# ---- gan_layer_sequencer ----
gan_layer_sequencer/final_congestion.png
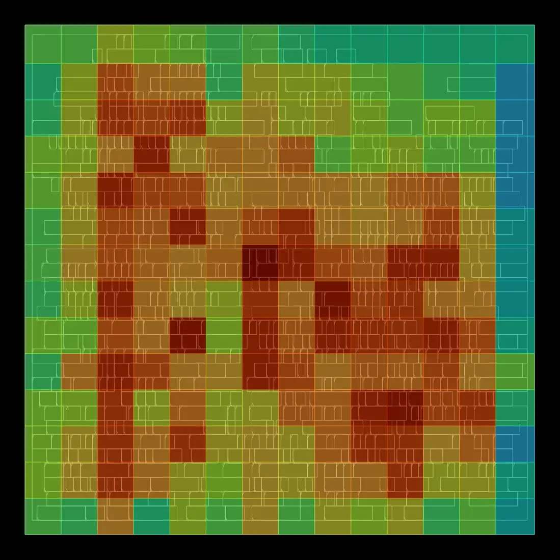

`src/rtl/gan_layer_sequencer_pkg.sv`:
```
// gan_ctrl_pkg: shared state encoding and default sizing for the generator/discriminator sequencers
package gan_ctrl_pkg;
  typedef enum logic [2:0] {S_IDLE, S_START, S_WAIT, S_RESP, S_DRAIN, S_ERR} state_t;
  localparam int DEF_NUM_LAYERS = 4;
  localparam int DEF_TIMEOUT_CYCLES = 20000;
  localparam int DEF_TO_W = 16;
  localparam int DEF_CNT_W = 24;
  localparam int IDX_W = 3;
endpackage

```
`src/rtl/gan_layer_sequencer_watchdog.sv`:
```
// seq_timeout_watchdog: counts enabled cycles since clear and flags the TIMEOUT_CYCLES-th one
module seq_timeout_watchdog #(
  parameter int TIMEOUT_CYCLES = 20000,
  parameter int TO_W = 16
) (
  input  logic clk,
  input  logic rst_n,
  input  logic clear,
  input  logic enable,
  output logic expired
);
  logic [TO_W-1:0] cnt;
  assign expired = enable && cnt == TO_W'(TIMEOUT_CYCLES - 1);
  always_ff @(posedge clk or negedge rst_n)
    if (!rst_n) cnt <= '0;
    else if (clear) cnt <= '0;
    else if (enable && !expired) cnt <= cnt + 1'b1;
endmodule

```
`src/rtl/gan_layer_sequencer.sv`:
```
// gan_layer_sequencer: starts each MAC layer in turn per latent request, with timeout, abort and frame cycle accounting
module gan_layer_sequencer
  import gan_ctrl_pkg::*;
#(
  parameter int NUM_LAYERS = DEF_NUM_LAYERS,
  parameter int TIMEOUT_CYCLES = DEF_TIMEOUT_CYCLES,
  parameter int TO_W = DEF_TO_W,
  parameter int CNT_W = DEF_CNT_W
) (
  input  logic                  clk,
  input  logic                  rst_n,
  input  logic                  req_valid,
  output logic                  req_ready,
  output logic [NUM_LAYERS-1:0] layer_start,
  input  logic [NUM_LAYERS-1:0] layer_done,
  output logic                  resp_valid,
  input  logic                  resp_ready,
  input  logic                  abort,
  output logic                  busy,
  output logic [IDX_W-1:0]      active_layer,
  output logic                  error,
  output logic [IDX_W-1:0]      error_layer,
  output logic [CNT_W-1:0]      frame_cycles
);
  state_t state;
  logic [CNT_W-1:0] fcnt, fsat;
  logic [NUM_LAYERS-1:0] cur;
  logic done_act, last, expired;
  assign req_ready = state == S_IDLE;
  assign cur = NUM_LAYERS'(1) << active_layer;
  assign done_act = |(layer_done & cur);
  assign last = active_layer == IDX_W'(NUM_LAYERS - 1);
  assign fsat = (&fcnt) ? fcnt : fcnt + 1'b1;
  seq_timeout_watchdog #(.TIMEOUT_CYCLES(TIMEOUT_CYCLES), .TO_W(TO_W)) u_wd (
    .clk,
    .rst_n,
    .clear(state == S_START),
    .enable(state == S_WAIT || state == S_DRAIN),
    .expired
  );
  // frame_cycles latches fsat on the final WAIT cycle so that cycle is counted too
  always_ff @(posedge clk or negedge rst_n)
    if (!rst_n) begin
      state <= S_IDLE;
      layer_start <= '0;
      resp_valid <= 1'b0;
      busy <= 1'b0;
      active_layer <= '0;
      error <= 1'b0;
      error_layer <= '0;
      frame_cycles <= '0;
      fcnt <= '0;
    end else begin
      layer_start <= '0;
      if (state == S_START || state == S_WAIT) fcnt <= fsat;
      case (state)
        S_IDLE: if (req_valid) begin
          state <= S_START;
          layer_start <= NUM_LAYERS'(1);
          busy <= 1'b1;
          active_layer <= '0;
          fcnt <= '0;
          error <= 1'b0;
        end
        S_START: state <= abort ? S_DRAIN : S_WAIT;
        S_WAIT: if (abort) begin
          state <= done_act ? S_IDLE : S_DRAIN;
          busy <= !done_act;
        end else if (done_act && last) begin
          state <= S_RESP;
          resp_valid <= 1'b1;
          frame_cycles <= fsat;
        end else if (done_act) begin
          state <= S_START;
          active_layer <= active_layer + 1'b1;
          layer_start <= cur << 1;
        end else if (expired) begin
          state <= S_ERR;
          busy <= 1'b0;
          error <= 1'b1;
          error_layer <= active_layer;
        end
        S_DRAIN: if (done_act || expired) begin
          state <= S_IDLE;
          busy <= 1'b0;
          if (!done_act) begin
            error <= 1'b1;
            error_layer <= active_layer;
          end
        end
        S_RESP: if (resp_ready || abort) begin
          state <= S_IDLE;
          resp_valid <= 1'b0;
          busy <= 1'b0;
        end
        S_ERR: if (abort) state <= S_IDLE;
        default: state <= S_IDLE;
      endcase
    end
endmodule

```
`config.mk`:
```
export PLATFORM = sky130hd
export DESIGN_NAME = gan_layer_sequencer
export DESIGN_NICKNAME = d
export VERILOG_FILES = /design/src/rtl/gan_layer_sequencer_pkg.sv /design/src/rtl/gan_layer_sequencer_watchdog.sv /design/src/rtl/gan_layer_sequencer.sv
export SDC_FILE = /design/constraint.sdc
export NUM_CORES = 1
export LEC_CHECK = 0
export ABC_AREA = 1
export CORE_UTILIZATION = 52
export DETAILED_ROUTE_END_ITERATION = 8
export GPL_TIMING_DRIVEN = 0
export HOLD_SLACK_MARGIN = 0.12
export PLACE_DENSITY = 0.77
export SLEW_MARGIN = 20
export SYNTH_ARGS = -nofsm -noshare
export SYNTH_HDL_FRONTEND = slang
export SYNTH_SLANG_ARGS = --single-unit
```
`constraint.sdc`:
```
create_clock -name clk -period 1.67 [get_ports clk]
set_input_delay 0.334 -clock clk [delete_from_list [all_inputs] [get_ports clk]]
set_output_delay 0.334 -clock clk [all_outputs]
set_load 0.01 [all_outputs]
```
# ---- ex_mult_hilo ----
File: src/rtl/ex_mult_hilo.sv
// ex_mult_hilo -- iterative shift-add 32x32 multiplier with the HI/LO pair.
//
// Sits beside the EX-stage ALU. MULT/MULTU run one shift-add step per cycle
// on operand magnitudes, and the sign is applied in a final FIX cycle.
// MTHI/MTLO writes are accepted only while idle. HI/LO always read the last
// committed value.
//
// Ports:
//   Clk, Reset_n        clock (rising edge), asynchronous active-low reset
//   Start_EX, Signed_EX start a multiply (sampled in IDLE), 1 = MULT, 0 = MULTU
//   Operand_A_EX/B_EX   multiplicand (rs) / multiplier (rt)
//   Write_HI_EX/LO_EX   MTHI / MTLO strobes, data on Write_Data_EX
//   HI_EX, LO_EX        registered HI / LO
//   Busy_EX             multiply in progress (pipeline stall source)
//   Done_EX             one-cycle pulse when HI/LO take a product
//
// Build option: define MULT_EARLY_EXIT_EN to leave CALC as soon as the
// remaining multiplier bits are all zero.
//
// state  | meaning
// IDLE   | waiting; accepts Start_EX or MTHI/MTLO
// CALC   | one shift-add step per cycle
// FIX    | apply sign, commit product to HI/LO, pulse Done_EX

module ex_mult_hilo #(
   parameter int WIDTH = 32
) (
   input  logic             Clk,
   input  logic             Reset_n,
   input  logic             Start_EX,
   input  logic             Signed_EX,
   input  logic [WIDTH-1:0] Operand_A_EX,
   input  logic [WIDTH-1:0] Operand_B_EX,
   input  logic             Write_HI_EX,
   input  logic             Write_LO_EX,
   input  logic [WIDTH-1:0] Write_Data_EX,
   output logic [WIDTH-1:0] HI_EX,
   output logic [WIDTH-1:0] LO_EX,
   output logic             Busy_EX,
   output logic             Done_EX
);

   localparam int CW = $clog2(WIDTH);

   typedef enum logic [1:0] {
      S_IDLE = 2'd0,
      S_CALC = 2'd1,
      S_FIX  = 2'd2
   } state_t;

   state_t               r_state;
   state_t               w_state_nxt;

   logic [WIDTH-1:0]     r_mcand;
   logic [WIDTH-1:0]     r_mplier;
   logic [2*WIDTH-1:0]   r_acc;
   logic [CW-1:0]        r_cnt;
   logic                 r_neg;
   logic [WIDTH-1:0]     r_hi;
   logic [WIDTH-1:0]     r_lo;
   logic                 r_done;

   logic                 w_start;
   logic [WIDTH-1:0]     w_mag_a;
   logic [WIDTH-1:0]     w_mag_b;
   logic [WIDTH-1:0]     w_addend;
   logic [WIDTH:0]       w_sum;
   logic [2*WIDTH-1:0]   w_step_acc;
   logic [2*WIDTH-1:0]   w_calc_acc;
   logic [WIDTH-1:0]     w_mplier_sh;
   logic                 w_last;
   logic                 w_exit;
   logic [2*WIDTH-1:0]   w_result;

   assign w_start = (r_state == S_IDLE) && Start_EX;

   // Magnitudes for MULT. The most negative value maps onto itself, which is
   // exactly its magnitude when read as unsigned.
   assign w_mag_a = (Signed_EX && Operand_A_EX[WIDTH-1]) ?
                    (~Operand_A_EX + {{(WIDTH-1){1'b0}}, 1'b1}) : Operand_A_EX;
   assign w_mag_b = (Signed_EX && Operand_B_EX[WIDTH-1]) ?
                    (~Operand_B_EX + {{(WIDTH-1){1'b0}}, 1'b1}) : Operand_B_EX;

   // One step: add into the upper half, then shift {carry, acc} right by one.
   assign w_addend    = r_mplier[0] ? r_mcand : '0;
   assign w_sum       = {1'b0, r_acc[2*WIDTH-1:WIDTH]} + {1'b0, w_addend};
   assign w_step_acc  = {w_sum, r_acc[WIDTH-1:1]};
   assign w_mplier_sh = r_mplier >> 1;
   assign w_last      = (r_cnt == CW'(WIDTH-1));

`ifdef MULT_EARLY_EXIT_EN
   logic [CW-1:0] w_rem;

   // Steps still owed after this one; with no multiplier bits left they add
   // nothing, so only their shifts remain and are applied in one go.
   assign w_rem      = CW'(WIDTH-1) - r_cnt;
   assign w_exit     = w_last || (w_mplier_sh == '0);
   assign w_calc_acc = (w_mplier_sh == '0) ? (w_step_acc >> w_rem) : w_step_acc;
`else
   assign w_exit     = w_last;
   assign w_calc_acc = w_step_acc;
`endif

   assign w_result = r_neg ? (~r_acc + {{(2*WIDTH-1){1'b0}}, 1'b1}) : r_acc;

   always_ff @(posedge Clk or negedge Reset_n) begin
      if (!Reset_n) begin
         r_state <= S_IDLE;
      end else begin
         r_state <= w_state_nxt;
      end
   end

   always_comb begin
      w_state_nxt = r_state;
      case (r_state)
         S_IDLE:  if (Start_EX) w_state_nxt = S_CALC;
         S_CALC:  if (w_exit)   w_state_nxt = S_FIX;
         S_FIX:   w_state_nxt = S_IDLE;
         default: w_state_nxt = S_IDLE;
      endcase
   end

   always_ff @(posedge Clk or negedge Reset_n) begin
      if (!Reset_n) begin
         r_mcand  <= '0;
         r_mplier <= '0;
         r_acc    <= '0;
         r_cnt    <= '0;
         r_neg    <= 1'b0;
         r_hi     <= '0;
         r_lo     <= '0;
         r_done   <= 1'b0;
      end else begin
         r_done <= 1'b0;
         case (r_state)
            S_IDLE: begin
               if (w_start) begin
                  r_mcand  <= w_mag_a;
                  r_mplier <= w_mag_b;
                  r_neg    <= Signed_EX && (Operand_A_EX[WIDTH-1] ^ Operand_B_EX[WIDTH-1]);
                  r_acc    <= '0;
                  r_cnt    <= '0;
               end else begin
                  if (Write_HI_EX) r_hi <= Write_Data_EX;
                  if (Write_LO_EX) r_lo <= Write_Data_EX;
               end
            end
            S_CALC: begin
               r_acc    <= w_calc_acc;
               r_mplier <= w_mplier_sh;
               r_cnt    <= r_cnt + 1'b1;
            end
            S_FIX: begin
               r_hi   <= w_result[2*WIDTH-1:WIDTH];
               r_lo   <= w_result[WIDTH-1:0];
               r_done <= 1'b1;
            end
            default: ;
         endcase
      end
   end

   assign HI_EX   = r_hi;
   assign LO_EX   = r_lo;
   assign Busy_EX = (r_state != S_IDLE);
   assign Done_EX = r_done;

endmodule
File: config.mk
export PLATFORM = sky130hd
export DESIGN_NAME = ex_mult_hilo
export DESIGN_NICKNAME = d
export VERILOG_FILES = /design/src/rtl/ex_mult_hilo.sv
export SDC_FILE = /design/constraint.sdc
export NUM_CORES = 1
export LEC_CHECK = 0
export CAP_MARGIN = 20
export CORE_ASPECT_RATIO = 1.75
export CORE_MARGIN = 2
export CORE_UTILIZATION = 57
export DETAILED_ROUTE_END_ITERATION = 10
export GPL_TIMING_DRIVEN = 0
export PLACE_DENSITY = 0.86
export SLEW_MARGIN = 20
export SYNTH_ARGS = -nofsm -noshare
export SYNTH_HDL_FRONTEND = slang
export SYNTH_SLANG_ARGS = --single-unit
File: constraint.sdc
create_clock -name Clk -period 3.15 [get_ports Clk]
set_input_delay 0.63 -clock Clk [delete_from_list [all_inputs] [get_ports Clk]]
set_output_delay 0.63 -clock Clk [all_outputs]
set_load 0.02 [all_outputs]
# ---- dec_7seg ----
$ cat src/rtl/dec_7seg_pkg.sv
// Shared constants and the hex-to-glyph mapping for the seven-segment decoder.
// Segment patterns are 7 bits ordered a..g (bit6=a ... bit0=g).
package dec_7seg_pkg;

    localparam logic [6:0] SEG_0 = 7'h7E;
    localparam logic [6:0] SEG_1 = 7'h30;
    localparam logic [6:0] SEG_2 = 7'h6D;
    localparam logic [6:0] SEG_3 = 7'h79;
    localparam logic [6:0] SEG_4 = 7'h33;
    localparam logic [6:0] SEG_5 = 7'h5B;
    localparam logic [6:0] SEG_6 = 7'h5F;
    localparam logic [6:0] SEG_7 = 7'h70;
    localparam logic [6:0] SEG_8 = 7'h7F;
    localparam logic [6:0] SEG_9 = 7'h7B;
    localparam logic [6:0] SEG_A = 7'h77;
    // b, c, d are lower-case glyphs
    localparam logic [6:0] SEG_B = 7'h1F;
    localparam logic [6:0] SEG_C = 7'h0D;
    localparam logic [6:0] SEG_D = 7'h3D;
    localparam logic [6:0] SEG_E = 7'h4F;
    localparam logic [6:0] SEG_F = 7'h47;

    localparam logic [6:0] SEG_BLANK = 7'h00;
    localparam logic [6:0] SEG_ALL   = 7'h7F;

    // Bit positions within the 8-bit led output.
    localparam int unsigned SEG_IDX_A  = 7;
    localparam int unsigned SEG_IDX_B  = 6;
    localparam int unsigned SEG_IDX_C  = 5;
    localparam int unsigned SEG_IDX_D  = 4;
    localparam int unsigned SEG_IDX_E  = 3;
    localparam int unsigned SEG_IDX_F  = 2;
    localparam int unsigned SEG_IDX_G  = 1;
    localparam int unsigned SEG_IDX_DP = 0;

    function automatic logic [6:0] hex_to_seg(input logic [3:0] nib);
        logic [6:0] seg;
        seg = SEG_BLANK;
        case (nib)
            4'h0: seg = SEG_0;
            4'h1: seg = SEG_1;
            4'h2: seg = SEG_2;
            4'h3: seg = SEG_3;
            4'h4: seg = SEG_4;
            4'h5: seg = SEG_5;
            4'h6: seg = SEG_6;
            4'h7: seg = SEG_7;
            4'h8: seg = SEG_8;
            4'h9: seg = SEG_9;
            4'hA: seg = SEG_A;
            4'hB: seg = SEG_B;
            4'hC: seg = SEG_C;
            4'hD: seg = SEG_D;
            4'hE: seg = SEG_E;
            4'hF: seg = SEG_F;
            default: seg = SEG_BLANK;
        endcase
        return seg;
    endfunction

endpackage

$ cat src/rtl/dec_7seg_lut.sv
// Combinational nibble-to-glyph lookup (a..g, active-high), no clock.
module dec_7seg_lut
    import dec_7seg_pkg::*;
(
    input  logic [3:0] i_hex,
    output logic [6:0] o_seg
);

    always_comb begin
        o_seg = hex_to_seg(i_hex);
    end

endmodule

$ cat src/rtl/dec_7seg.sv
// Registered hex-to-seven-segment decoder with blanking, dp and polarity select.
// Optional lamp-test input enabled by defining DEC_7SEG_LAMP_TEST_EN.
module dec_7seg
    import dec_7seg_pkg::*;
#(
    parameter bit ACTIVE_LOW = 1'b0
) (
    input  logic       clk,
    input  logic       rst,
    input  logic [3:0] hex,
    input  logic       dp_in,
    input  logic       blank,
`ifdef DEC_7SEG_LAMP_TEST_EN
    input  logic       lamp_test,
`endif
    output logic [7:0] led
);

    localparam logic [7:0] RST_VAL = ACTIVE_LOW ? 8'hFF : 8'h00;

    logic [6:0] w_seg;
    logic [7:0] w_pattern;
    logic [7:0] w_next;
    logic [7:0] r_led;

    dec_7seg_lut u_lut (
        .i_hex (hex),
        .o_seg (w_seg)
    );

    // Priority: lamp test, then blank, then decode; polarity applied last.
    always_comb begin
        w_pattern = {w_seg, dp_in};
        if (blank) begin
            w_pattern = {SEG_BLANK, 1'b0};
        end
`ifdef DEC_7SEG_LAMP_TEST_EN
        if (lamp_test) begin
            w_pattern = {SEG_ALL, 1'b1};
        end
`endif
        w_next = ACTIVE_LOW ? ~w_pattern : w_pattern;
    end

    always_ff @(posedge clk or posedge rst) begin
        if (rst) begin
            r_led <= RST_VAL;
        end else begin
            r_led <= w_next;
        end
    end

    assign led = r_led;

endmodule

$ cat config.mk
export PLATFORM = sky130hd
export DESIGN_NAME = dec_7seg
export DESIGN_NICKNAME = d
export VERILOG_FILES = /design/src/rtl/dec_7seg_pkg.sv /design/src/rtl/dec_7seg_lut.sv /design/src/rtl/dec_7seg.sv
export SDC_FILE = /design/constraint.sdc
export NUM_CORES = 1
export LEC_CHECK = 0
export CAP_MARGIN = 20
export CORE_AREA = 2 2 39 41
export DETAILED_ROUTE_END_ITERATION = 8
export DIE_AREA = 0 0 41 43
export PLACE_DENSITY_LB_ADDON = 0.15
export SYNTH_ARGS = -nofsm -noshare
export SYNTH_HDL_FRONTEND = slang
export SYNTH_SLANG_ARGS = --single-unit
$ cat constraint.sdc
create_clock -name clk -period 0.9 [get_ports clk]
set_input_delay 0.135 -clock clk [delete_from_list [all_inputs] [get_ports clk]]
set_output_delay 0.135 -clock clk [all_outputs]
set_load 0.005 [all_outputs]
# ---- ex_mem_stage_flat ----
$ cat config.mk
export PLATFORM = sky130hd
export DESIGN_NAME = ex_mem_stage_flat
export DESIGN_NICKNAME = d
export VERILOG_FILES = /design/src/rtl/core_pkg.sv /design/src/rtl/ex_mem_stage_if.sv /design/src/rtl/ex_mem_stage_skid.sv /design/src/rtl/ex_mem_stage.sv /design/src/flat_wrapper.sv
export SDC_FILE = /design/constraint.sdc
export NUM_CORES = 1
export LEC_CHECK = 0
export ABC_AREA = 1
export CORE_UTILIZATION = 30
export CTS_CLUSTER_SIZE = 10
export DETAILED_ROUTE_END_ITERATION = 8
export PLACE_DENSITY_LB_ADDON = 0.1
export REMOVE_ABC_BUFFERS = 1
export SLEW_MARGIN = 5
export SYNTH_ARGS = -nofsm -noshare
export SYNTH_HDL_FRONTEND = slang
export SYNTH_SLANG_ARGS = --single-unit
$ cat constraint.sdc
create_clock -name clk -period 2.2 [get_ports clk]
set_clock_uncertainty 0.1 [all_clocks]
set_input_delay 0.33 -clock clk [delete_from_list [all_inputs] [get_ports clk]]
set_output_delay 0.33 -clock clk [all_outputs]
set_load 0.01 [all_outputs]
$ cat src/rtl/core_pkg.sv
// -----------------------------------------------------------------------------
// core_pkg
// Shared types and constants for the RISC-V core pipeline.
//   XLEN            datapath / PC / immediate width
//   REG_AW          register index width
//   PC_STEP         sequential PC increment (link address = pc + PC_STEP)
//   ex_mem_bundle_t payload carried across the EX/MEM boundary
//   jalr_target()   clears bit 0 of the JALR sum
// -----------------------------------------------------------------------------
package core_pkg;

    localparam int XLEN   = 32;
    localparam int REG_AW = 5;

    localparam logic [XLEN-1:0] PC_STEP = XLEN'(4);

    typedef struct packed {
        logic [XLEN-1:0]   result;
        logic [XLEN-1:0]   store_data;
        logic [REG_AW-1:0] rd;
        logic              reg_write;
        logic              mem_read;
        logic              mem_write;
        logic [2:0]        funct3;
    } ex_mem_bundle_t;

    // JALR jumps to (rs1 + imm) with the least significant bit forced to zero.
    function automatic logic [XLEN-1:0] jalr_target(input logic [XLEN-1:0] sum);
        return {sum[XLEN-1:1], 1'b0};
    endfunction

endpackage : core_pkg

$ cat src/rtl/ex_mem_stage_if.sv
// -----------------------------------------------------------------------------
// ex_mem_stage_if
// Bundles every data/handshake signal of the EX/MEM stage.
//   Upstream side  : in_valid/in_ready, alu_result, rs2_data, pc, imm,
//                    branch, jal, jalr, mem_read, mem_write, reg_write, rd, funct3
//   Downstream side: out_valid/out_ready, out_result, out_store_data, out_rd,
//                    out_reg_write, out_mem_read, out_mem_write, out_funct3
//   Fetch side     : redirect_valid, redirect_pc
// Modports
//   slave  : the stage itself
//   master : the surrounding pipeline (execute, memory and fetch stages)
// -----------------------------------------------------------------------------
interface ex_mem_stage_if #(
    parameter int DATA_WIDTH = core_pkg::XLEN,
    parameter int REG_ADDR_W = core_pkg::REG_AW
);

    // upstream bundle
    logic                  in_valid;
    logic                  in_ready;
    logic [DATA_WIDTH-1:0] alu_result;
    logic [DATA_WIDTH-1:0] rs2_data;
    logic [DATA_WIDTH-1:0] pc;
    logic [DATA_WIDTH-1:0] imm;
    logic                  branch;
    logic                  jal;
    logic                  jalr;
    logic                  mem_read;
    logic                  mem_write;
    logic                  reg_write;
    logic [REG_ADDR_W-1:0] rd;
    logic [2:0]            funct3;

    // downstream bundle
    logic                  out_valid;
    logic                  out_ready;
    logic [DATA_WIDTH-1:0] out_result;
    logic [DATA_WIDTH-1:0] out_store_data;
    logic [REG_ADDR_W-1:0] out_rd;
    logic                  out_reg_write;
    logic                  out_mem_read;
    logic                  out_mem_write;
    logic [2:0]            out_funct3;

    // fetch redirect
    logic                  redirect_valid;
    logic [DATA_WIDTH-1:0] redirect_pc;

    modport slave (
        input  in_valid, alu_result, rs2_data, pc, imm,
               branch, jal, jalr, mem_read, mem_write, reg_write, rd, funct3,
               out_ready,
        output in_ready,
               out_valid, out_result, out_store_data, out_rd,
               out_reg_write, out_mem_read, out_mem_write, out_funct3,
               redirect_valid, redirect_pc
    );

    modport master (
        output in_valid, alu_result, rs2_data, pc, imm,
               branch, jal, jalr, mem_read, mem_write, reg_write, rd, funct3,
               out_ready,
        input  in_ready,
               out_valid, out_result, out_store_data, out_rd,
               out_reg_write, out_mem_read, out_mem_write, out_funct3,
               redirect_valid, redirect_pc
    );

endinterface : ex_mem_stage_if

$ cat src/rtl/ex_mem_stage_skid.sv
// -----------------------------------------------------------------------------
// skid_buffer
// Two-entry valid/ready buffer (main + skid register), strictly FIFO.
//   clk, reset  clock, synchronous active-high reset
//   flush       empties both entries; wins over push and drain
//   push        qualified write (caller has already checked in_ready)
//   in_data     payload to store on push
//   in_ready    registered: 1 whenever the skid entry is free
//   out_valid   main entry holds a payload
//   out_ready   consumer takes main this cycle
//   out_data    main entry payload, stable while out_valid & ~out_ready
// -----------------------------------------------------------------------------
module skid_buffer #(
    parameter type T = logic
) (
    input  logic clk,
    input  logic reset,
    input  logic flush,
    input  logic push,
    input  T     in_data,
    output logic in_ready,
    output logic out_valid,
    input  logic out_ready,
    output T     out_data
);

    logic main_valid;
    logic skid_valid;
    T     main_q;
    T     skid_q;
    logic drain;

    assign drain     = main_valid & out_ready;
    assign in_ready  = ~skid_valid;
    assign out_valid = main_valid;
    assign out_data  = main_q;

    // A push while the skid entry is occupied cannot happen because in_ready
    // is low then; the skid-occupied branch therefore only handles the drain.
    always_ff @(posedge clk) begin
        if (reset) begin
            // NOTE: payload registers are reset as well as the valid bits so
            // the outputs read as zero after reset, not as stale data.
            main_valid <= 1'b0;
            skid_valid <= 1'b0;
            main_q     <= '0;
            skid_q     <= '0;
        end else if (flush) begin
            main_valid <= 1'b0;
            skid_valid <= 1'b0;
        end else if (skid_valid) begin
            if (drain) begin
                // skid moves up first; main stays valid with the older entry
                main_q     <= skid_q;
                skid_valid <= 1'b0;
            end
        end else if (push) begin
            if (main_valid && !out_ready) begin
                // main is held: park the new payload in the skid entry
                skid_q     <= in_data;
                skid_valid <= 1'b1;
            end else begin
                // NOTE: non-blocking assignments let main_q be refilled in the
                // same edge it is consumed without ordering hazards.
                main_q     <= in_data;
                main_valid <= 1'b1;
            end
        end else if (drain) begin
            main_valid <= 1'b0;
        end
    end

endmodule : skid_buffer

$ cat src/rtl/ex_mem_stage.sv
// -----------------------------------------------------------------------------
// ex_mem_stage
// Execute-to-memory boundary: resolves branches/jumps, raises a one-cycle
// registered PC redirect, and hands a registered EX/MEM bundle to the memory
// stage through a 2-entry skid buffer.
//   clk    single clock, all state on posedge
//   reset  synchronous, active-high; beats flush
//   flush  kills held and incoming ops on the next edge
//   bus    ex_mem_stage_if.slave: upstream bundle, downstream bundle, redirect
// Instantiate the interface with the same DATA_WIDTH / REG_ADDR_W as this
// module; the bundle type is sized by core_pkg (XLEN / REG_AW).
// -----------------------------------------------------------------------------
module ex_mem_stage
    import core_pkg::*;
#(
    parameter int DATA_WIDTH = XLEN,
    parameter int REG_ADDR_W = REG_AW
) (
    input  logic           clk,
    input  logic           reset,
    input  logic           flush,
    ex_mem_stage_if.slave  bus
);

    logic                  acc;
    logic                  taken;
    logic                  in_ready;
    logic [DATA_WIDTH-1:0] link_addr;
    logic [DATA_WIDTH-1:0] target;
    logic [REG_ADDR_W-1:0] rd_in;
    ex_mem_bundle_t        in_bundle;
    ex_mem_bundle_t        out_bundle;
    logic                  out_valid;
    logic                  redirect_valid_q;
    logic [DATA_WIDTH-1:0] redirect_pc_q;

    assign acc       = bus.in_valid & in_ready & ~flush;
    assign taken     = bus.jal | bus.jalr | (bus.branch & bus.alu_result[0]);
    assign link_addr = bus.pc + PC_STEP;   // wraps modulo 2^DATA_WIDTH
    assign rd_in     = bus.rd;

    // Target selection and bundle formation.
    always_comb begin
        // NOTE: every variable gets a default first so no path leaves it
        // unassigned, which would otherwise infer a latch.
        target    = bus.pc + bus.imm;
        in_bundle = '0;

        if (bus.jalr) begin
            target = jalr_target(bus.alu_result);
        end

        in_bundle.result     = (bus.jal | bus.jalr) ? link_addr : bus.alu_result;
        in_bundle.store_data = bus.rs2_data;
        in_bundle.rd         = rd_in;
        in_bundle.reg_write  = bus.reg_write;
        in_bundle.mem_read   = bus.mem_read;
        in_bundle.mem_write  = bus.mem_write;
        in_bundle.funct3     = bus.funct3;
    end

    skid_buffer #(
        .T (ex_mem_bundle_t)
    ) u_skid (
        .clk       (clk),
        .reset     (reset),
        .flush     (flush),
        .push      (acc),
        .in_data   (in_bundle),
        .in_ready  (in_ready),
        .out_valid (out_valid),
        .out_ready (bus.out_ready),
        .out_data  (out_bundle)
    );

    // Redirect: a single-cycle pulse after each accepted taken op. The target
    // register keeps its last value between pulses and across a flush.
    always_ff @(posedge clk) begin
        if (reset) begin
            redirect_valid_q <= 1'b0;
            redirect_pc_q    <= '0;
        end else if (flush) begin
            redirect_valid_q <= 1'b0;
        end else begin
            redirect_valid_q <= acc & taken;
            if (acc && taken) begin
                redirect_pc_q <= target;
            end
        end
    end

    assign bus.in_ready       = in_ready;
    assign bus.out_valid      = out_valid;
    assign bus.out_result     = out_bundle.result;
    assign bus.out_store_data = out_bundle.store_data;
    assign bus.out_rd         = out_bundle.rd;
    assign bus.out_reg_write  = out_bundle.reg_write;
    assign bus.out_mem_read   = out_bundle.mem_read;
    assign bus.out_mem_write  = out_bundle.mem_write;
    assign bus.out_funct3     = out_bundle.funct3;
    assign bus.redirect_valid = redirect_valid_q;
    assign bus.redirect_pc    = redirect_pc_q;

endmodule : ex_mem_stage

$ cat src/flat_wrapper.sv
// flat-port wrapper written by rule: the top's interface ports become plain ports
module ex_mem_stage_flat import core_pkg::*;
#(
    parameter int DATA_WIDTH = XLEN,
    parameter int REG_ADDR_W = REG_AW
)
  (clk, reset, flush, bus_in_valid, bus_alu_result, bus_rs2_data, bus_pc, bus_imm, bus_branch, bus_jal, bus_jalr, bus_mem_read, bus_mem_write, bus_reg_write, bus_rd, bus_funct3, bus_out_ready, bus_in_ready, bus_out_valid, bus_out_result, bus_out_store_data, bus_out_rd, bus_out_reg_write, bus_out_mem_read, bus_out_mem_write, bus_out_funct3, bus_redirect_valid, bus_redirect_pc);
  ex_mem_stage_if #(.DATA_WIDTH(DATA_WIDTH), .REG_ADDR_W(REG_ADDR_W)) bus_i ();
  input  logic clk;
  input  logic reset;
  input  logic flush;
  input wire logic [$bits(bus_i.in_valid)-1:0] bus_in_valid;
  input wire logic [$bits(bus_i.alu_result)-1:0] bus_alu_result;
  input wire logic [$bits(bus_i.rs2_data)-1:0] bus_rs2_data;
  input wire logic [$bits(bus_i.pc)-1:0] bus_pc;
  input wire logic [$bits(bus_i.imm)-1:0] bus_imm;
  input wire logic [$bits(bus_i.branch)-1:0] bus_branch;
  input wire logic [$bits(bus_i.jal)-1:0] bus_jal;
  input wire logic [$bits(bus_i.jalr)-1:0] bus_jalr;
  input wire logic [$bits(bus_i.mem_read)-1:0] bus_mem_read;
  input wire logic [$bits(bus_i.mem_write)-1:0] bus_mem_write;
  input wire logic [$bits(bus_i.reg_write)-1:0] bus_reg_write;
  input wire logic [$bits(bus_i.rd)-1:0] bus_rd;
  input wire logic [$bits(bus_i.funct3)-1:0] bus_funct3;
  input wire logic [$bits(bus_i.out_ready)-1:0] bus_out_ready;
  output wire logic [$bits(bus_i.in_ready)-1:0] bus_in_ready;
  output wire logic [$bits(bus_i.out_valid)-1:0] bus_out_valid;
  output wire logic [$bits(bus_i.out_result)-1:0] bus_out_result;
  output wire logic [$bits(bus_i.out_store_data)-1:0] bus_out_store_data;
  output wire logic [$bits(bus_i.out_rd)-1:0] bus_out_rd;
  output wire logic [$bits(bus_i.out_reg_write)-1:0] bus_out_reg_write;
  output wire logic [$bits(bus_i.out_mem_read)-1:0] bus_out_mem_read;
  output wire logic [$bits(bus_i.out_mem_write)-1:0] bus_out_mem_write;
  output wire logic [$bits(bus_i.out_funct3)-1:0] bus_out_funct3;
  output wire logic [$bits(bus_i.redirect_valid)-1:0] bus_redirect_valid;
  output wire logic [$bits(bus_i.redirect_pc)-1:0] bus_redirect_pc;
  assign bus_i.in_valid = bus_in_valid;
  assign bus_i.alu_result = bus_alu_result;
  assign bus_i.rs2_data = bus_rs2_data;
  assign bus_i.pc = bus_pc;
  assign bus_i.imm = bus_imm;
  assign bus_i.branch = bus_branch;
  assign bus_i.jal = bus_jal;
  assign bus_i.jalr = bus_jalr;
  assign bus_i.mem_read = bus_mem_read;
  assign bus_i.mem_write = bus_mem_write;
  assign bus_i.reg_write = bus_reg_write;
  assign bus_i.rd = bus_rd;
  assign bus_i.funct3 = bus_funct3;
  assign bus_i.out_ready = bus_out_ready;
  assign bus_in_ready = bus_i.in_ready;
  assign bus_out_valid = bus_i.out_valid;
  assign bus_out_result = bus_i.out_result;
  assign bus_out_store_data = bus_i.out_store_data;
  assign bus_out_rd = bus_i.out_rd;
  assign bus_out_reg_write = bus_i.out_reg_write;
  assign bus_out_mem_read = bus_i.out_mem_read;
  assign bus_out_mem_write = bus_i.out_mem_write;
  assign bus_out_funct3 = bus_i.out_funct3;
  assign bus_redirect_valid = bus_i.redirect_valid;
  assign bus_redirect_pc = bus_i.redirect_pc;
  ex_mem_stage #(.DATA_WIDTH(DATA_WIDTH), .REG_ADDR_W(REG_ADDR_W)) u_core (.clk(clk), .reset(reset), .flush(flush), .bus(bus_i));
endmodule
gan_layer_sequencer/met1.png
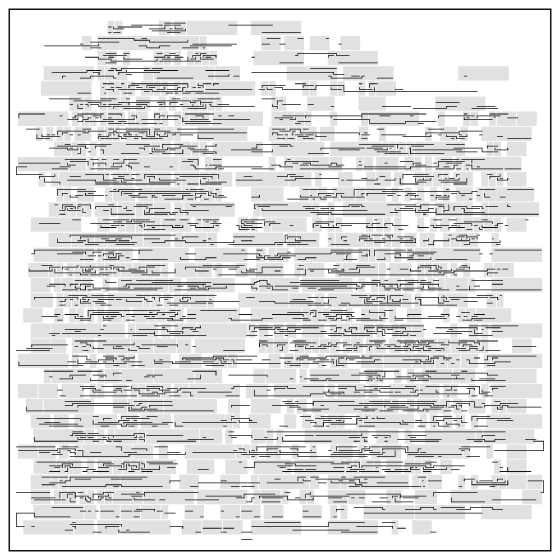
wire length on this layer: 5550 microns
main direction: horizontal
longest straight run: 42.8 microns
nets with wire on the layer: 719
share of all routed wire: 41%

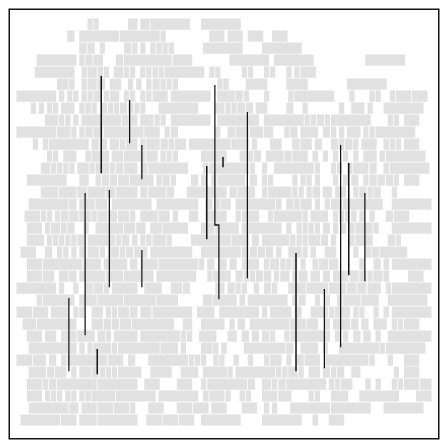
gan_layer_sequencer/met4.png
nets with wire on the layer: 16
wire length on this layer: 362 microns

Notes on gan_layer_sequencer/final_congestion.png above:
busiest grt layer: met2
routed len/inst: 15.6 microns
GRT met1 Usage: 0.338

==> changes_impl.md, gan_layer_sequencer <==
## Flow update

- Hold-fix buffers, CTS: 1
- Number of CTS-inserted buffers: 9
- Fillers: 622
- Fraction of layout cells with a size suffix above 1: 0.241
- Max_cap viols: 0
- Count of final setup violators: 41
- Hold Vio Cnt, Final: 0
- Mapped Area: 4700 sq um
- Antenna cells: 0
- PortBufs: 46
- Syn Inst Count: 660
- Pre-CTS setup slack: -0.368 ns
- Worst min-delay path category: in -> async
- All-Layer GR Usage: 0.265
- Ys async rst share: 1.00
- Fmax: 543 MHz
- Logic area: 2680 sq um
- Clock power frac: 0.158
- Violated checks: negative setup slack
- Setup WS post-layout: -0.173 ns
- Final Skew: 0.0110 ns
- Most frequent logic cell in the layout: nand2_1
- R2r setup slk: -0.17 ns
- P_sw: 4.06 mW
- P_comb: 4.72 mW
- Die height: 97.1 microns
- EDFF count, synth: 0
- FF-to-FF path depth: 11
- Minimum clock period: 1.84 ns
- Status: complete, but fails checks
- FF+latch area: 2010 sq um
- Placed inst area: 5380 sq um
- DR vias: 4887
- Avg Cell Area, Syn: 7.12 sq um
- Total setup buffers inserted after CTS: 17
- Mux area share: 0
- Hpwl dp: 8470 microns
## gan_layer_sequencer: layer usage
| layer | GRT usage | vias to the layer above |
|---|---|---|
| met4 | 0.0964 | 0 |
| met5 | 0 | - |
| met3 | 0.0460 | 38 |
| met1 | 0.338 | 2331 |
| met2 | 0.453 | 210 |
| li1 | - | 2308 |
## gan_layer_sequencer: layout make-up
class / count / area share
timing repair buffer: 89 / 0.138
sequential: 80 / 0.313
clock buffer: 10 / 0.0198
inverter: 85 / 0.0543
multi-input combinational: 481 / 0.417
clock inverter: 5 / 0.00915
buffer: 15 / 0.0282
tap: 108 / 0.0210
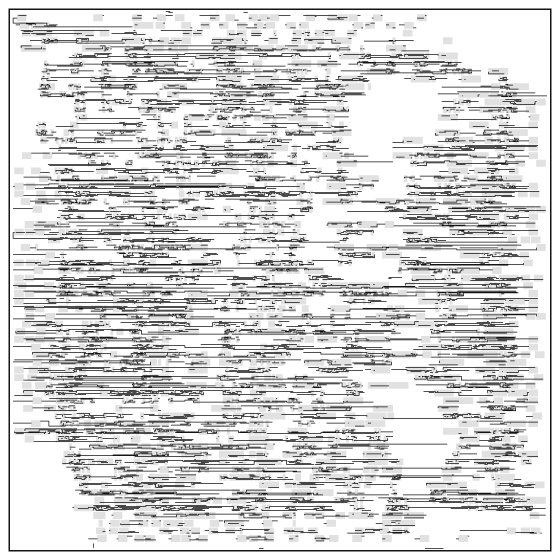
ex_mem_stage_flat/met1.png
nets with wire on the layer: 2065
wire length on this layer: 18900 microns
main direction: horizontal

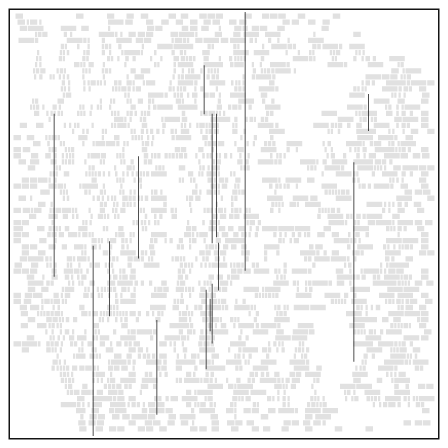
ex_mem_stage_flat/met4.png
share of all routed wire: 1.8%
nets with wire on the layer: 10
main direction: vertical
wire length on this layer: 732 microns

==> changes_impl.md, ex_mem_stage_flat <==
## Flow update

- Count leader, synth: nand2_1
- GRT met1 Usage: 0.301
- Seq share, synth: 0.343
- Buffers, non-clock: 415
- Clock group: 3.20 mW
- Non-clk invs: 175
- Status: finished clean
- VDD IR max: 0.547 mV
- Setup TNS: 0 ns
- Slowest CP cell: clkdlybuf4s50_1
- Largest cells by area: dfxtp_1 (34%), nand2_1 (18%), nor2_1 (7.8%)
- Critical Path End: u_core.bus.redirect_pc[25]
- Routability cong.: 0.874
- All-Layer GR Usage: 0.218
- Setup crit end kind: flop
- HP Start: reset
- Slew Limit Fails: 0
- Synth warn: 0
- Unique cell types: 43
- Placed inst area: 14900 sq um
- DR iter-0 viols: 554
- Crit path arrival time: 2.30 ns
- Tot Pwr: 8.92 mW
- Most frequent CP cell: nand2_1
- IO Pins: 257
- Main logic family: simple AND/OR/NAND/NOR gates
- EDFF count, synth: 0
- Hold Slack: 0.0283 ns
- Worst min-delay path category: in -> reg
- Max_cap viols: 0
- Worst stage delay on the critical path: 0.49 ns
- P_sw: 2.69 mW
- Busiest grt layer: met2
- Critical Path Source Type: input port
- R2R Path Start: u_core.u_skid.skid_valid
==> ex_mem_stage_flat: registers in the layout, indices dropped and copies added, names as in the netlist <==
name                       flops
u_core.bus.redirect_valid      1
u_core.u_skid.out_valid        1
u_core.u_skid.skid_valid       1
u_core.bus.redirect_pc        32
u_core.u_skid.skid_q          75
u_core.u_skid.out_data        75
==> ex_mem_stage_flat: critical path: cells and delay by family <==
family,cells,cell delay (ns)
AOI/OAI and AO/OA,1,0.05
adders and majority gates,1,0.37
buffers and inverters,2,0.64
and+or+nand+nor,8,0.89
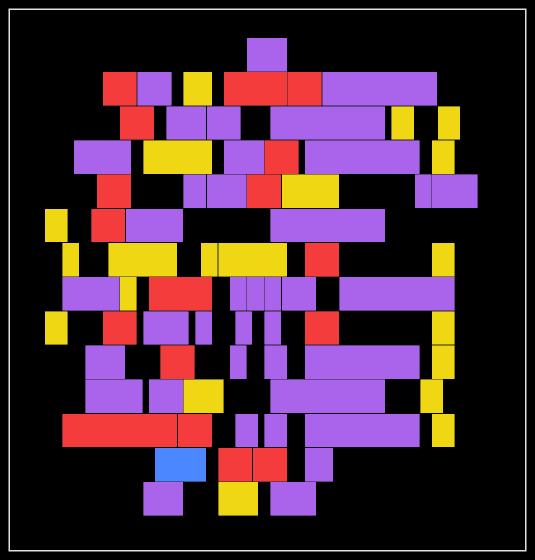
dec_7seg/drive_strength.png
| size | color | cells |
|---|---|---|
| drive 2 | yellow | 20 |
| drive 3 to 4 | red | 17 |
| drive 6 and up | blue | 1 |
| drive 1 or less | purple | 38 |

==> changes_impl.md, dec_7seg <==
## Flow update

- Count leader, synth: dfrtp_1
- Initial core utilization: 0.354
- Pint: 0.666 mW
- Fmax: 1160 MHz
- Crit path required time: 0.76 ns
- All-Layer GR Usage: 0.128
- P_seq: 0.394 mW
- Core box area: 1380 sq um
- Worst stage delay on the critical path: 0.36 ns
- Status: finished clean
- Fin cells: 92
- Detailed Route WL: 1060 microns
- Site Rows: 14
- Maximum fanout along the worst path: 1
- Logic area: 303 sq um
- Pwr top: sequential cells
- Slew Limit Fails: 0
- Die height: 43 microns
- Static leakage: 0.384 nW
- CTS clk-pin slew, worst paths: 0.05 ns
- Dpl cells: 88
- Critical path buffers and inverters: 1
- Final worst-path cycle share: 0.960
- Power per Cell Area: 1180 nW/um^2
- H-tree Lvls: 1
- Count of final setup violators: 0
- Minimum clock period: 0.864 ns
- VDD IR max: 0.364 mV
- CTS tree: done
- Router iterations before antenna repair: 4
- Syn_nets: 62
- IO Pins: 16
- Yosys adder share: 0.153
- Die Span X: 41 microns
- Post-CTS sizing: 48
- Clock power frac: 0.286
- Tool warnings: 31
- Antenna Nets Post-Route: 0
- XOR/XNOR share of the synthesized area: 0
- Die area: 1760 sq um
- DR vias: 446
- Max_cap viols: 0
- Relative slew slack: 0.794
- P_sw: 0.222 mW
- Most used DFF post-synth: dfrtp_1
- Top Family by Delay on Critical Path: flip-flops
- Vias in the first global route: 397
- Unique cell types: 20
- Pre-CTS setup slack: -0.622 ns
- Flops after synth: 8
- Critical Path End: led[0]
- Post-Synth Simple-Gate Area: 0.171
- Max-area cell share: 0.408
- AND-OR/OR-AND Cells, Area Fraction: 0.171
- DR iter-0 viols: 6
- Layout area overhead: 53.1%
- Tot Pwr: 0.888 mW
- Setup WS post-layout: 0.0357 ns
- Total setup buffers inserted after CTS: 1
- Fillers: 144
==> dec_7seg: cell type report <==
| class | count | share of cell area |
|---|---|---|
| Multi-Input combinational cell | 34 | 0.403 |
| Sequential cell | 8 | 0.267 |
| Timing Repair Buffer | 27 | 0.253 |
| Clock buffer | 3 | 0.0300 |
| Tap cell | 16 | 0.0267 |
| Inverter | 4 | 0.0200 |
==> dec_7seg: layer usage <==
layer  vias to the layer above  global-route usage
li1                        225                   -
met1                       202               0.121
met2                        19               0.234
met3                         0              0.0157
met4                         0              0.0800
met5                         -                   0
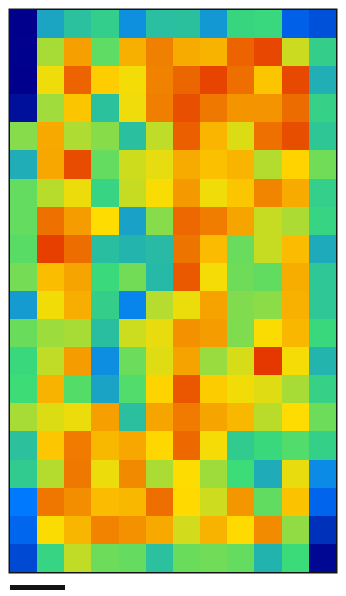
ex_mult_hilo/density.png
Scale bar: 20 microns. The die is cut into 12 by 20 equal tiles; dark blue is low, red is high, 0 to 100% covered.
tiles over 75% full: 38%
nearly empty tiles: 1.7%
mean over tiles: 64%
fullest tile: 94%

==> changes_impl.md, ex_mult_hilo <==
## Flow update

- Met1 wire length: 14700 microns
- Final worst-path cycle share: 1.00
- Static leakage: 6.35 nW
- Count of final setup violators: 1
- Initial core utilization: 0.583
- Seq/total area: 0.319
- Setup WS post-layout: -0.0103 ns
- Violated checks: negative setup slack
- Largest net degree at the start of global routing: 104
- Die height: 203 microns
- Tot Pwr: 15.4 mW
- Minimum clock period: 3.16 ns
- Max FFs per register: 64
- Status: complete, but fails checks
- DR iter-0 viols: 867
==> ex_mult_hilo: power by group <==
part | leakage (nW) | internal (mW) | switching (mW)
combinational | 3.62 | 3.46 | 4.85
clock | 0.269 | 1.16 | 0.994
sequential | 2.46 | 3.82 | 1.12
total | 6.35 | 8.45 | 6.97
==> ex_mult_hilo: critical path, stage by stage, from the launching register on <==
cell	delay, ns
dfrtp_1	0.43
or3_1	0.44
or4b_1	0.65
nor4_4	0.49
nand2_1	0.28
o41ai_1	0.38
xor2_1	0.24
a21oi_1	0.11

==> layout pictures side by side <==
Met2 routing.
image #1
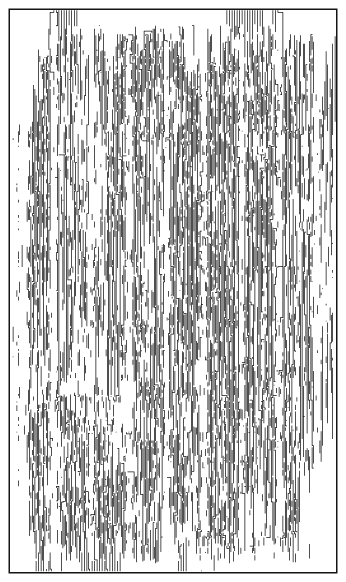
image #2
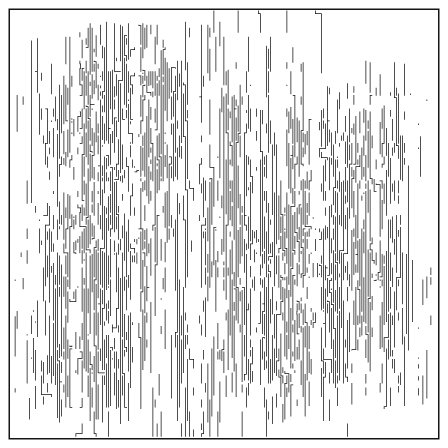
image #3
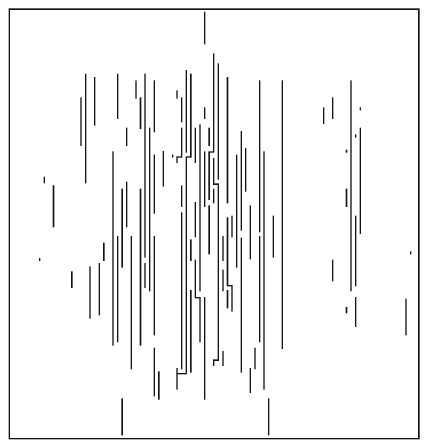
image #4
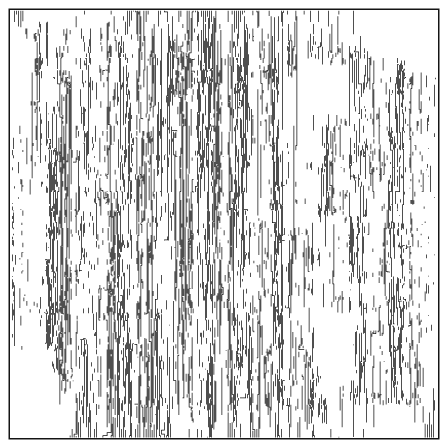
gan_layer_sequencer is image #2.
ex_mem_stage_flat is image #4.
ex_mult_hilo is image #1.
dec_7seg is image #3.

Key to image #4:
share of all routed wire: 46%
longest straight run: 75.1 microns
main direction: vertical


# ---- turn_countdown_flat ----
## src/rtl/turn_countdown_if.sv

```systemverilog
// Control/status bundle between the game controller and turn_countdown.
// master = controller side (drives strobes), slave = countdown block.
interface turn_countdown_if;
    localparam int unsigned SECS_W = 7;
    localparam int unsigned BCD_W  = 4;

    logic              tick_in;
    logic              start;
    logic              pause;
    logic              reload;
    logic [SECS_W-1:0] secs_left;
    logic [BCD_W-1:0]  bcd_tens;
    logic [BCD_W-1:0]  bcd_ones;
    logic              running;
    logic              expired;
    logic              expire_pulse;
    logic              warn;

    modport master (
        output tick_in, start, pause, reload,
        input  secs_left, bcd_tens, bcd_ones, running, expired, expire_pulse, warn
    );

    modport slave (
        input  tick_in, start, pause, reload,
        output secs_left, bcd_tens, bcd_ones, running, expired, expire_pulse, warn
    );
endinterface

```

## src/rtl/turn_countdown.sv

```systemverilog
// Game-turn countdown driven by the 1 s timeUp level; binary + BCD readout.
// Optional last-seconds blinking warn output enabled by TURN_COUNTDOWN_WARN_EN.
module turn_countdown #(
    parameter int unsigned START_SECS = 30,
    parameter int unsigned WARN_SECS  = 5
) (
    input  logic            C_50Mhz,
    input  logic            rst_n,
    turn_countdown_if.slave bus
);
    localparam int unsigned SECS_W = 7;
    localparam logic [SECS_W-1:0] START_VAL = SECS_W'(START_SECS);
    localparam logic [SECS_W-1:0] WARN_TOP  = SECS_W'(WARN_SECS + 1);

    // Parameter legality: START_SECS 1..99, WARN_SECS 1..START_SECS.
    if (START_SECS < 1 || START_SECS > 99 || WARN_SECS < 1 || WARN_SECS > START_SECS) begin : g_bad_params
    end

    typedef enum logic [1:0] {IDLE, RUN, PAUSED, EXPIRED} state_t;

    state_t            state;
    logic              tick_q;
    logic [SECS_W-1:0] secs;
    logic              running_q;
    logic              expired_q;
    logic              pulse_q;
    logic              tick_rise;

    assign tick_rise = bus.tick_in & ~tick_q;

    // Turn FSM; strobe priority reload > pause > start > tick_rise.
    always_ff @(posedge C_50Mhz or negedge rst_n) begin
        if (!rst_n) begin
            state     <= IDLE;
            tick_q    <= 1'b0;
            secs      <= START_VAL;
            running_q <= 1'b0;
            expired_q <= 1'b0;
            pulse_q   <= 1'b0;
        end else begin
            tick_q  <= bus.tick_in;
            pulse_q <= 1'b0;
            case (state)
                IDLE: begin
                    secs <= START_VAL;
                    if (!bus.reload && !bus.pause && bus.start) begin
                        state     <= RUN;
                        running_q <= 1'b1;
                    end
                end
                RUN: begin
                    if (bus.reload) begin
                        secs <= START_VAL;
                    end else if (bus.pause) begin
                        state     <= PAUSED;
                        running_q <= 1'b0;
                    end else if (tick_rise) begin
                        if (secs > SECS_W'(1)) begin
                            secs <= secs - SECS_W'(1);
                        end else begin
                            secs      <= '0;
                            state     <= EXPIRED;
                            running_q <= 1'b0;
                            expired_q <= 1'b1;
                            pulse_q   <= 1'b1;
                        end
                    end
                end
                PAUSED: begin
                    if (bus.reload) begin
                        state <= IDLE;
                        secs  <= START_VAL;
                    end else if (!bus.pause && bus.start) begin
                        state     <= RUN;
                        running_q <= 1'b1;
                    end
                end
                EXPIRED: begin
                    if (bus.reload) begin
                        state     <= IDLE;
                        secs      <= START_VAL;
                        expired_q <= 1'b0;
                    end else if (!bus.pause && bus.start) begin
                        state     <= RUN;
                        secs      <= START_VAL;
                        running_q <= 1'b1;
                        expired_q <= 1'b0;
                    end else begin
                        secs <= '0;
                    end
                end
                default: begin
                    state     <= IDLE;
                    secs      <= START_VAL;
                    running_q <= 1'b0;
                    expired_q <= 1'b0;
                end
            endcase
        end
    end

    assign bus.secs_left    = secs;
    assign bus.running      = running_q;
    assign bus.expired      = expired_q;
    assign bus.expire_pulse = pulse_q;
    // Display digits decode straight from the count register.
    assign bus.bcd_tens     = 4'(secs / SECS_W'(10));
    assign bus.bcd_ones     = 4'(secs % SECS_W'(10));

`ifdef TURN_COUNTDOWN_WARN_EN
    logic warn_q;

    // Blink on each tick while the new count lies in 1..WARN_SECS.
    always_ff @(posedge C_50Mhz or negedge rst_n) begin
        if (!rst_n) begin
            warn_q <= 1'b0;
        end else if (state != RUN || bus.reload || bus.pause) begin
            warn_q <= 1'b0;
        end else if (tick_rise) begin
            if (secs > SECS_W'(1) && secs <= WARN_TOP) begin
                warn_q <= ~warn_q;
            end else if (secs <= SECS_W'(1)) begin
                warn_q <= 1'b0;
            end
        end
    end

    assign bus.warn = warn_q;
`else
    logic unused_warn;
    assign unused_warn = ^WARN_TOP;
    assign bus.warn    = 1'b0;
`endif
endmodule

```

## src/flat_wrapper.sv

```systemverilog
// flat-port wrapper written by rule: the top's interface ports become plain ports
module turn_countdown_flat 
#(
    parameter int unsigned START_SECS = 30,
    parameter int unsigned WARN_SECS  = 5
)
  (C_50Mhz, rst_n, bus_tick_in, bus_start, bus_pause, bus_reload, bus_secs_left, bus_bcd_tens, bus_bcd_ones, bus_running, bus_expired, bus_expire_pulse, bus_warn);
  turn_countdown_if bus_i ();
  input  logic C_50Mhz;
  input  logic rst_n;
  input wire logic [$bits(bus_i.tick_in)-1:0] bus_tick_in;
  input wire logic [$bits(bus_i.start)-1:0] bus_start;
  input wire logic [$bits(bus_i.pause)-1:0] bus_pause;
  input wire logic [$bits(bus_i.reload)-1:0] bus_reload;
  output wire logic [$bits(bus_i.secs_left)-1:0] bus_secs_left;
  output wire logic [$bits(bus_i.bcd_tens)-1:0] bus_bcd_tens;
  output wire logic [$bits(bus_i.bcd_ones)-1:0] bus_bcd_ones;
  output wire logic [$bits(bus_i.running)-1:0] bus_running;
  output wire logic [$bits(bus_i.expired)-1:0] bus_expired;
  output wire logic [$bits(bus_i.expire_pulse)-1:0] bus_expire_pulse;
  output wire logic [$bits(bus_i.warn)-1:0] bus_warn;
  assign bus_i.tick_in = bus_tick_in;
  assign bus_i.start = bus_start;
  assign bus_i.pause = bus_pause;
  assign bus_i.reload = bus_reload;
  assign bus_secs_left = bus_i.secs_left;
  assign bus_bcd_tens = bus_i.bcd_tens;
  assign bus_bcd_ones = bus_i.bcd_ones;
  assign bus_running = bus_i.running;
  assign bus_expired = bus_i.expired;
  assign bus_expire_pulse = bus_i.expire_pulse;
  assign bus_warn = bus_i.warn;
  turn_countdown #(.START_SECS(START_SECS), .WARN_SECS(WARN_SECS)) u_core (.C_50Mhz(C_50Mhz), .rst_n(rst_n), .bus(bus_i));
endmodule
```

## config.mk

```make
export PLATFORM = sky130hd
export DESIGN_NAME = turn_countdown_flat
export DESIGN_NICKNAME = d
export VERILOG_FILES = /design/src/rtl/turn_countdown_if.sv /design/src/rtl/turn_countdown.sv /design/src/flat_wrapper.sv
export SDC_FILE = /design/constraint.sdc
export NUM_CORES = 1
export LEC_CHECK = 0
export ABC_AREA = 1
export CORE_AREA = 2 2 58 60
export DETAILED_ROUTE_END_ITERATION = 7
export DIE_AREA = 0 0 60 62
export PLACE_DENSITY_LB_ADDON = 0.15
export SKIP_LAST_GASP = 1
export SLEW_MARGIN = 15
export SYNTH_ARGS = -nofsm -noshare
export SYNTH_HDL_FRONTEND = slang
export SYNTH_SLANG_ARGS = --single-unit
```

## constraint.sdc

```tcl
create_clock -name C_50Mhz -period 6.96 [get_ports C_50Mhz]
set_clock_uncertainty 0.2 [all_clocks]
set_input_delay 1.044 -clock C_50Mhz [delete_from_list [all_inputs] [get_ports C_50Mhz]]
set_output_delay 1.044 -clock C_50Mhz [all_outputs]
set_load 0.02 [all_outputs]
```

# ---- clock_divider_mc ----
===== config.mk =====
export PLATFORM = sky130hd
export DESIGN_NAME = clock_divider_mc
export DESIGN_NICKNAME = d
export VERILOG_FILES = /design/src/rtl/clock_divider_mc.sv
export SDC_FILE = /design/constraint.sdc
export NUM_CORES = 1
export LEC_CHECK = 0
export CORE_AREA = 2 2 327 329
export CTS_CLUSTER_SIZE = 40
export DETAILED_ROUTE_END_ITERATION = 10
export DIE_AREA = 0 0 329 331
export SLEW_MARGIN = 15
export SYNTH_ARGS = -nofsm -noshare
export SYNTH_HDL_FRONTEND = slang
export SYNTH_SLANG_ARGS = --single-unit

===== constraint.sdc =====
create_clock -name clock_in -period 4.33 [get_ports clock_in]
set_clock_uncertainty 0.2 [all_clocks]
set_input_delay 0.433 -clock clock_in [delete_from_list [all_inputs] [get_ports clock_in]]
set_output_delay 0.433 -clock clock_in [all_outputs]
set_load 0.02 [all_outputs]

===== src/rtl/clock_divider_mc.sv =====
// Multi-channel programmable clock divider with phase preload
// and per-channel glitch-free shadow reload on period wrap.
module clock_divider_mc #(
  parameter int NCH = 2,
  parameter int W   = 28
) (
  input  logic             clock_in,
  input  logic             reset_n,
  input  logic             enable,
  input  logic             load,
  input  logic [NCH*W-1:0] divisor_in,
  input  logic [NCH*W-1:0] high_in,
  input  logic [NCH*W-1:0] phase_in,
  output logic [NCH-1:0]   clock_out,
  output logic [NCH-1:0]   period_tick,
  output logic             load_pending
);

  typedef enum logic {IDLE, RUN} state_t;

  localparam logic [W-1:0] ONE = W'(1);

  state_t state;

  logic [W-1:0] cnt     [NCH];
  logic [W-1:0] div_a   [NCH];
  logic [W-1:0] high_a  [NCH];
  logic [W-1:0] phase_a [NCH];
  logic [W-1:0] div_s   [NCH];
  logic [W-1:0] high_s  [NCH];
  logic [W-1:0] phase_s [NCH];
  logic [W-1:0] div_n   [NCH];
  logic [W-1:0] high_n  [NCH];
  logic [W-1:0] phase_n [NCH];
  logic [W-1:0] start   [NCH];

  logic [NCH-1:0] armed;
  logic [NCH-1:0] nz;
  logic [NCH-1:0] last;
  logic [NCH-1:0] wrap;
  logic [NCH-1:0] apply;

  assign load_pending = |armed;

  // Guarding with nz keeps div_a-1 from ever underflowing.
  always_comb begin
    for (int i = 0; i < NCH; i++) begin
      nz[i]    = div_a[i] != '0;
      last[i]  = nz[i] && (cnt[i] == div_a[i] - ONE);
      wrap[i]  = nz[i] && (cnt[i] >= div_a[i] - ONE);
      apply[i] = armed[i] && enable && (!nz[i] || wrap[i]);
      div_n[i] = load     ? divisor_in[i*W +: W] :
                 armed[i] ? div_s[i] : div_a[i];
      high_n[i] = load     ? high_in[i*W +: W] :
                  armed[i] ? high_s[i] : high_a[i];
      phase_n[i] = load     ? phase_in[i*W +: W] :
                   armed[i] ? phase_s[i] : phase_a[i];
      start[i] = (phase_n[i] < div_n[i]) ? phase_n[i] : '0;
    end
  end

  always_ff @(posedge clock_in or negedge reset_n) begin
    if (!reset_n) begin
      state       <= IDLE;
      armed       <= '0;
      clock_out   <= '0;
      period_tick <= '0;
      for (int i = 0; i < NCH; i++) begin
        cnt[i]     <= '0;
        div_a[i]   <= '0;
        high_a[i]  <= '0;
        phase_a[i] <= '0;
        div_s[i]   <= '0;
        high_s[i]  <= '0;
        phase_s[i] <= '0;
      end
    end else begin
      unique case (state)
        IDLE: begin
          clock_out   <= '0;
          period_tick <= '0;
          armed       <= '0;
          for (int i = 0; i < NCH; i++) begin
            div_a[i]   <= div_n[i];
            high_a[i]  <= high_n[i];
            phase_a[i] <= phase_n[i];
            cnt[i]     <= enable ? start[i] : '0;
          end
          if (enable) state <= RUN;
        end
        RUN: begin
          // A new capture re-arms every channel, even ones already updated.
          armed <= load ? '1 : (armed & ~apply);
          for (int i = 0; i < NCH; i++) begin
            if (load) begin
              div_s[i]   <= divisor_in[i*W +: W];
              high_s[i]  <= high_in[i*W +: W];
              phase_s[i] <= phase_in[i*W +: W];
            end
            if (apply[i]) begin
              div_a[i]   <= div_s[i];
              high_a[i]  <= high_s[i];
              phase_a[i] <= phase_s[i];
            end
            if (!enable || !nz[i]) begin
              cnt[i]         <= '0;
              clock_out[i]   <= 1'b0;
              period_tick[i] <= 1'b0;
            end else begin
              cnt[i]         <= wrap[i] ? '0 : cnt[i] + ONE;
              clock_out[i]   <= cnt[i] < high_a[i];
              period_tick[i] <= last[i];
            end
          end
          if (!enable) state <= IDLE;
        end
        default: state <= IDLE;
      endcase
    end
  end

endmodule


turn_countdown_flat/drive_strength.png
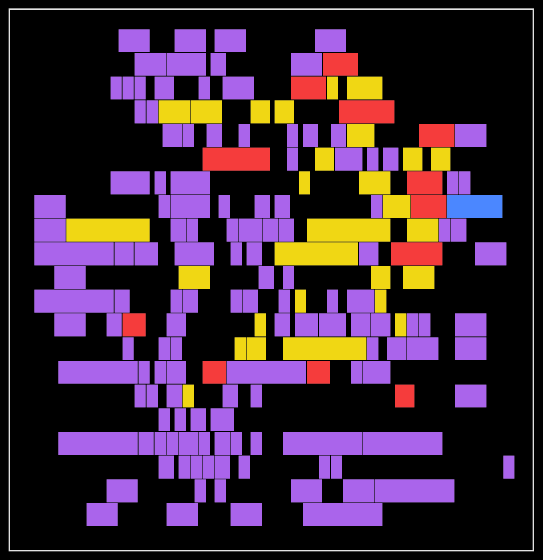
| size | color | cells |
|---|---|---|
| drive 6 and up | blue | 1 |
| drive 3 to 4 | red | 12 |
| drive 1 or less | purple | 134 |
| drive 2 | yellow | 28 |

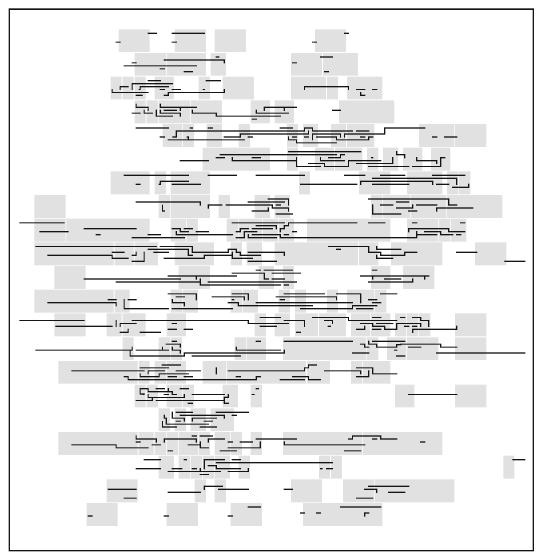
turn_countdown_flat/met1.png
wire length on this layer: 1170 microns
longest straight run: 15.6 microns

==> changes_impl.md, turn_countdown_flat <==
## Flow update

- Hold Path Sink: u_core.bus.running
- Synth warn: 0
- Routed len/inst: 10.7 microns
- Critical Path Stages: 18
- Top Family by Delay on Critical Path: simple AND/OR/NAND/NOR gates
- Pint: 0.330 mW
- Final worst-path cycle share: 0.609
- CTS tree: done
- H-tree Lvls: 1
- Commonest cells in the netlist: nand2_1 (23), inv_1 (15), nor2_1 (13)
- Residual DRC count: 0
- Fraction of layout cells with a size suffix above 1: 0.234
- Maximum fanout along the worst path: 8
- Setup TNS: 0 ns
- Slowest CP cell: dfrtp_1
- Worst Setup SP: u_core.bus.secs_left[6]
- Status: finished clean
- Pwr top: combinational logic
- First-pass GRT wire length: 4110 microns
- Minimum clock period: 4.24 ns
- Mux area share: 0
- Largest net degree at the start of global routing: 14
- EDFF count, synth: 0
- Post-Synth Simple-Gate Area: 0.358
- XOR/XNOR share of the synthesized area: 0.0225
- P_sw: 0.331 mW
- Hold-fix buffers, CTS: 0
- Met2 GRT Util: 0.234
- Post-layout util: 0.458
- Max_cap viols: 0
- Vias per std cell: 4.78
- Largest cells by area: dfrtp_1 (19%), dfstp_2 (9.0%), nand2_1 (7.4%)
- Unique cell types: 39
- Router iterations before antenna repair: 4
- All-Layer GR Usage: 0.147
- Ys async rst share: 1.00
==> turn_countdown_flat: final cells by class <==
type / count / area [sq um] / area share
clock buffer: 4 / 26.3 / 0.0180
timing repair buffer: 23 / 230 / 0.158
inverter: 26 / 114 / 0.0782
tap: 46 / 57.6 / 0.0395
multi-input combinational: 109 / 698 / 0.479
sequential: 13 / 330 / 0.227
==> turn_countdown_flat: sequential cells by signal, indices dropped and copies added (netlist names) <==
| name | flops |
|---|---|
| u_core.bus.secs_left | 7 |
| u_core.state | 2 |
| u_core.bus.expire_pulse | 1 |
| u_core.bus.expired | 1 |
| u_core.bus.running | 1 |
| u_core.tick_q | 1 |
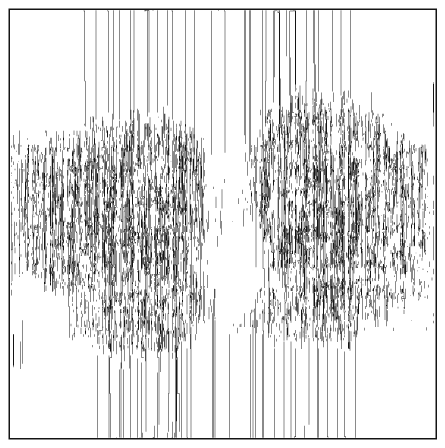
clock_divider_mc/met2.png
wire length on this layer: 39.1 mm
longest straight run: 117 microns
share of all routed wire: 49%
nets with wire on the layer: 2553

==> changes_impl.md, clock_divider_mc <==
## Flow update

- Status: complete, but fails checks
- Violated checks: negative setup slack
- Count of final setup violators: 124
- P_comb: 4.52 mW
- Setup WS post-layout: -0.178 ns
- Non-clk invs: 182
- Mux area share: 0.149
- Flops after synth: 399
- Syn Inst Count: 2395
- Fillers: 10800
- Max-area cell share: 0.415
- Yosys top cell by area: dfrtp_1
- Die area: 109000 sq um
- Sw frac: 0.348
- PortBufs: 176
- Unique cell types: 60
- Unrepaired setup endpoints after global routing: true
- Clock buf count: 62
- Clock power frac: 0.287
- Slowest CP cell: or4_4
- Fin nets: 3021
- Dpl cells: 3988
==> clock_divider_mc: worst paths after layout <==
kind | start | endpoint | slack, ns | cells after the start
worst max-delay path | div_a[4] | div_a[12] | -0.18 | 16
max in group asynchronous | reset_n | armed[0] | 2.63 | 3
min in group clock_in | high_in[3] | high_s[31] | 0.28 | 2
worst min register to register | phase_a[42] | phase_a[42] | 0.29 | 2
worst max register to register | div_a[4] | div_a[12] | -0.18 | 16
worst min-delay path | reset_n | high_s[13] | 0.28 | 2

==> screenshots <==
Placement density heat map.
Plate I
Scale bar: 100 microns. The die is cut into 33 by 33 equal tiles; dark blue is low, red is high, 0 to 100% covered.
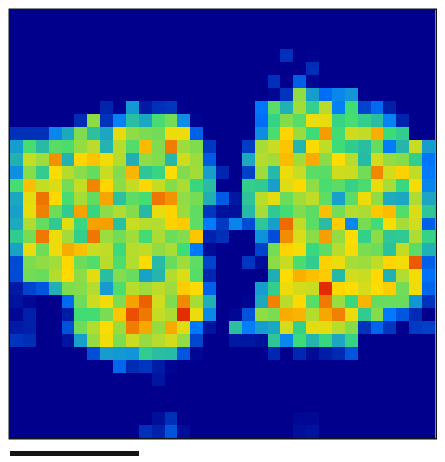
Plate II
Scale bar: 20 microns. The die is cut into 6 by 6 equal tiles; dark blue is low, red is high, 0 to 100% covered.
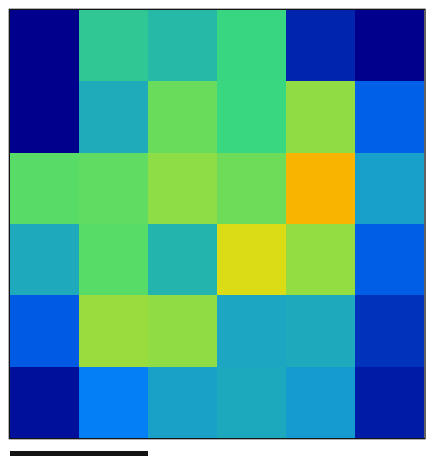
turn_countdown_flat: Plate II
clock_divider_mc: Plate I
- largest die: Plate I
- highest utilization: Plate II

Key to Plate II:
densest ninth of the die: middle
mean over tiles: 38%
nearly empty tiles: 8.3%
fullest tile: 80%
tiles over 75% full: 2.8%


# ---- uart_boot_loader ----
uart_boot_loader/met1.png
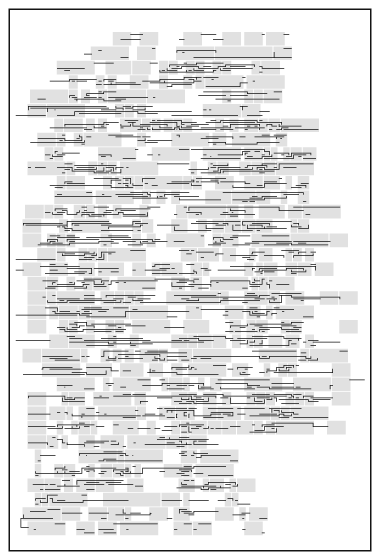

--- src/rtl/uart_boot_loader_pkg.sv ---
// Shared definitions for the UART boot loader: FSM states, sync default, word width.
package uart_boot_loader_pkg;

    typedef enum logic [2:0] {
        ST_SYNC,
        ST_LEN,
        ST_DATA,
        ST_CSUM,
        ST_DONE,
        ST_ERR
    } boot_state_t;

    localparam logic [7:0] SYNC_BYTE_DEFAULT = 8'hA5;
    localparam int         WORD_W            = 32;

endpackage

--- src/rtl/uart_boot_loader_word_assembler.sv ---
// Little-endian byte-to-word shifter; word_ready pulses the cycle after the 4th byte.
module boot_word_assembler
    import uart_boot_loader_pkg::*;
(
    input  logic              clk,
    input  logic              rst,
    input  logic              clear,
    input  logic              byte_valid,
    input  logic              strobe_en,
    input  logic [7:0]        byte_data,
    output logic [WORD_W-1:0] word,
    output logic [1:0]        byte_cnt,
    output logic              word_ready
);

    always_ff @(posedge clk) begin
        if (rst || clear) begin
            word       <= '0;
            byte_cnt   <= '0;
            word_ready <= 1'b0;
        end else begin
            word_ready <= byte_valid && strobe_en && (byte_cnt == 2'd3);
            if (byte_valid) begin
                word     <= {byte_data, word[WORD_W-1:8]};
                byte_cnt <= byte_cnt + 2'd1;
            end
        end
    end

endmodule

--- src/rtl/uart_boot_loader.sv ---
// Frame parser loading an instruction image from UART bytes while holding the CPU in reset.
// Optional trailing checksum byte: define UART_BOOT_LOADER_CHECKSUM_EN.
module uart_boot_loader
    import uart_boot_loader_pkg::*;
#(
    parameter int         ADDR_W    = 10,
    parameter int         BASE_ADDR = 0,
    parameter int         MAX_WORDS = 1024,
    parameter logic [7:0] SYNC_BYTE = SYNC_BYTE_DEFAULT
) (
    input  logic              clk,
    input  logic              rst,
    input  logic              rx_valid,
    input  logic [7:0]        rx_data,
    input  logic              rx_err,
    output logic              mem_we,
    output logic [ADDR_W-1:0] mem_addr,
    output logic [31:0]       mem_wdata,
    output logic              cpu_rst,
    output logic              busy,
    output logic              done,
    output logic              err
);

    localparam int WC_W = $clog2(MAX_WORDS + 1);

    boot_state_t       state, state_next;
    logic [WC_W-1:0]   word_cnt;
    logic [WORD_W-1:0] asm_word;
    logic [1:0]        asm_cnt;
    logic              asm_ready;
    logic              asm_valid;
    logic              restart;
    logic              last_write;
    logic [31:0]       len_value;
    logic              len_bad;

    assign restart    = rx_valid && (rx_data == SYNC_BYTE) &&
                        (state == ST_SYNC || state == ST_DONE || state == ST_ERR);
    assign last_write = (state == ST_DATA) && mem_we && (word_cnt == WC_W'(1));
    // The LEN bytes reuse the assembler; the 4th byte completes the count combinationally.
    assign len_value  = {rx_data, asm_word[31:8]};
    assign len_bad    = (len_value == 32'd0) || (len_value > 32'(MAX_WORDS));
    // A byte landing in the final write cycle belongs to the trailer, not to the image.
    assign asm_valid  = rx_valid && !rx_err &&
                        (state == ST_LEN || (state == ST_DATA && !last_write));

    boot_word_assembler u_asm (
        .clk        (clk),
        .rst        (rst),
        .clear      (restart),
        .byte_valid (asm_valid),
        .strobe_en  (state == ST_DATA),
        .byte_data  (rx_data),
        .word       (asm_word),
        .byte_cnt   (asm_cnt),
        .word_ready (asm_ready)
    );

    assign mem_we    = asm_ready;
    assign mem_wdata = asm_word;

`ifdef UART_BOOT_LOADER_CHECKSUM_EN
    logic [7:0] csum_q;
    logic       csum_ok;

    assign csum_ok = (rx_data == csum_q);

    always_ff @(posedge clk) begin
        if (rst || restart) begin
            csum_q <= '0;
        end else if (asm_valid) begin
            csum_q <= csum_q + rx_data;
        end
    end
`endif

    always_ff @(posedge clk) begin
        if (rst) begin
            state <= ST_SYNC;
        end else begin
            state <= state_next;
        end
    end

    always_comb begin
        state_next = state;
        case (state)
            ST_SYNC, ST_DONE, ST_ERR: begin
                if (restart) state_next = ST_LEN;
            end
            ST_LEN: begin
                if (rx_valid) begin
                    if (rx_err)                         state_next = ST_ERR;
                    else if (asm_cnt == 2'd3)           state_next = len_bad ? ST_ERR : ST_DATA;
                end
            end
            ST_DATA: begin
`ifdef UART_BOOT_LOADER_CHECKSUM_EN
                if (last_write) begin
                    if (rx_valid) state_next = (rx_err || !csum_ok) ? ST_ERR : ST_DONE;
                    else          state_next = ST_CSUM;
                end else if (rx_valid && rx_err) begin
                    state_next = ST_ERR;
                end
`else
                if (last_write)                 state_next = ST_DONE;
                else if (rx_valid && rx_err)    state_next = ST_ERR;
`endif
            end
`ifdef UART_BOOT_LOADER_CHECKSUM_EN
            ST_CSUM: begin
                if (rx_valid) state_next = (rx_err || !csum_ok) ? ST_ERR : ST_DONE;
            end
`endif
            default: state_next = ST_SYNC;
        endcase
    end

    always_comb begin
        busy    = (state == ST_LEN) || (state == ST_DATA) || (state == ST_CSUM);
        done    = (state == ST_DONE);
        err     = (state == ST_ERR);
        cpu_rst = (state != ST_DONE);
    end

    always_ff @(posedge clk) begin
        if (rst || restart) begin
            mem_addr <= ADDR_W'(BASE_ADDR);
            word_cnt <= '0;
        end else begin
            if (mem_we) begin
                mem_addr <= mem_addr + ADDR_W'(1);
            end
            if (state == ST_LEN && asm_valid && asm_cnt == 2'd3 && !len_bad) begin
                word_cnt <= len_value[WC_W-1:0];
            end else if (mem_we && state == ST_DATA) begin
                word_cnt <= word_cnt - WC_W'(1);
            end
        end
    end

endmodule

--- config.mk ---
export PLATFORM = sky130hd
export DESIGN_NAME = uart_boot_loader
export DESIGN_NICKNAME = d
export VERILOG_FILES = /design/src/rtl/uart_boot_loader_pkg.sv /design/src/rtl/uart_boot_loader_word_assembler.sv /design/src/rtl/uart_boot_loader.sv
export SDC_FILE = /design/constraint.sdc
export NUM_CORES = 1
export LEC_CHECK = 0
export CORE_AREA = 2 2 66 100
export DETAILED_ROUTE_END_ITERATION = 8
export DIE_AREA = 0 0 68 102
export PLACE_DENSITY = 0.73
export SYNTH_ARGS = -nofsm -noshare
export SYNTH_HDL_FRONTEND = slang
export SYNTH_SLANG_ARGS = --single-unit
--- constraint.sdc ---
create_clock -name clk -period 2.9 [get_ports clk]
set_input_delay 0.87 -clock clk [delete_from_list [all_inputs] [get_ports clk]]
set_output_delay 0.87 -clock clk [all_outputs]
set_load 0.02 [all_outputs]
# ---- bmu_seq_unit ----
[src/rtl/bmu_pkg.sv]
//------------------------------------------------------------------------------
// Module   : bmu_pkg
// Purpose  : Opcodes, FSM encoding and result-slice helper shared by the BMU
//            and its multi-cycle companion.
// Revision : 1.0  initial release
//------------------------------------------------------------------------------
`default_nettype none

package bmu_pkg;

  localparam logic [4:0] c_OPT_CLMUL  = 5'b00001;
  localparam logic [4:0] c_OPT_CLMULH = 5'b00010;
  localparam logic [4:0] c_OPT_CLMULR = 5'b00011;
  localparam logic [4:0] c_OPT_CLZ    = 5'b00100;
  localparam logic [4:0] c_OPT_CPOP   = 5'b00101;
  localparam logic [4:0] c_OPT_CTZ    = 5'b00110;

  typedef enum logic [1:0] {
    S_IDLE = 2'd0,
    S_RUN  = 2'd1,
    S_FIN  = 2'd2
  } state_t;

  // The 64-bit carry-less product is sliced according to the CLMUL variant.
  function automatic logic [31:0] clmul_slice(input logic [4:0] opt, input logic [63:0] acc);
    case (opt)
      c_OPT_CLMULH: clmul_slice = acc[63:32];
      c_OPT_CLMULR: clmul_slice = acc[62:31];
      default:      clmul_slice = acc[31:0];
    endcase
  endfunction

endpackage

`default_nettype wire

[src/rtl/bmu_bitcount.sv]
//------------------------------------------------------------------------------
// Module   : bmu_bitcount
// Purpose  : Combinational leading-zero, trailing-zero and population counts
//            of a 32-bit word. A zero input gives clz = ctz = 32.
// Revision : 1.0  initial release
//------------------------------------------------------------------------------
`default_nettype none

module bmu_bitcount (
  input  logic [31:0] x,
  output logic [5:0]  clz,
  output logic [5:0]  ctz,
  output logic [5:0]  cpop
);

  always_comb begin
    clz  = 6'd32;
    ctz  = 6'd32;
    cpop = 6'd0;
    // Ascending scan: the highest set bit is the last to write clz.
    for (int i = 0; i < 32; i++) begin
      if (x[i]) clz = 6'(31 - i);
      cpop = cpop + {5'd0, x[i]};
    end
    for (int i = 31; i >= 0; i--) begin
      if (x[i]) ctz = 6'(i);
    end
  end

endmodule

`default_nettype wire

[src/rtl/bmu_seq_unit.sv]
//------------------------------------------------------------------------------
// Module   : bmu_seq_unit
// Purpose  : Multi-cycle CLMUL/CLMULH/CLMULR/CLZ/CTZ/CPOP beside the BMU,
//            start/done handshake. Define BMU_CLMUL_RADIX4_EN for 2 bits/cycle.
// Revision : 1.0  initial release
//------------------------------------------------------------------------------
`default_nettype none

module bmu_seq_unit
  import bmu_pkg::*;
(
  input  logic        clk,
  input  logic        rst,
  input  logic        start,
  input  logic        abort,
  input  logic [4:0]  option,
  input  logic [31:0] BMU_in_X,
  input  logic [31:0] BMU_in_Y,
  output logic        busy,
  output logic        done,
  output logic [31:0] BMU_out_S
);

`ifdef BMU_CLMUL_RADIX4_EN
  localparam int CNT_W = 4;
`else
  localparam int CNT_W = 5;
`endif

  state_t           r_state, w_state_nxt;
  logic [4:0]       r_opt,   w_opt_nxt;
  logic [31:0]      r_y,     w_y_nxt;
  logic [63:0]      r_xs,    w_xs_nxt;
  logic [63:0]      r_acc,   w_acc_nxt;
  logic [CNT_W-1:0] r_cnt,   w_cnt_nxt;
  logic [31:0]      r_res,   w_res_nxt;
  logic [63:0]      w_acc_step;
  logic [5:0]       w_clz, w_ctz, w_cpop;

  bmu_bitcount u_bitcount (
    .x    (BMU_in_X),
    .clz  (w_clz),
    .ctz  (w_ctz),
    .cpop (w_cpop)
  );

  // Multiplicand is pre-shifted and Y consumed from the LSB, so no barrel shifter.
`ifdef BMU_CLMUL_RADIX4_EN
  assign w_acc_step = r_acc ^ (r_y[0] ? r_xs : 64'd0) ^ (r_y[1] ? (r_xs << 1) : 64'd0);
`else
  assign w_acc_step = r_acc ^ (r_y[0] ? r_xs : 64'd0);
`endif

  always_comb begin
    w_state_nxt = r_state;
    w_opt_nxt   = r_opt;
    w_y_nxt     = r_y;
    w_xs_nxt    = r_xs;
    w_acc_nxt   = r_acc;
    w_cnt_nxt   = r_cnt;
    w_res_nxt   = r_res;
    case (r_state)
      S_IDLE: begin
        if (start) begin
          w_opt_nxt = option;
          w_y_nxt   = BMU_in_Y;
          w_xs_nxt  = {32'd0, BMU_in_X};
          w_acc_nxt = 64'd0;
          w_cnt_nxt = '0;
          case (option)
            c_OPT_CLMUL, c_OPT_CLMULH, c_OPT_CLMULR: w_state_nxt = S_RUN;
            c_OPT_CLZ:  begin w_res_nxt = {26'd0, w_clz};  w_state_nxt = S_FIN; end
            c_OPT_CTZ:  begin w_res_nxt = {26'd0, w_ctz};  w_state_nxt = S_FIN; end
            c_OPT_CPOP: begin w_res_nxt = {26'd0, w_cpop}; w_state_nxt = S_FIN; end
            default:    begin w_res_nxt = BMU_in_X;        w_state_nxt = S_FIN; end
          endcase
        end
      end
      S_RUN: begin
        w_acc_nxt = w_acc_step;
        w_cnt_nxt = r_cnt + 1'b1;
`ifdef BMU_CLMUL_RADIX4_EN
        w_xs_nxt  = r_xs << 2;
        w_y_nxt   = r_y >> 2;
`else
        w_xs_nxt  = r_xs << 1;
        w_y_nxt   = r_y >> 1;
`endif
        if (&r_cnt) begin
          w_res_nxt   = clmul_slice(r_opt, w_acc_step);
          w_state_nxt = S_FIN;
        end
      end
      S_FIN:   w_state_nxt = S_IDLE;
      default: w_state_nxt = S_IDLE;
    endcase
    // Flush wins over everything except reset, and never disturbs the result.
    if (abort) begin
      w_state_nxt = S_IDLE;
      w_res_nxt   = r_res;
    end
  end

  always_ff @(posedge clk) begin
    if (rst) begin
      r_state <= S_IDLE;
      r_opt   <= 5'd0;
      r_y     <= 32'd0;
      r_xs    <= 64'd0;
      r_acc   <= 64'd0;
      r_cnt   <= '0;
      r_res   <= 32'd0;
    end else begin
      r_state <= w_state_nxt;
      r_opt   <= w_opt_nxt;
      r_y     <= w_y_nxt;
      r_xs    <= w_xs_nxt;
      r_acc   <= w_acc_nxt;
      r_cnt   <= w_cnt_nxt;
      r_res   <= w_res_nxt;
    end
  end

  assign busy      = (r_state != S_IDLE);
  assign done      = (r_state == S_FIN);
  assign BMU_out_S = r_res;

endmodule

`default_nettype wire

[config.mk]
export PLATFORM = sky130hd
export DESIGN_NAME = bmu_seq_unit
export DESIGN_NICKNAME = d
export VERILOG_FILES = /design/src/rtl/bmu_pkg.sv /design/src/rtl/bmu_bitcount.sv /design/src/rtl/bmu_seq_unit.sv
export SDC_FILE = /design/constraint.sdc
export NUM_CORES = 1
export LEC_CHECK = 0
export ABC_CLOCK_PERIOD_IN_PS = 11700
export CAP_MARGIN = 25
export CELL_PAD_IN_SITES_DETAIL_PLACEMENT = 0
export CELL_PAD_IN_SITES_GLOBAL_PLACEMENT = 1
export CORE_MARGIN = 2
export CORE_UTILIZATION = 46
export DETAILED_ROUTE_END_ITERATION = 10
export GPL_TIMING_DRIVEN = 1
export PLACE_DENSITY_LB_ADDON = 0.1
export SYNTH_ARGS = -nofsm -noshare
export SYNTH_HDL_FRONTEND = slang
export SYNTH_SLANG_ARGS = --single-unit
[constraint.sdc]
create_clock -name clk -period 11.7 [get_ports clk]
set_clock_uncertainty 0.05 [all_clocks]
set_input_delay 2.925 -clock clk [delete_from_list [all_inputs] [get_ports clk]]
set_output_delay 2.925 -clock clk [all_outputs]
set_load 0.01 [all_outputs]
# ---- pipelined_addsub ----
===== src/rtl/pipelined_addsub.sv =====
// pipelined_addsub: chunked ripple-carry add/subtract pipeline with per-stage valid/ready handshake
module pipelined_addsub #(
  parameter int WIDTH = 16,
  parameter int STAGES = 4
) (
  input  logic             clk,
  input  logic             rst_n,
  input  logic             in_valid,
  output logic             in_ready,
  input  logic [WIDTH-1:0] a,
  input  logic [WIDTH-1:0] b,
  input  logic             sub,
  output logic             out_valid,
  input  logic             out_ready,
  output logic [WIDTH-1:0] sum,
  output logic             cout,
  output logic             ovf
);
  localparam int CW = WIDTH / STAGES;
  logic [STAGES-1:0] v_q, v_d, adv;
  logic [STAGES:0] rdy;
  logic [WIDTH-1:0] a_q [STAGES], b_q [STAGES], s_q [STAGES];
  logic [WIDTH-1:0] a_in [STAGES], b_in [STAGES], s_in [STAGES], s_d [STAGES];
  logic c_q [STAGES], c_in [STAGES], c_d [STAGES];
  logic [CW:0] t;
  logic ovf_q, ovf_d;
  // ready ripples back from the consumer; an empty stage always accepts
  always_comb begin
    rdy[STAGES] = out_ready;
    for (int k = STAGES - 1; k >= 0; k--) rdy[k] = ~v_q[k] | rdy[k+1];
    adv[0] = in_valid & rdy[0];
    for (int k = 1; k < STAGES; k++) adv[k] = v_q[k-1] & rdy[k];
    for (int k = 0; k < STAGES; k++) v_d[k] = adv[k] | (v_q[k] & ~rdy[k+1]);
  end
  // each stage adds its own chunk using the carry handed over by the stage before it
  always_comb begin
    a_in[0] = a;
    b_in[0] = b ^ {WIDTH{sub}};
    s_in[0] = '0;
    c_in[0] = sub;
    for (int k = 1; k < STAGES; k++) begin
      a_in[k] = a_q[k-1];
      b_in[k] = b_q[k-1];
      s_in[k] = s_q[k-1];
      c_in[k] = c_q[k-1];
    end
    t = '0;
    for (int k = 0; k < STAGES; k++) begin
      t = {1'b0, a_in[k][k*CW +: CW]} + {1'b0, b_in[k][k*CW +: CW]} + {{CW{1'b0}}, c_in[k]};
      s_d[k] = s_in[k];
      s_d[k][k*CW +: CW] = t[CW-1:0];
      c_d[k] = t[CW];
    end
    ovf_d = (a_in[STAGES-1][WIDTH-1] == b_in[STAGES-1][WIDTH-1]) &
            (s_d[STAGES-1][WIDTH-1] != a_in[STAGES-1][WIDTH-1]);
  end
  // stage registers load only when a beat advances into them, so a stalled output holds
  always_ff @(posedge clk or negedge rst_n) begin
    if (!rst_n) begin
      v_q <= '0;
      ovf_q <= 1'b0;
      for (int k = 0; k < STAGES; k++) begin
        a_q[k] <= '0;
        b_q[k] <= '0;
        s_q[k] <= '0;
        c_q[k] <= 1'b0;
      end
    end else begin
      v_q <= v_d;
      for (int k = 0; k < STAGES; k++) begin
        if (adv[k]) begin
          a_q[k] <= a_in[k];
          b_q[k] <= b_in[k];
          s_q[k] <= s_d[k];
          c_q[k] <= c_d[k];
        end
      end
      if (adv[STAGES-1]) ovf_q <= ovf_d;
    end
  end
  assign in_ready = rdy[0];
  assign out_valid = v_q[STAGES-1];
  assign sum = s_q[STAGES-1];
  assign cout = c_q[STAGES-1];
  assign ovf = ovf_q;
endmodule


===== config.mk =====
export PLATFORM = sky130hd
export DESIGN_NAME = pipelined_addsub
export DESIGN_NICKNAME = d
export VERILOG_FILES = /design/src/rtl/pipelined_addsub.sv
export SDC_FILE = /design/constraint.sdc
export NUM_CORES = 1
export LEC_CHECK = 0
export CORE_ASPECT_RATIO = 0.7
export CORE_MARGIN = 1
export CORE_UTILIZATION = 45
export CTS_CLUSTER_SIZE = 16
export DETAILED_ROUTE_END_ITERATION = 6
export MAX_ROUTING_LAYER = met4
export PLACE_DENSITY = 0.7
export SYNTH_ARGS = -nofsm -noshare
export SYNTH_HDL_FRONTEND = slang
export SYNTH_SLANG_ARGS = --single-unit

===== constraint.sdc =====
create_clock -name clk -period 1.9 [get_ports clk]
set_clock_uncertainty 0.1 [all_clocks]
set_input_delay 0.285 -clock clk [delete_from_list [all_inputs] [get_ports clk]]
set_output_delay 0.285 -clock clk [all_outputs]
set_load 0.05 [all_outputs]

# ---- dec_nto2n_seq ----
### config.mk
export PLATFORM = sky130hd
export DESIGN_NAME = dec_nto2n_seq
export DESIGN_NICKNAME = d
export VERILOG_FILES = /design/src/rtl/dec_nto2n_seq.sv
export SDC_FILE = /design/constraint.sdc
export NUM_CORES = 1
export LEC_CHECK = 0
export ABC_AREA = 1
export ABC_CLOCK_PERIOD_IN_PS = 3710
export CAP_MARGIN = 20
export CORE_ASPECT_RATIO = 1.75
export CORE_UTILIZATION = 50
export DETAILED_ROUTE_END_ITERATION = 8
export PLACE_DENSITY = 0.82
export RECOVER_POWER = 100
export SYNTH_ARGS = -nofsm -noshare
export SYNTH_HDL_FRONTEND = slang
export SYNTH_SLANG_ARGS = --single-unit
export TNS_END_PERCENT = 50
### constraint.sdc
create_clock -name clk -period 3.71 [get_ports clk]
set_input_delay 1.113 -clock clk [delete_from_list [all_inputs] [get_ports clk]]
set_output_delay 1.113 -clock clk [all_outputs]
set_load 0.02 [all_outputs]
### src/rtl/dec_nto2n_seq.sv
// Registered N:2^N decoder with a valid/ready command port and four output modes:
// latched one-hot, timed one-hot pulse, thermometer, and timed one-hot scan.
module dec_nto2n_seq #(
  parameter int unsigned SEL_W  = 2,
  parameter int unsigned HOLD_W = 4
) (
  input  logic                   clk,
  input  logic                   rst_n,
  input  logic                   en,
  input  logic                   in_valid,
  output logic                   in_ready,
  input  logic [SEL_W-1:0]       sel,
  input  logic [1:0]             mode,
  input  logic [HOLD_W-1:0]      hold,
  output logic [(1<<SEL_W)-1:0]  y,
  output logic                   y_valid,
  output logic                   busy
);

  localparam int unsigned OUT_W = 1 << SEL_W;

  localparam logic [1:0] ModeLatch = 2'b00;
  localparam logic [1:0] ModePulse = 2'b01;
  localparam logic [1:0] ModeTherm = 2'b10;
  localparam logic [1:0] ModeScan  = 2'b11;

  typedef enum logic [1:0] {StIdle, StPulse, StScan} state_e;

  state_e              state_q, state_d;
  logic [SEL_W-1:0]    sel_q, sel_d;
  logic [HOLD_W-1:0]   hold_q, hold_d;
  logic [SEL_W-1:0]    step_q, step_d;
  logic [HOLD_W-1:0]   cnt_q, cnt_d;
  logic [OUT_W-1:0]    y_q, y_d;
  logic                y_valid_q, y_valid_d;
  logic                accept;
  logic                clear;

  function automatic logic [OUT_W-1:0] onehot(input logic [SEL_W-1:0] s);
    return OUT_W'(1) << s;
  endfunction

  function automatic logic [OUT_W-1:0] therm(input logic [SEL_W-1:0] s);
    logic [OUT_W-1:0] t;
    t = '0;
    for (int unsigned i = 0; i < OUT_W; i++) begin
      t[i] = (SEL_W'(i) <= s);
    end
    return t;
  endfunction

  assign accept = in_valid & in_ready;

  // State and datapath registers
  always_ff @(posedge clk or negedge rst_n) begin
    if (!rst_n) begin
      state_q   <= StIdle;
      sel_q     <= '0;
      hold_q    <= '0;
      step_q    <= '0;
      cnt_q     <= '0;
      y_q       <= '0;
      y_valid_q <= 1'b0;
    end else begin
      state_q   <= state_d;
      sel_q     <= sel_d;
      hold_q    <= hold_d;
      step_q    <= step_d;
      cnt_q     <= cnt_d;
      y_q       <= y_d;
      y_valid_q <= y_valid_d;
    end
  end

  // Next-state logic
  always_comb begin
    state_d   = state_q;
    sel_d     = sel_q;
    hold_d    = hold_q;
    step_d    = step_q;
    cnt_d     = cnt_q;
    y_d       = y_q;
    y_valid_d = y_valid_q;
    clear     = 1'b0;

    if (!en) begin
      clear = 1'b1;
    end else begin
      unique case (state_q)
        StIdle: begin
          if (accept) begin
            sel_d     = sel;
            hold_d    = hold;
            step_d    = '0;
            cnt_d     = '0;
            y_valid_d = 1'b1;
            unique case (mode)
              ModeLatch: y_d = onehot(sel);
              ModePulse: begin
                y_d     = onehot(sel);
                state_d = StPulse;
              end
              ModeTherm: y_d = therm(sel);
              ModeScan: begin
                y_d     = onehot('0);
                state_d = StScan;
              end
            endcase
          end
        end
        StPulse: begin
          if (cnt_q == hold_q) begin
            clear = 1'b1;
          end else begin
            cnt_d = cnt_q + HOLD_W'(1);
          end
        end
        StScan: begin
          // Step counter stops at sel_q: the last step ends the sequence
          if (cnt_q == hold_q) begin
            if (step_q == sel_q) begin
              clear = 1'b1;
            end else begin
              step_d = step_q + SEL_W'(1);
              cnt_d  = '0;
              y_d    = onehot(step_q + SEL_W'(1));
            end
          end else begin
            cnt_d = cnt_q + HOLD_W'(1);
          end
        end
        default: clear = 1'b1;
      endcase
    end

    if (clear) begin
      state_d   = StIdle;
      step_d    = '0;
      cnt_d     = '0;
      y_d       = '0;
      y_valid_d = 1'b0;
    end
  end

  // Outputs
  always_comb begin
    in_ready = en & (state_q == StIdle);
    busy     = (state_q != StIdle);
  end

  assign y       = y_q;
  assign y_valid = y_valid_q;

endmodule


==> gallery <==
Track usage over the die.
picture 1
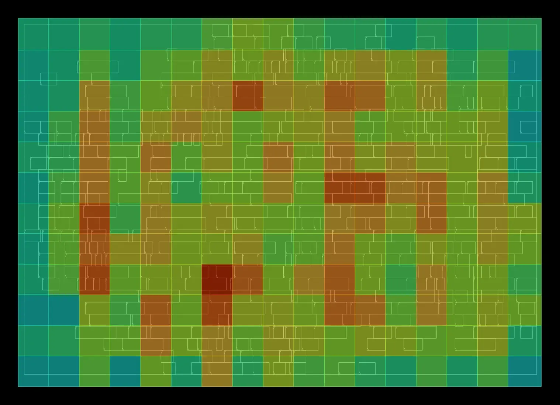
picture 2
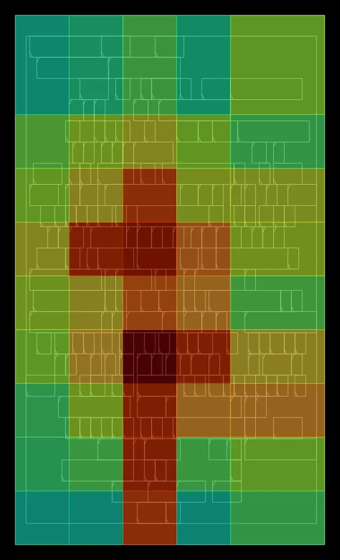
picture 3
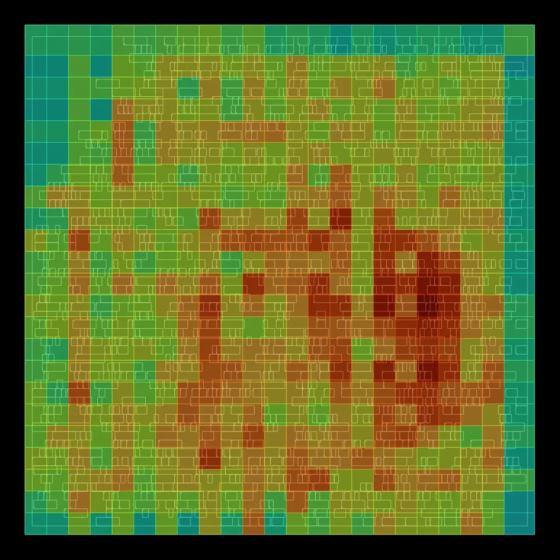
picture 4
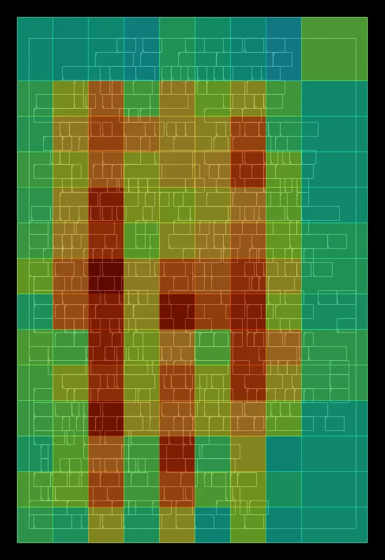
bmu_seq_unit is picture 3.
dec_nto2n_seq is picture 2.
pipelined_addsub is picture 1.
uart_boot_loader is picture 4.
The one with the lowest track usage is picture 1.

bmu_seq_unit/met2.png
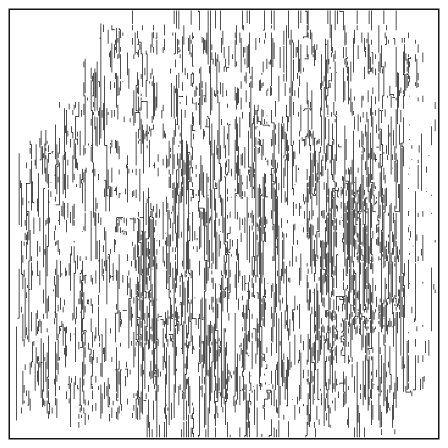
main direction: vertical
nets with wire on the layer: 1270

==> changes_impl.md, bmu_seq_unit <==
## Flow update

- Top Layer Used: met4
- DR iter-0 viols: 1061
- Mux area share: 0.0108
- Count leader, synth: nand2_1
- Routed len/inst: 18.7 microns
- P_comb: 0.474 mW
- Placed inst area: 12500 sq um
- Post-CTS sizing: 0
- Flops after synth: 204
- Critical Path Stages: 18
- Fraction of layout cells with a size suffix above 1: 0.0452
- Antenna Nets Post-Route: 0
- EDFF count, synth: 0
- Pint: 1.33 mW
- Die area: 26100 sq um
- Yosys stat area: 11400 sq um
- Global-route met3 utilization: 0.0421
- Commonest cells in the netlist: nand2_1 (234), a21oi_1 (207), dfxtp_1 (204)
- Critical Path End: BMU_out_S[2]
- Hpwl dp: 22300 microns
- Crit path arrival time: 8.71 ns
- Fin nets: 1621
- Layout area overhead: 15.8%
- Core box area: 24300 sq um
- FF-to-FF path depth: 6
- Dpl cells: 1810
- Met2 GRT Util: 0.386
- Relative slew slack: 0.326
- Top Family by Delay on Critical Path: adder cells
- Pre-CTS setup slack: 2.84 ns
- Die Span X: 161 microns
- R2R Path End: r_acc[56]
- Vias in the first global route: 9946
- Sink Count: 204
- CP cell instances: clkdlybuf4s50_1 > inv_1 > ha_1 > inv_1 > fa_1 > fa_1 > fa_1 > fa_1 > fa_1 > fa_1 > fa_1 > fa_1 > xor2_1 > o31ai_1 > a221oi_1 > o21ai_0 > a41oi_1 > o41ai_2
- PortBufs: 106
- Power per Cell Area: 145 nW/um^2
- Pwr top: sequential cells
- Sw frac: 0.303
- AND-OR/OR-AND Cells, Area Fraction: 0.247
- Fmax: 119 MHz
- CTS root buffer: clkbuf_16
- Status: finished clean
- Tool warnings: 30
- Number of CTS-inserted buffers: 24
- Yosys top cell by area: dfxtp_1
- Largest cells by area: dfxtp_1 (36%), a21oi_1 (9.1%), nand2_1 (7.7%)
- Busiest grt layer: met1
- Clock power frac: 0.365
-- bmu_seq_unit: flip-flops by register name (all words and copies together), names as in the netlist --
register / count
r_acc: 64
r_xs: 64
BMU_out_S: 32
r_y: 32
r_cnt: 5
r_opt: 5
r_state: 2
-- bmu_seq_unit: final cells by class --
cell class	instances	area (sq um)	area share
clock inverter	3	30.0	0.00227
timing repair buffer	119	1160	0.0879
inverter	51	191	0.0145
tap	324	405	0.0307
clock buffer	37	689	0.0522
multi-input combinational	1112	6640	0.503
sequential	204	4090	0.310
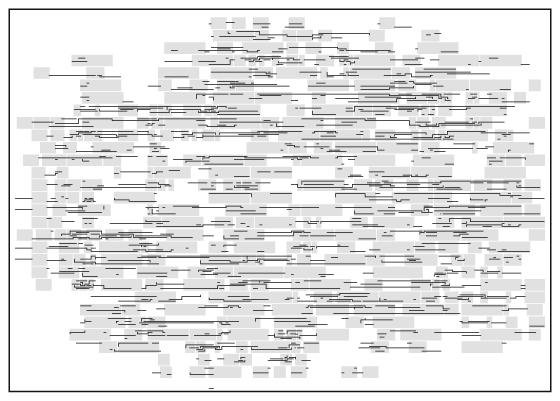
pipelined_addsub/met1.png
main direction: horizontal
wire length on this layer: 3410 microns
share of all routed wire: 48%

==> changes_impl.md, pipelined_addsub <==
## Flow update

- Die Span X: 118 microns
- Number of CTS-inserted buffers: 9
- Fraction of layout cells with a size suffix above 1: 0.332
- Ys async rst share: 1.00
- First-pass GRT wire length: 11800 microns
- Post-layout util: 0.595
- Static leakage: 2.45 nW
- Core box area: 9110 sq um
- Placed inst area: 5050 sq um
- Clock group: 1.95 mW
- Yosys adder share: 0.0686
- R2R Path Start: a_in[12]
- Status: finished clean
- Power per Cell Area: 1470 nW/um^2
- Yosys stat area: 4230 sq um
- Setup TNS: 0 ns
- Top Family by Delay on Critical Path: buffers and inverters
- Hold-fix buffers, CTS: 1
- Slew Limit Fails: 0
- Fmax: 538 MHz
- Tool warnings: 27
- Tap cells: 124
- Fin nets: 437
- P_sw: 2.64 mW
- Pint: 5.30 mW
- Number of cells in Yosys stat: 306
- Hpwl dp: 5060 microns
- Dpl cells: 493
- Mux area share: 0.182
- P_seq: 3.20 mW
- Relative slew slack: 0.667
- Initial core utilization: 0.464
- PortBufs: 56
- Top Layer Used: met4
- Flops after synth: 97
- Slowest CP cell: clkdlybuf4s50_1
- Post-CTS sizing: 4
- P_comb: 2.79 mW
- Critical Path End: sum[13]
- Syn_nets: 362
- Busiest grt layer: met2
- Routed len/inst: 13.9 microns
- WL met3: 302 microns
- GRT met1 Usage: 0.196
- R2R Path End: cout
- CTS tree: done
-- pipelined_addsub: cells in the final DEF, fill, tap and decap left out, drive strengths merged, types with 2 or more instances in the layout --
master         instances
clkinv                 4
buf                   33
bufinv                 2
xor2                   8
inv                    5
xnor2                 17
clkdlybuf4s50         37
ha                    12
a21o                   8
nand2                 30
clkbuf                10
o21ai                 26
nand2b                 4
dfrtp                 97
a21oi                  7
dlymetal6s2s           4
mux2                  68
fa                     7
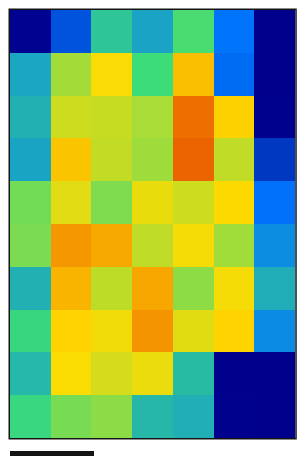
uart_boot_loader/density.png
Scale bar: 20 microns. The die is cut into 7 by 10 equal tiles; dark blue is low, red is high, 0 to 100% covered.
densest ninth of the die: middle
mean over tiles: 52%
nearly empty tiles: 11%

About uart_boot_loader/met1.png:
wire length on this layer: 2980 microns
main direction: horizontal
share of all routed wire: 40%

==> changes_impl.md, uart_boot_loader <==
## Flow update

- Status: finished clean
- Static leakage: 1.20 nW
- EDFF count, synth: 0
- Avg Cell Area, Syn: 8.24 sq um
- P_comb: 0.126 mW
- Non-clk invs: 6
- Post-layout util: 0.612
- Number of CTS-inserted buffers: 9
- IO Pins: 59
- Largest register by flop count: u_asm.word
- Initial antenna violation count: 0
- Hold depth: 2
- Final worst-path cycle share: 0.948
- Main logic family: simple AND/OR/NAND/NOR gates
- Core box area: 6040 sq um
- Layout area overhead: 32.3%
- Commonest cells in the netlist: dfxtp_1 (59), a21oi_1 (50), nand3_1 (36), o21ai_0 (36), nor2_1 (22)
- Number of cells in Yosys stat: 339
- Vias in the first global route: 2569
- GRT met1 Usage: 0.284
- FF-to-FF path depth: 7
- DR vias: 2785
- Sink Count: 59
- Max-area cell share: 0.423
- Largest cells by area: dfxtp_1 (42%), a21oi_1 (9.0%), nand3_1 (6.4%)
- Largest regs: u_asm.word (32), word_cnt (11), mem_addr (10)
==> uart_boot_loader: worst min-delay path by stage <==
stage / start / slack (ns) / end
final: u_asm.word[2] / 0.48 / u_asm.word[2]
after global routing: u_asm.word[2] / 0.51 / u_asm.word[2]
after detailed placement: u_asm.word[2] / 0.47 / u_asm.word[2]
after global placement: u_asm.word[2] / 0.46 / u_asm.word[2]
after floorplan: u_asm.byte_cnt[1] / 0.46 / u_asm.byte_cnt[1]
after CTS: u_asm.word[2] / 0.48 / u_asm.word[2]
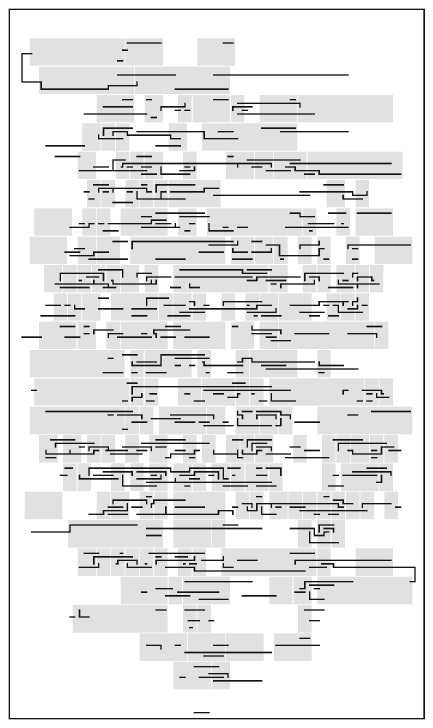
dec_nto2n_seq/met1.png
longest straight run: 14.3 microns
main direction: horizontal
wire length on this layer: 1040 microns
share of all routed wire: 37%

==> changes_impl.md, dec_nto2n_seq <==
## Flow update

- Top Family by Delay on Critical Path: buffers and inverters
- Multi-input combinational area share: 0.427
- Clock group: 0.146 mW
- Total setup buffers inserted after CTS: 0
- Routed len/inst: 12.6 microns
- Setup crit end kind: primary output
- Unique cell types: 23
- Largest net degree at the start of global routing: 20
- Maximum fanout along the worst path: 3
- Met2 wire len: 1570 microns
- VDD IR max: 0.202 mV
- Critical path buffers and inverters: 3
- Sw frac: 0.323
- Fraction of cell area in non-clock buffers: 0.122
- Tool warnings: 32
- Mux area share: 0
- CP cell instances: dlygate4sd3_1 > nand2_1 > inv_1 > clkdlybuf4s50_1
- Crit path required time: 2.60 ns
- Fmax: 284 MHz
- Yosys adder share: 0.0906
- Setup CP Type: in -> out
- Clock Latency Late Sink: 0.26 ns
- CTS max path bufs: 2
- Antenna Nets Post-Route: 0
- Post-Synth Simple-Gate Area: 0.293
- Fraction of layout cells with a size suffix above 1: 0.0457
- Hold Path Sink: y_valid
- Tot Pwr: 0.523 mW
- Vias in the first global route: 1125
- Global-route met3 utilization: 0.0325
- Worst Setup SP: en
- Status: finished clean
- Router iterations before antenna repair: 4
- Design area: 1480 sq um
- Pint: 0.354 mW
- Routability cong.: 0.803
- FF-to-FF path depth: 11
- Crit path arrival time: 2.41 ns
- CTS tree: done
- Seq/total area: 0.322
- Core box area: 2330 sq um
- Pwr top: sequential cells
- IO Pins: 19
- P_comb: 0.136 mW
==> dec_nto2n_seq: cell usage after synthesis, drive strengths merged <==
cell / number
a21oi: 8
a31oi: 1
buf: 2
clkinv: 2
dfrtp: 19
ha: 9
inv: 28
nand2: 63
nand3: 9
nand4: 4
nor2: 12
o21a: 1
o21ai: 17
xnor2: 1
xor2: 1
==> dec_nto2n_seq: stage by stage <==
step           worst slack, ns  instances
5_1_grt                  0.159        222
4_1_cts                  0.237        222
3_3_place_gp             0.282        218
3_5_place_dp             0.237        218
6_report                 0.187        222
2_1_floorplan             1.31        177

# ---- vending_machine_flat ----
vending_machine_flat/drive_strength.png
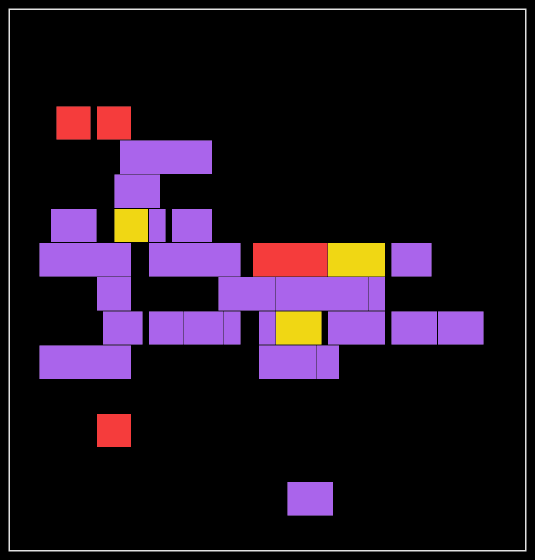

--- src/rtl/vending_pkg.sv ---
// Shared types and constants for the single-product vending controller.
// Credit-tracking states plus the default price and coin input width.
package vending_pkg;

  localparam int DOL_W         = 3;
  localparam int STATE_W       = 3;
  localparam int PRICE_DEFAULT = 3;

  // State value equals the credit held; wider prices reuse unnamed codes.
  typedef enum logic [STATE_W-1:0] {
    IDLE = 3'd0,
    CR1  = 3'd1,
    CR2  = 3'd2
  } state_e;

endpackage

--- src/rtl/vending_machine_if.sv ---
// Coin-in / vend-out bundle between the front-end, the controller and the dispenser.
// No backpressure: dol is a one-cycle presentation, change a one-cycle pulse.
interface vending_machine_if;
  import vending_pkg::*;

  logic [DOL_W-1:0] dol;
  logic             change;

  modport master (output dol, input change);
  modport slave  (input dol, output change);

endinterface

--- src/rtl/vending_machine.sv ---
// Accumulates dollar credit and emits a registered one-cycle vend pulse at PRICE; 1-cycle latency.
// No backpressure: every nonzero dol is consumed each cycle, excess over PRICE is dropped.
module vending_machine
  import vending_pkg::*;
#(
  parameter int PRICE    = PRICE_DEFAULT,
  parameter int CREDIT_W = 3
) (
  input  logic                clk,
  input  logic                reset,
  vending_machine_if.slave    bus
);

  state_e              state_q, state_d;
  logic                change_q, change_d;
  logic [CREDIT_W-1:0] credit;
  logic [CREDIT_W:0]   sum;

  assign credit = CREDIT_W'(state_q);

  always_comb begin
    state_d  = state_q;
    change_d = 1'b0;
    sum      = {1'b0, credit} + (CREDIT_W+1)'(bus.dol);
    if (bus.dol != '0) begin
      if (sum >= (CREDIT_W+1)'(PRICE)) begin
        // A single insertion vends at most once; any surplus is forfeited.
        state_d  = IDLE;
        change_d = 1'b1;
      end else begin
        state_d  = state_e'(STATE_W'(sum));
      end
    end
  end

  always_ff @(posedge clk) begin
    if (reset) begin
      state_q  <= IDLE;
      change_q <= 1'b0;
    end else begin
      state_q  <= state_d;
      change_q <= change_d;
    end
  end

  assign bus.change = change_q;

endmodule

--- src/flat_wrapper.sv ---
// flat-port wrapper written by rule: the top's interface ports become plain ports
module vending_machine_flat import vending_pkg::*;
#(
  parameter int PRICE    = PRICE_DEFAULT,
  parameter int CREDIT_W = 3
)
  (clk, reset, bus_dol, bus_change);
  vending_machine_if bus_i ();
  input  logic clk;
  input  logic reset;
  input wire logic [$bits(bus_i.dol)-1:0] bus_dol;
  output wire logic [$bits(bus_i.change)-1:0] bus_change;
  assign bus_i.dol = bus_dol;
  assign bus_change = bus_i.change;
  vending_machine #(.PRICE(PRICE), .CREDIT_W(CREDIT_W)) u_core (.clk(clk), .reset(reset), .bus(bus_i));
endmodule
--- config.mk ---
export PLATFORM = sky130hd
export DESIGN_NAME = vending_machine_flat
export DESIGN_NICKNAME = d
export VERILOG_FILES = /design/src/rtl/vending_pkg.sv /design/src/rtl/vending_machine_if.sv /design/src/rtl/vending_machine.sv /design/src/flat_wrapper.sv
export SDC_FILE = /design/constraint.sdc
export NUM_CORES = 1
export LEC_CHECK = 0
export CAP_MARGIN = 20
export CORE_AREA = 2 2 39 41
export DETAILED_ROUTE_END_ITERATION = 7
export DIE_AREA = 0 0 41 43
export GPL_ROUTABILITY_DRIVEN = 0
export HOLD_SLACK_MARGIN = 0.03
export SLEW_MARGIN = 20
export SYNTH_ARGS = -nofsm -noshare
export SYNTH_HDL_FRONTEND = slang
export SYNTH_SLANG_ARGS = --single-unit
--- constraint.sdc ---
create_clock -name clk -period 2.56 [get_ports clk]
set_clock_uncertainty 0.15 [all_clocks]
set_input_delay 0.384 -clock clk [delete_from_list [all_inputs] [get_ports clk]]
set_output_delay 0.384 -clock clk [all_outputs]
set_load 0.01 [all_outputs]
# ---- rr_task_scheduler ----
--- src/rtl/sched_pkg.sv ---
// Shared definitions for the round-robin task scheduler family:
// FSM state encoding, default sizing and a constant-width helper.
package sched_pkg;

    typedef enum logic [1:0] {
        IDLE   = 2'd0,
        RUN    = 2'd1,
        SWITCH = 2'd2
    } state_t;

    localparam int DEFAULT_N       = 4;
    localparam int DEFAULT_QUANTUM = 8;

    // Ceiling log2, usable in parameter defaults.
    function automatic int clog2(input int value);
        int result;
        result = 0;
        while ((1 << result) < value) begin
            result = result + 1;
        end
        return result;
    endfunction

endpackage

--- src/rtl/rr_pick.sv ---
// Combinational round-robin picker: first set req bit after index last,
// searching upward with wrap-around.
module rr_pick #(
    parameter int N   = 4,
    parameter int IDW = 2
) (
    input  logic [N-1:0]   req,
    input  logic [IDW-1:0] last,
    output logic           any,
    output logic [IDW-1:0] winner
);

    logic [IDW-1:0] idx;

    // NOTE: every variable written here gets a default first, otherwise
    // paths that skip an assignment infer latches.
    always_comb begin
        any    = 1'b0;
        winner = '0;
        idx    = '0;
        // Scan from the farthest offset down so the nearest requester wins.
        for (int off = N; off >= 1; off--) begin
            idx = IDW'((int'(last) + off) % N);
            if (req[idx]) begin
                any    = 1'b1;
                winner = idx;
            end
        end
    end

endmodule

--- src/rtl/rr_task_scheduler.sv ---
// Time-sliced round-robin scheduler: one owner at a time, preemption on
// quantum expiry, and a one-cycle grant-free gap between owners.
module rr_task_scheduler
    import sched_pkg::*;
#(
    parameter int N       = DEFAULT_N,
    parameter int QUANTUM = DEFAULT_QUANTUM,
    parameter int IDW     = clog2(N),
    parameter int CW      = clog2(QUANTUM)
) (
    input  logic           clk,
    input  logic           rst,
    input  logic [N-1:0]   req,
    input  logic [N-1:0]   done,
    output logic [N-1:0]   grant,
    output logic           busy,
    output logic [IDW-1:0] cur_id,
    output logic [CW-1:0]  slice_cnt,
    output logic           preempt
);

    state_t         state, state_n;
    logic [IDW-1:0] last, last_n;
    logic [N-1:0]   grant_n;
    logic           busy_n;
    logic [IDW-1:0] cur_id_n;
    logic [CW-1:0]  slice_n;
    logic           preempt_n;

    logic           pick_any;
    logic [IDW-1:0] pick_winner;
    logic           owner_release;
    logic           slice_expired;
    logic           others_waiting;

    rr_pick #(
        .N   (N),
        .IDW (IDW)
    ) u_pick (
        .req    (req),
        .last   (last),
        .any    (pick_any),
        .winner (pick_winner)
    );

    assign owner_release  = done[cur_id] | ~req[cur_id];
    assign slice_expired  = (slice_cnt == CW'(QUANTUM - 1));
    assign others_waiting = |(req & ~grant);

    always_comb begin
        state_n   = state;
        last_n    = last;
        grant_n   = grant;
        busy_n    = busy;
        cur_id_n  = cur_id;
        slice_n   = slice_cnt;
        preempt_n = 1'b0;
        case (state)
            IDLE, SWITCH: begin
                slice_n = '0;
                if (pick_any) begin
                    state_n              = RUN;
                    grant_n              = '0;
                    grant_n[pick_winner] = 1'b1;
                    busy_n               = 1'b1;
                    cur_id_n             = pick_winner;
                end else begin
                    state_n = IDLE;
                    grant_n = '0;
                    busy_n  = 1'b0;
                end
            end
            RUN: begin
                // A voluntary release outranks expiry, so no preempt pulse then.
                if (owner_release || (slice_expired && others_waiting)) begin
                    state_n   = SWITCH;
                    grant_n   = '0;
                    busy_n    = 1'b0;
                    slice_n   = '0;
                    last_n    = cur_id;
                    preempt_n = ~owner_release;
                end else if (slice_expired) begin
                    slice_n = '0;
                end else begin
                    slice_n = slice_cnt + CW'(1);
                end
            end
            default: begin
                state_n = IDLE;
                grant_n = '0;
                busy_n  = 1'b0;
                slice_n = '0;
            end
        endcase
    end

    // NOTE: sequential state uses non-blocking assignments so every register
    // samples the pre-edge values regardless of statement order.
    always_ff @(posedge clk or posedge rst) begin
        if (rst) begin
            state     <= IDLE;
            last      <= IDW'(N - 1);
            grant     <= '0;
            busy      <= 1'b0;
            cur_id    <= '0;
            slice_cnt <= '0;
            preempt   <= 1'b0;
        end else begin
            state     <= state_n;
            last      <= last_n;
            grant     <= grant_n;
            busy      <= busy_n;
            cur_id    <= cur_id_n;
            slice_cnt <= slice_n;
            preempt   <= preempt_n;
        end
    end

endmodule

--- config.mk ---
export PLATFORM = sky130hd
export DESIGN_NAME = rr_task_scheduler
export DESIGN_NICKNAME = d
export VERILOG_FILES = /design/src/rtl/sched_pkg.sv /design/src/rtl/rr_pick.sv /design/src/rtl/rr_task_scheduler.sv
export SDC_FILE = /design/constraint.sdc
export NUM_CORES = 1
export LEC_CHECK = 0
export CAP_MARGIN = 30
export CORE_MARGIN = 5
export CORE_UTILIZATION = 48
export CTS_BUF_LIST = sky130_fd_sc_hd__clkbuf_16
export DETAILED_ROUTE_END_ITERATION = 10
export HOLD_SLACK_MARGIN = 0.12
export PLACE_DENSITY = 0.82
export SLEW_MARGIN = 20
export SYNTH_ARGS = -nofsm -noshare
export SYNTH_HDL_FRONTEND = slang
export SYNTH_SLANG_ARGS = --single-unit
--- constraint.sdc ---
create_clock -name clk -period 4.7 [get_ports clk]
set_input_delay 1.41 -clock clk [delete_from_list [all_inputs] [get_ports clk]]
set_output_delay 1.41 -clock clk [all_outputs]
set_load 0.005 [all_outputs]

==> layout pictures side by side <==
Placement density heat map.
shot_01.png
Scale bar: 10 microns. The die is cut into 10 by 10 equal tiles; dark blue is low, red is high, 0 to 100% covered.
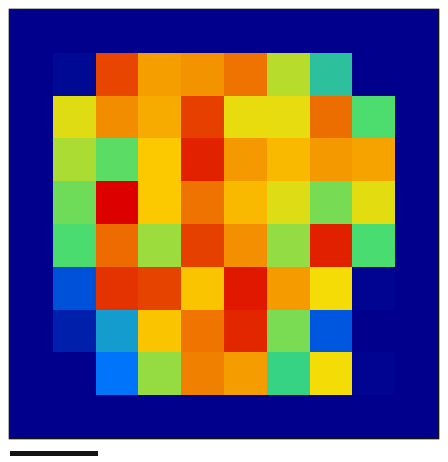
shot_02.png
Scale bar: 10 microns. The die is cut into 8 by 9 equal tiles; dark blue is low, red is high, 0 to 100% covered.
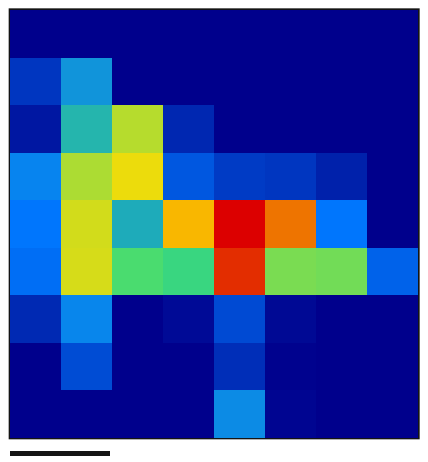
Of these, highest utilization: shot_01.png
Of these, largest die: shot_01.png
shot_02.png is vending_machine_flat.
shot_01.png is rr_task_scheduler.

Key to shot_01.png:
densest ninth of the die: middle
mean over tiles: 42%
nearly empty tiles: 42%
fullest tile: 100%

vending_machine_flat/met1.png
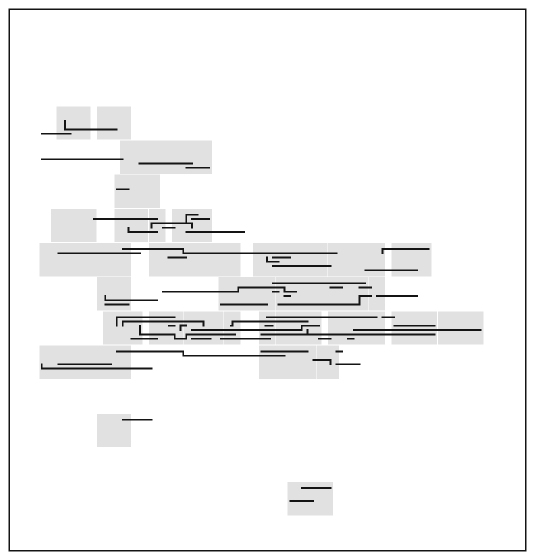
share of all routed wire: 51%
nets with wire on the layer: 36
wire length on this layer: 251 microns
longest straight run: 13.8 microns

Notes on vending_machine_flat/drive_strength.png above:
| size | color | cells |
|---|---|---|
| drive 3 to 4 | red | 4 |
| drive 1 or less | purple | 24 |
| drive 2 | yellow | 3 |

==> changes_impl.md, vending_machine_flat <==
## Flow update

- Total grt overflow: 0
- Flops after synth: 4
- CTS root buffer: clkbuf_4
- Clock buf count: 3
- P_sw: 0.0494 mW
- Unrepaired setup endpoints after global routing: false
- Sink Count: 4
- Critical path buffers and inverters: 1
- EDFF count, synth: 0
- Status: finished clean
- Antenna Nets Post-Route: 0
- Layout area overhead: 36.5%
- Setup CP Type: in -> reg
- AND-OR/OR-AND Cells, Area Fraction: 0.182
- Count leader, synth: dfxtp_1
- Sw frac: 0.259
- GRT met1 Usage: 0.103
- WL met3: 35 microns
- Unique cell types: 13
- Antenna cells: 0
- Largest net degree at the start of global routing: 7
-- vending_machine_flat: per-stage QoR --
stage                     cell area [sq um]  setup WS [ns]   util  total power, mW  std cells
after floorplan                         254          0.745      -           0.0939         23
after global routing                    347          0.267  0.250            0.201         47
final                                   347          0.408  0.250            0.190         47
after global placement                  324          0.162  0.234            0.110         44
after CTS                               347          0.396  0.250            0.195         47
after detailed placement                324          0.159  0.234            0.110         44
-- vending_machine_flat: registers in the layout, indices dropped and copies added, names as in the netlist --
name and flops:
u_core.bus.change 1, u_core.credit 3
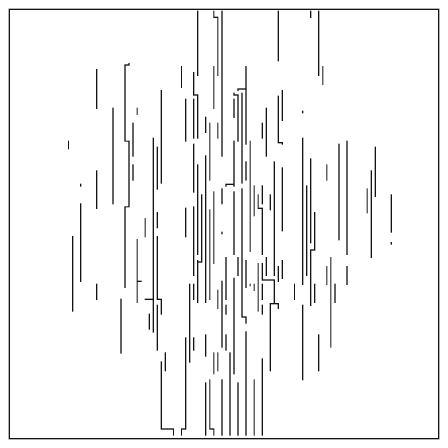
rr_task_scheduler/met2.png
share of all routed wire: 48%
nets with wire on the layer: 88
wire length on this layer: 719 microns
longest straight run: 22.1 microns
main direction: vertical

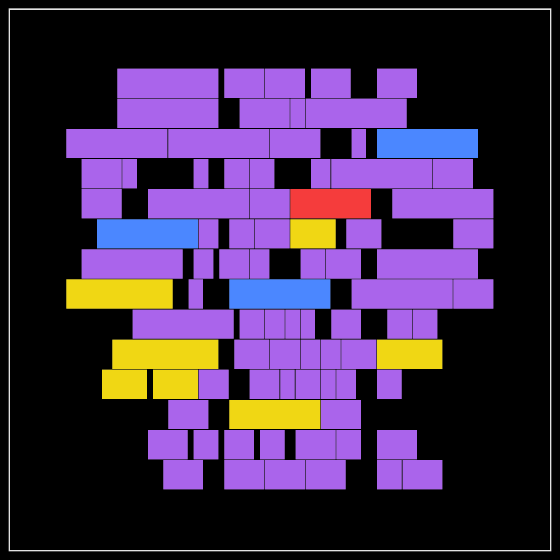
rr_task_scheduler/drive_strength.png
| size | color | cells |
|---|---|---|
| drive 3 to 4 | red | 1 |
| drive 6 and up | blue | 3 |
| drive 1 or less | purple | 75 |
| drive 2 | yellow | 7 |

==> changes_impl.md, rr_task_scheduler <==
## Flow update

- Router iterations before antenna repair: 4
- FF+latch area: 353 sq um
- R2R Path End: last[1]
- Hpwl dp: 1210 microns
- XOR/XNOR share of the synthesized area: 0
- Met2 GRT Util: 0.213
- Crit path required time: 4.87 ns
- Leading cell kind: sequential cells
- Clock power frac: 0.276
- Met1 wire length: 655 microns
- Hold depth: 1
- Non-clk invs: 3
- Routed len/inst: 14.6 microns
- Yosys top cell by area: dfrtp_1
- Vias per std cell: 5.39
- Core box area: 1470 sq um
- Worst stage delay on the critical path: 0.49 ns
- Comb power frac: 0.361
- CTS max path bufs: 2
- All-Layer GR Usage: 0.140
- Slowest CP cell: clkdlybuf4s50_1
- Critical Path Source Type: input port
- Largest net degree at the start of global routing: 15
- Buffers, non-clock: 20
- Max_cap viols: 0
- Worst min-delay path category: reg -> reg
- Status: finished clean
- Final worst-path cycle share: 0.638
- Hold Path Sink: slice_cnt[0]
- CTS tree: done
==> rr_task_scheduler: state kept, by name, summed over array words and instances (netlist names) <==
register,count
grant,4
slice_cnt,3
cur_id,2
last,2
state,2
preempt,1
==> rr_task_scheduler: power groups by stage <==
stage               sequential [mW]  combinational [mW]  clock [mW]
floorplan                     0.205               0.122           0
global placement              0.211               0.205           0
detailed placement            0.212               0.210           0
CTS                           0.211               0.213       0.161
global route                  0.218               0.229       0.168
finish                        0.210               0.209       0.160


==> gallery <==
Met2 routing.
(a)
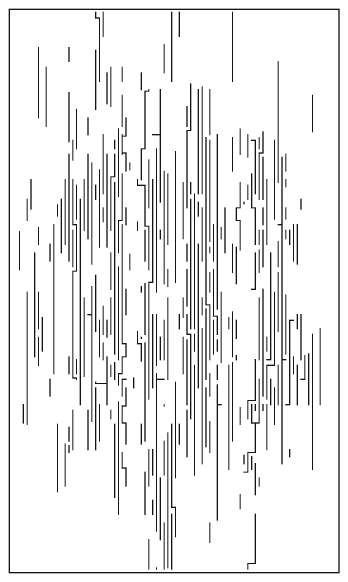
(b)
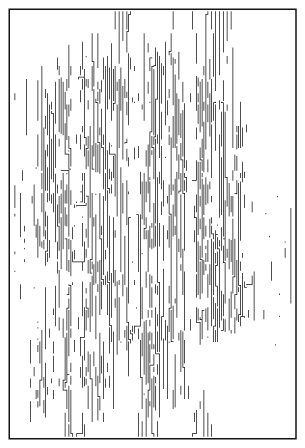
(c)
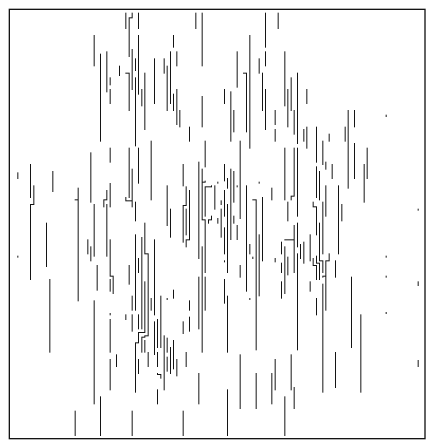
(d)
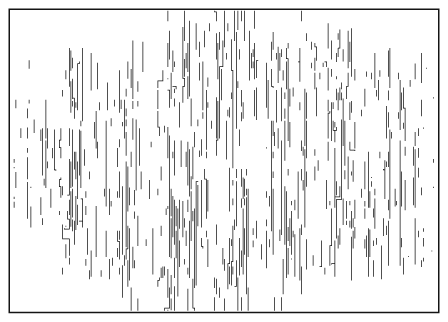
(e)
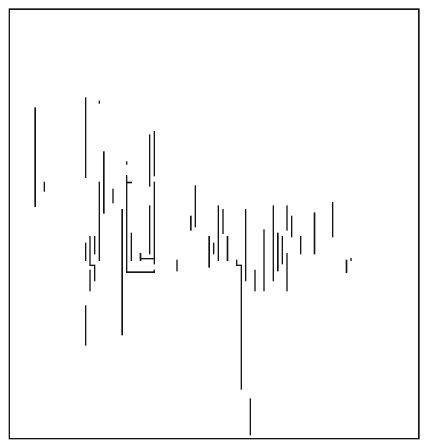
| picture | from |
|---|---|
| (a) | dec_nto2n_seq |
| (b) | uart_boot_loader |
| (c) | turn_countdown_flat |
| (d) | pipelined_addsub |
| (e) | vending_machine_flat |


## Gallery

Track usage over the die.
panel A
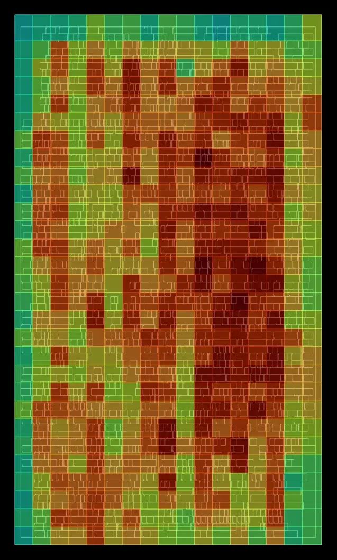
panel B
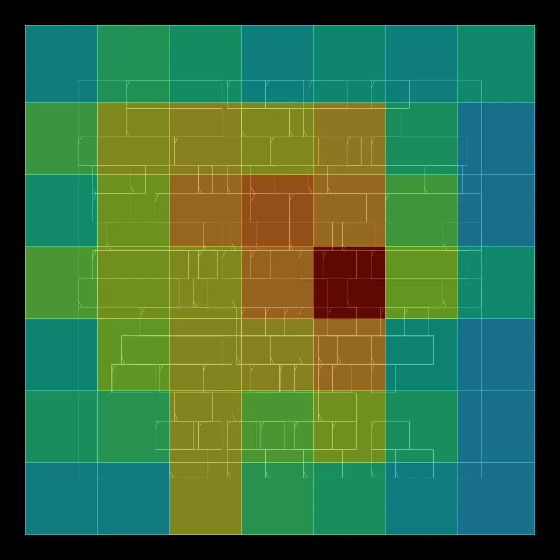
panel C
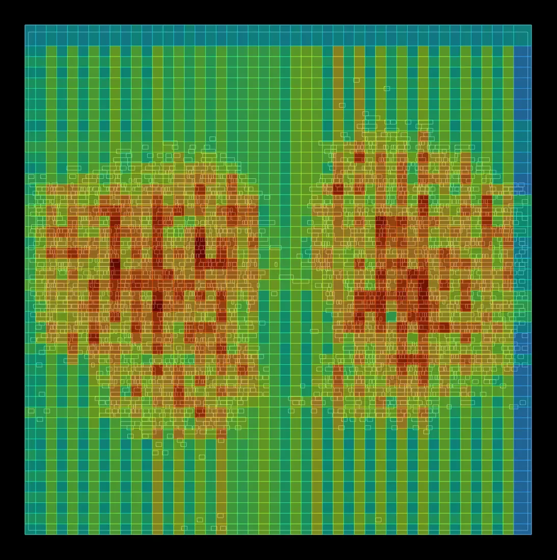
panel D
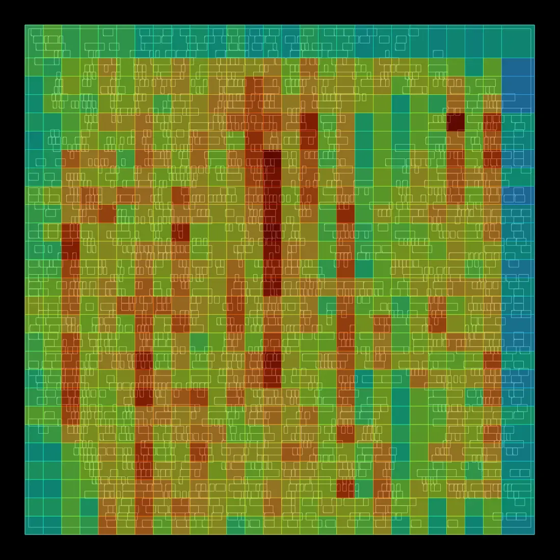
panel E
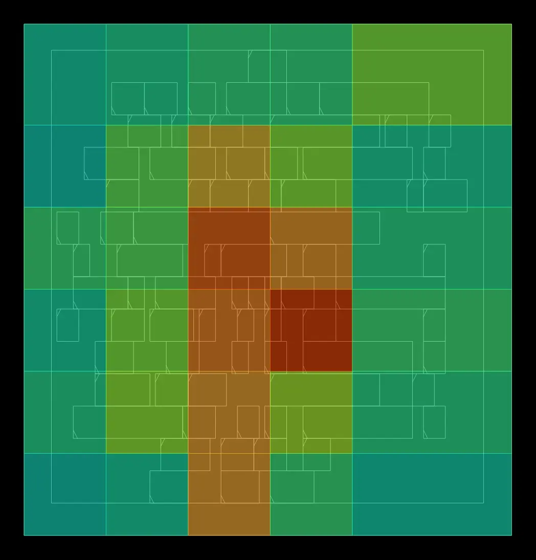
panel F
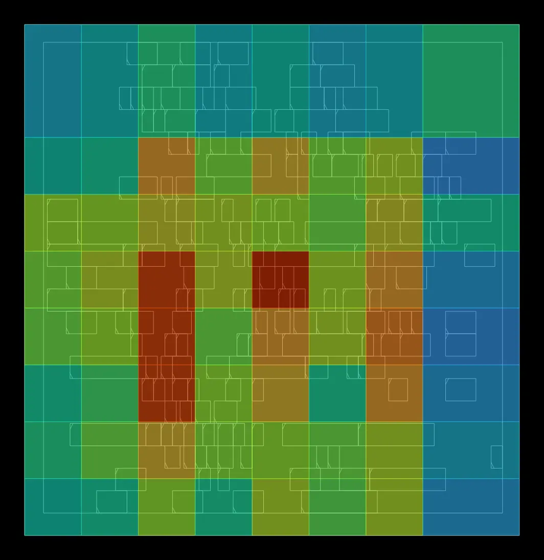
- ex_mem_stage_flat = panel D
- turn_countdown_flat = panel F
- clock_divider_mc = panel C
- ex_mult_hilo = panel A
- rr_task_scheduler = panel B
- dec_7seg = panel E
The one with the lowest utilization is panel C.
The one with the highest track usage is panel A.

Power and IR drop assume default switching activity.
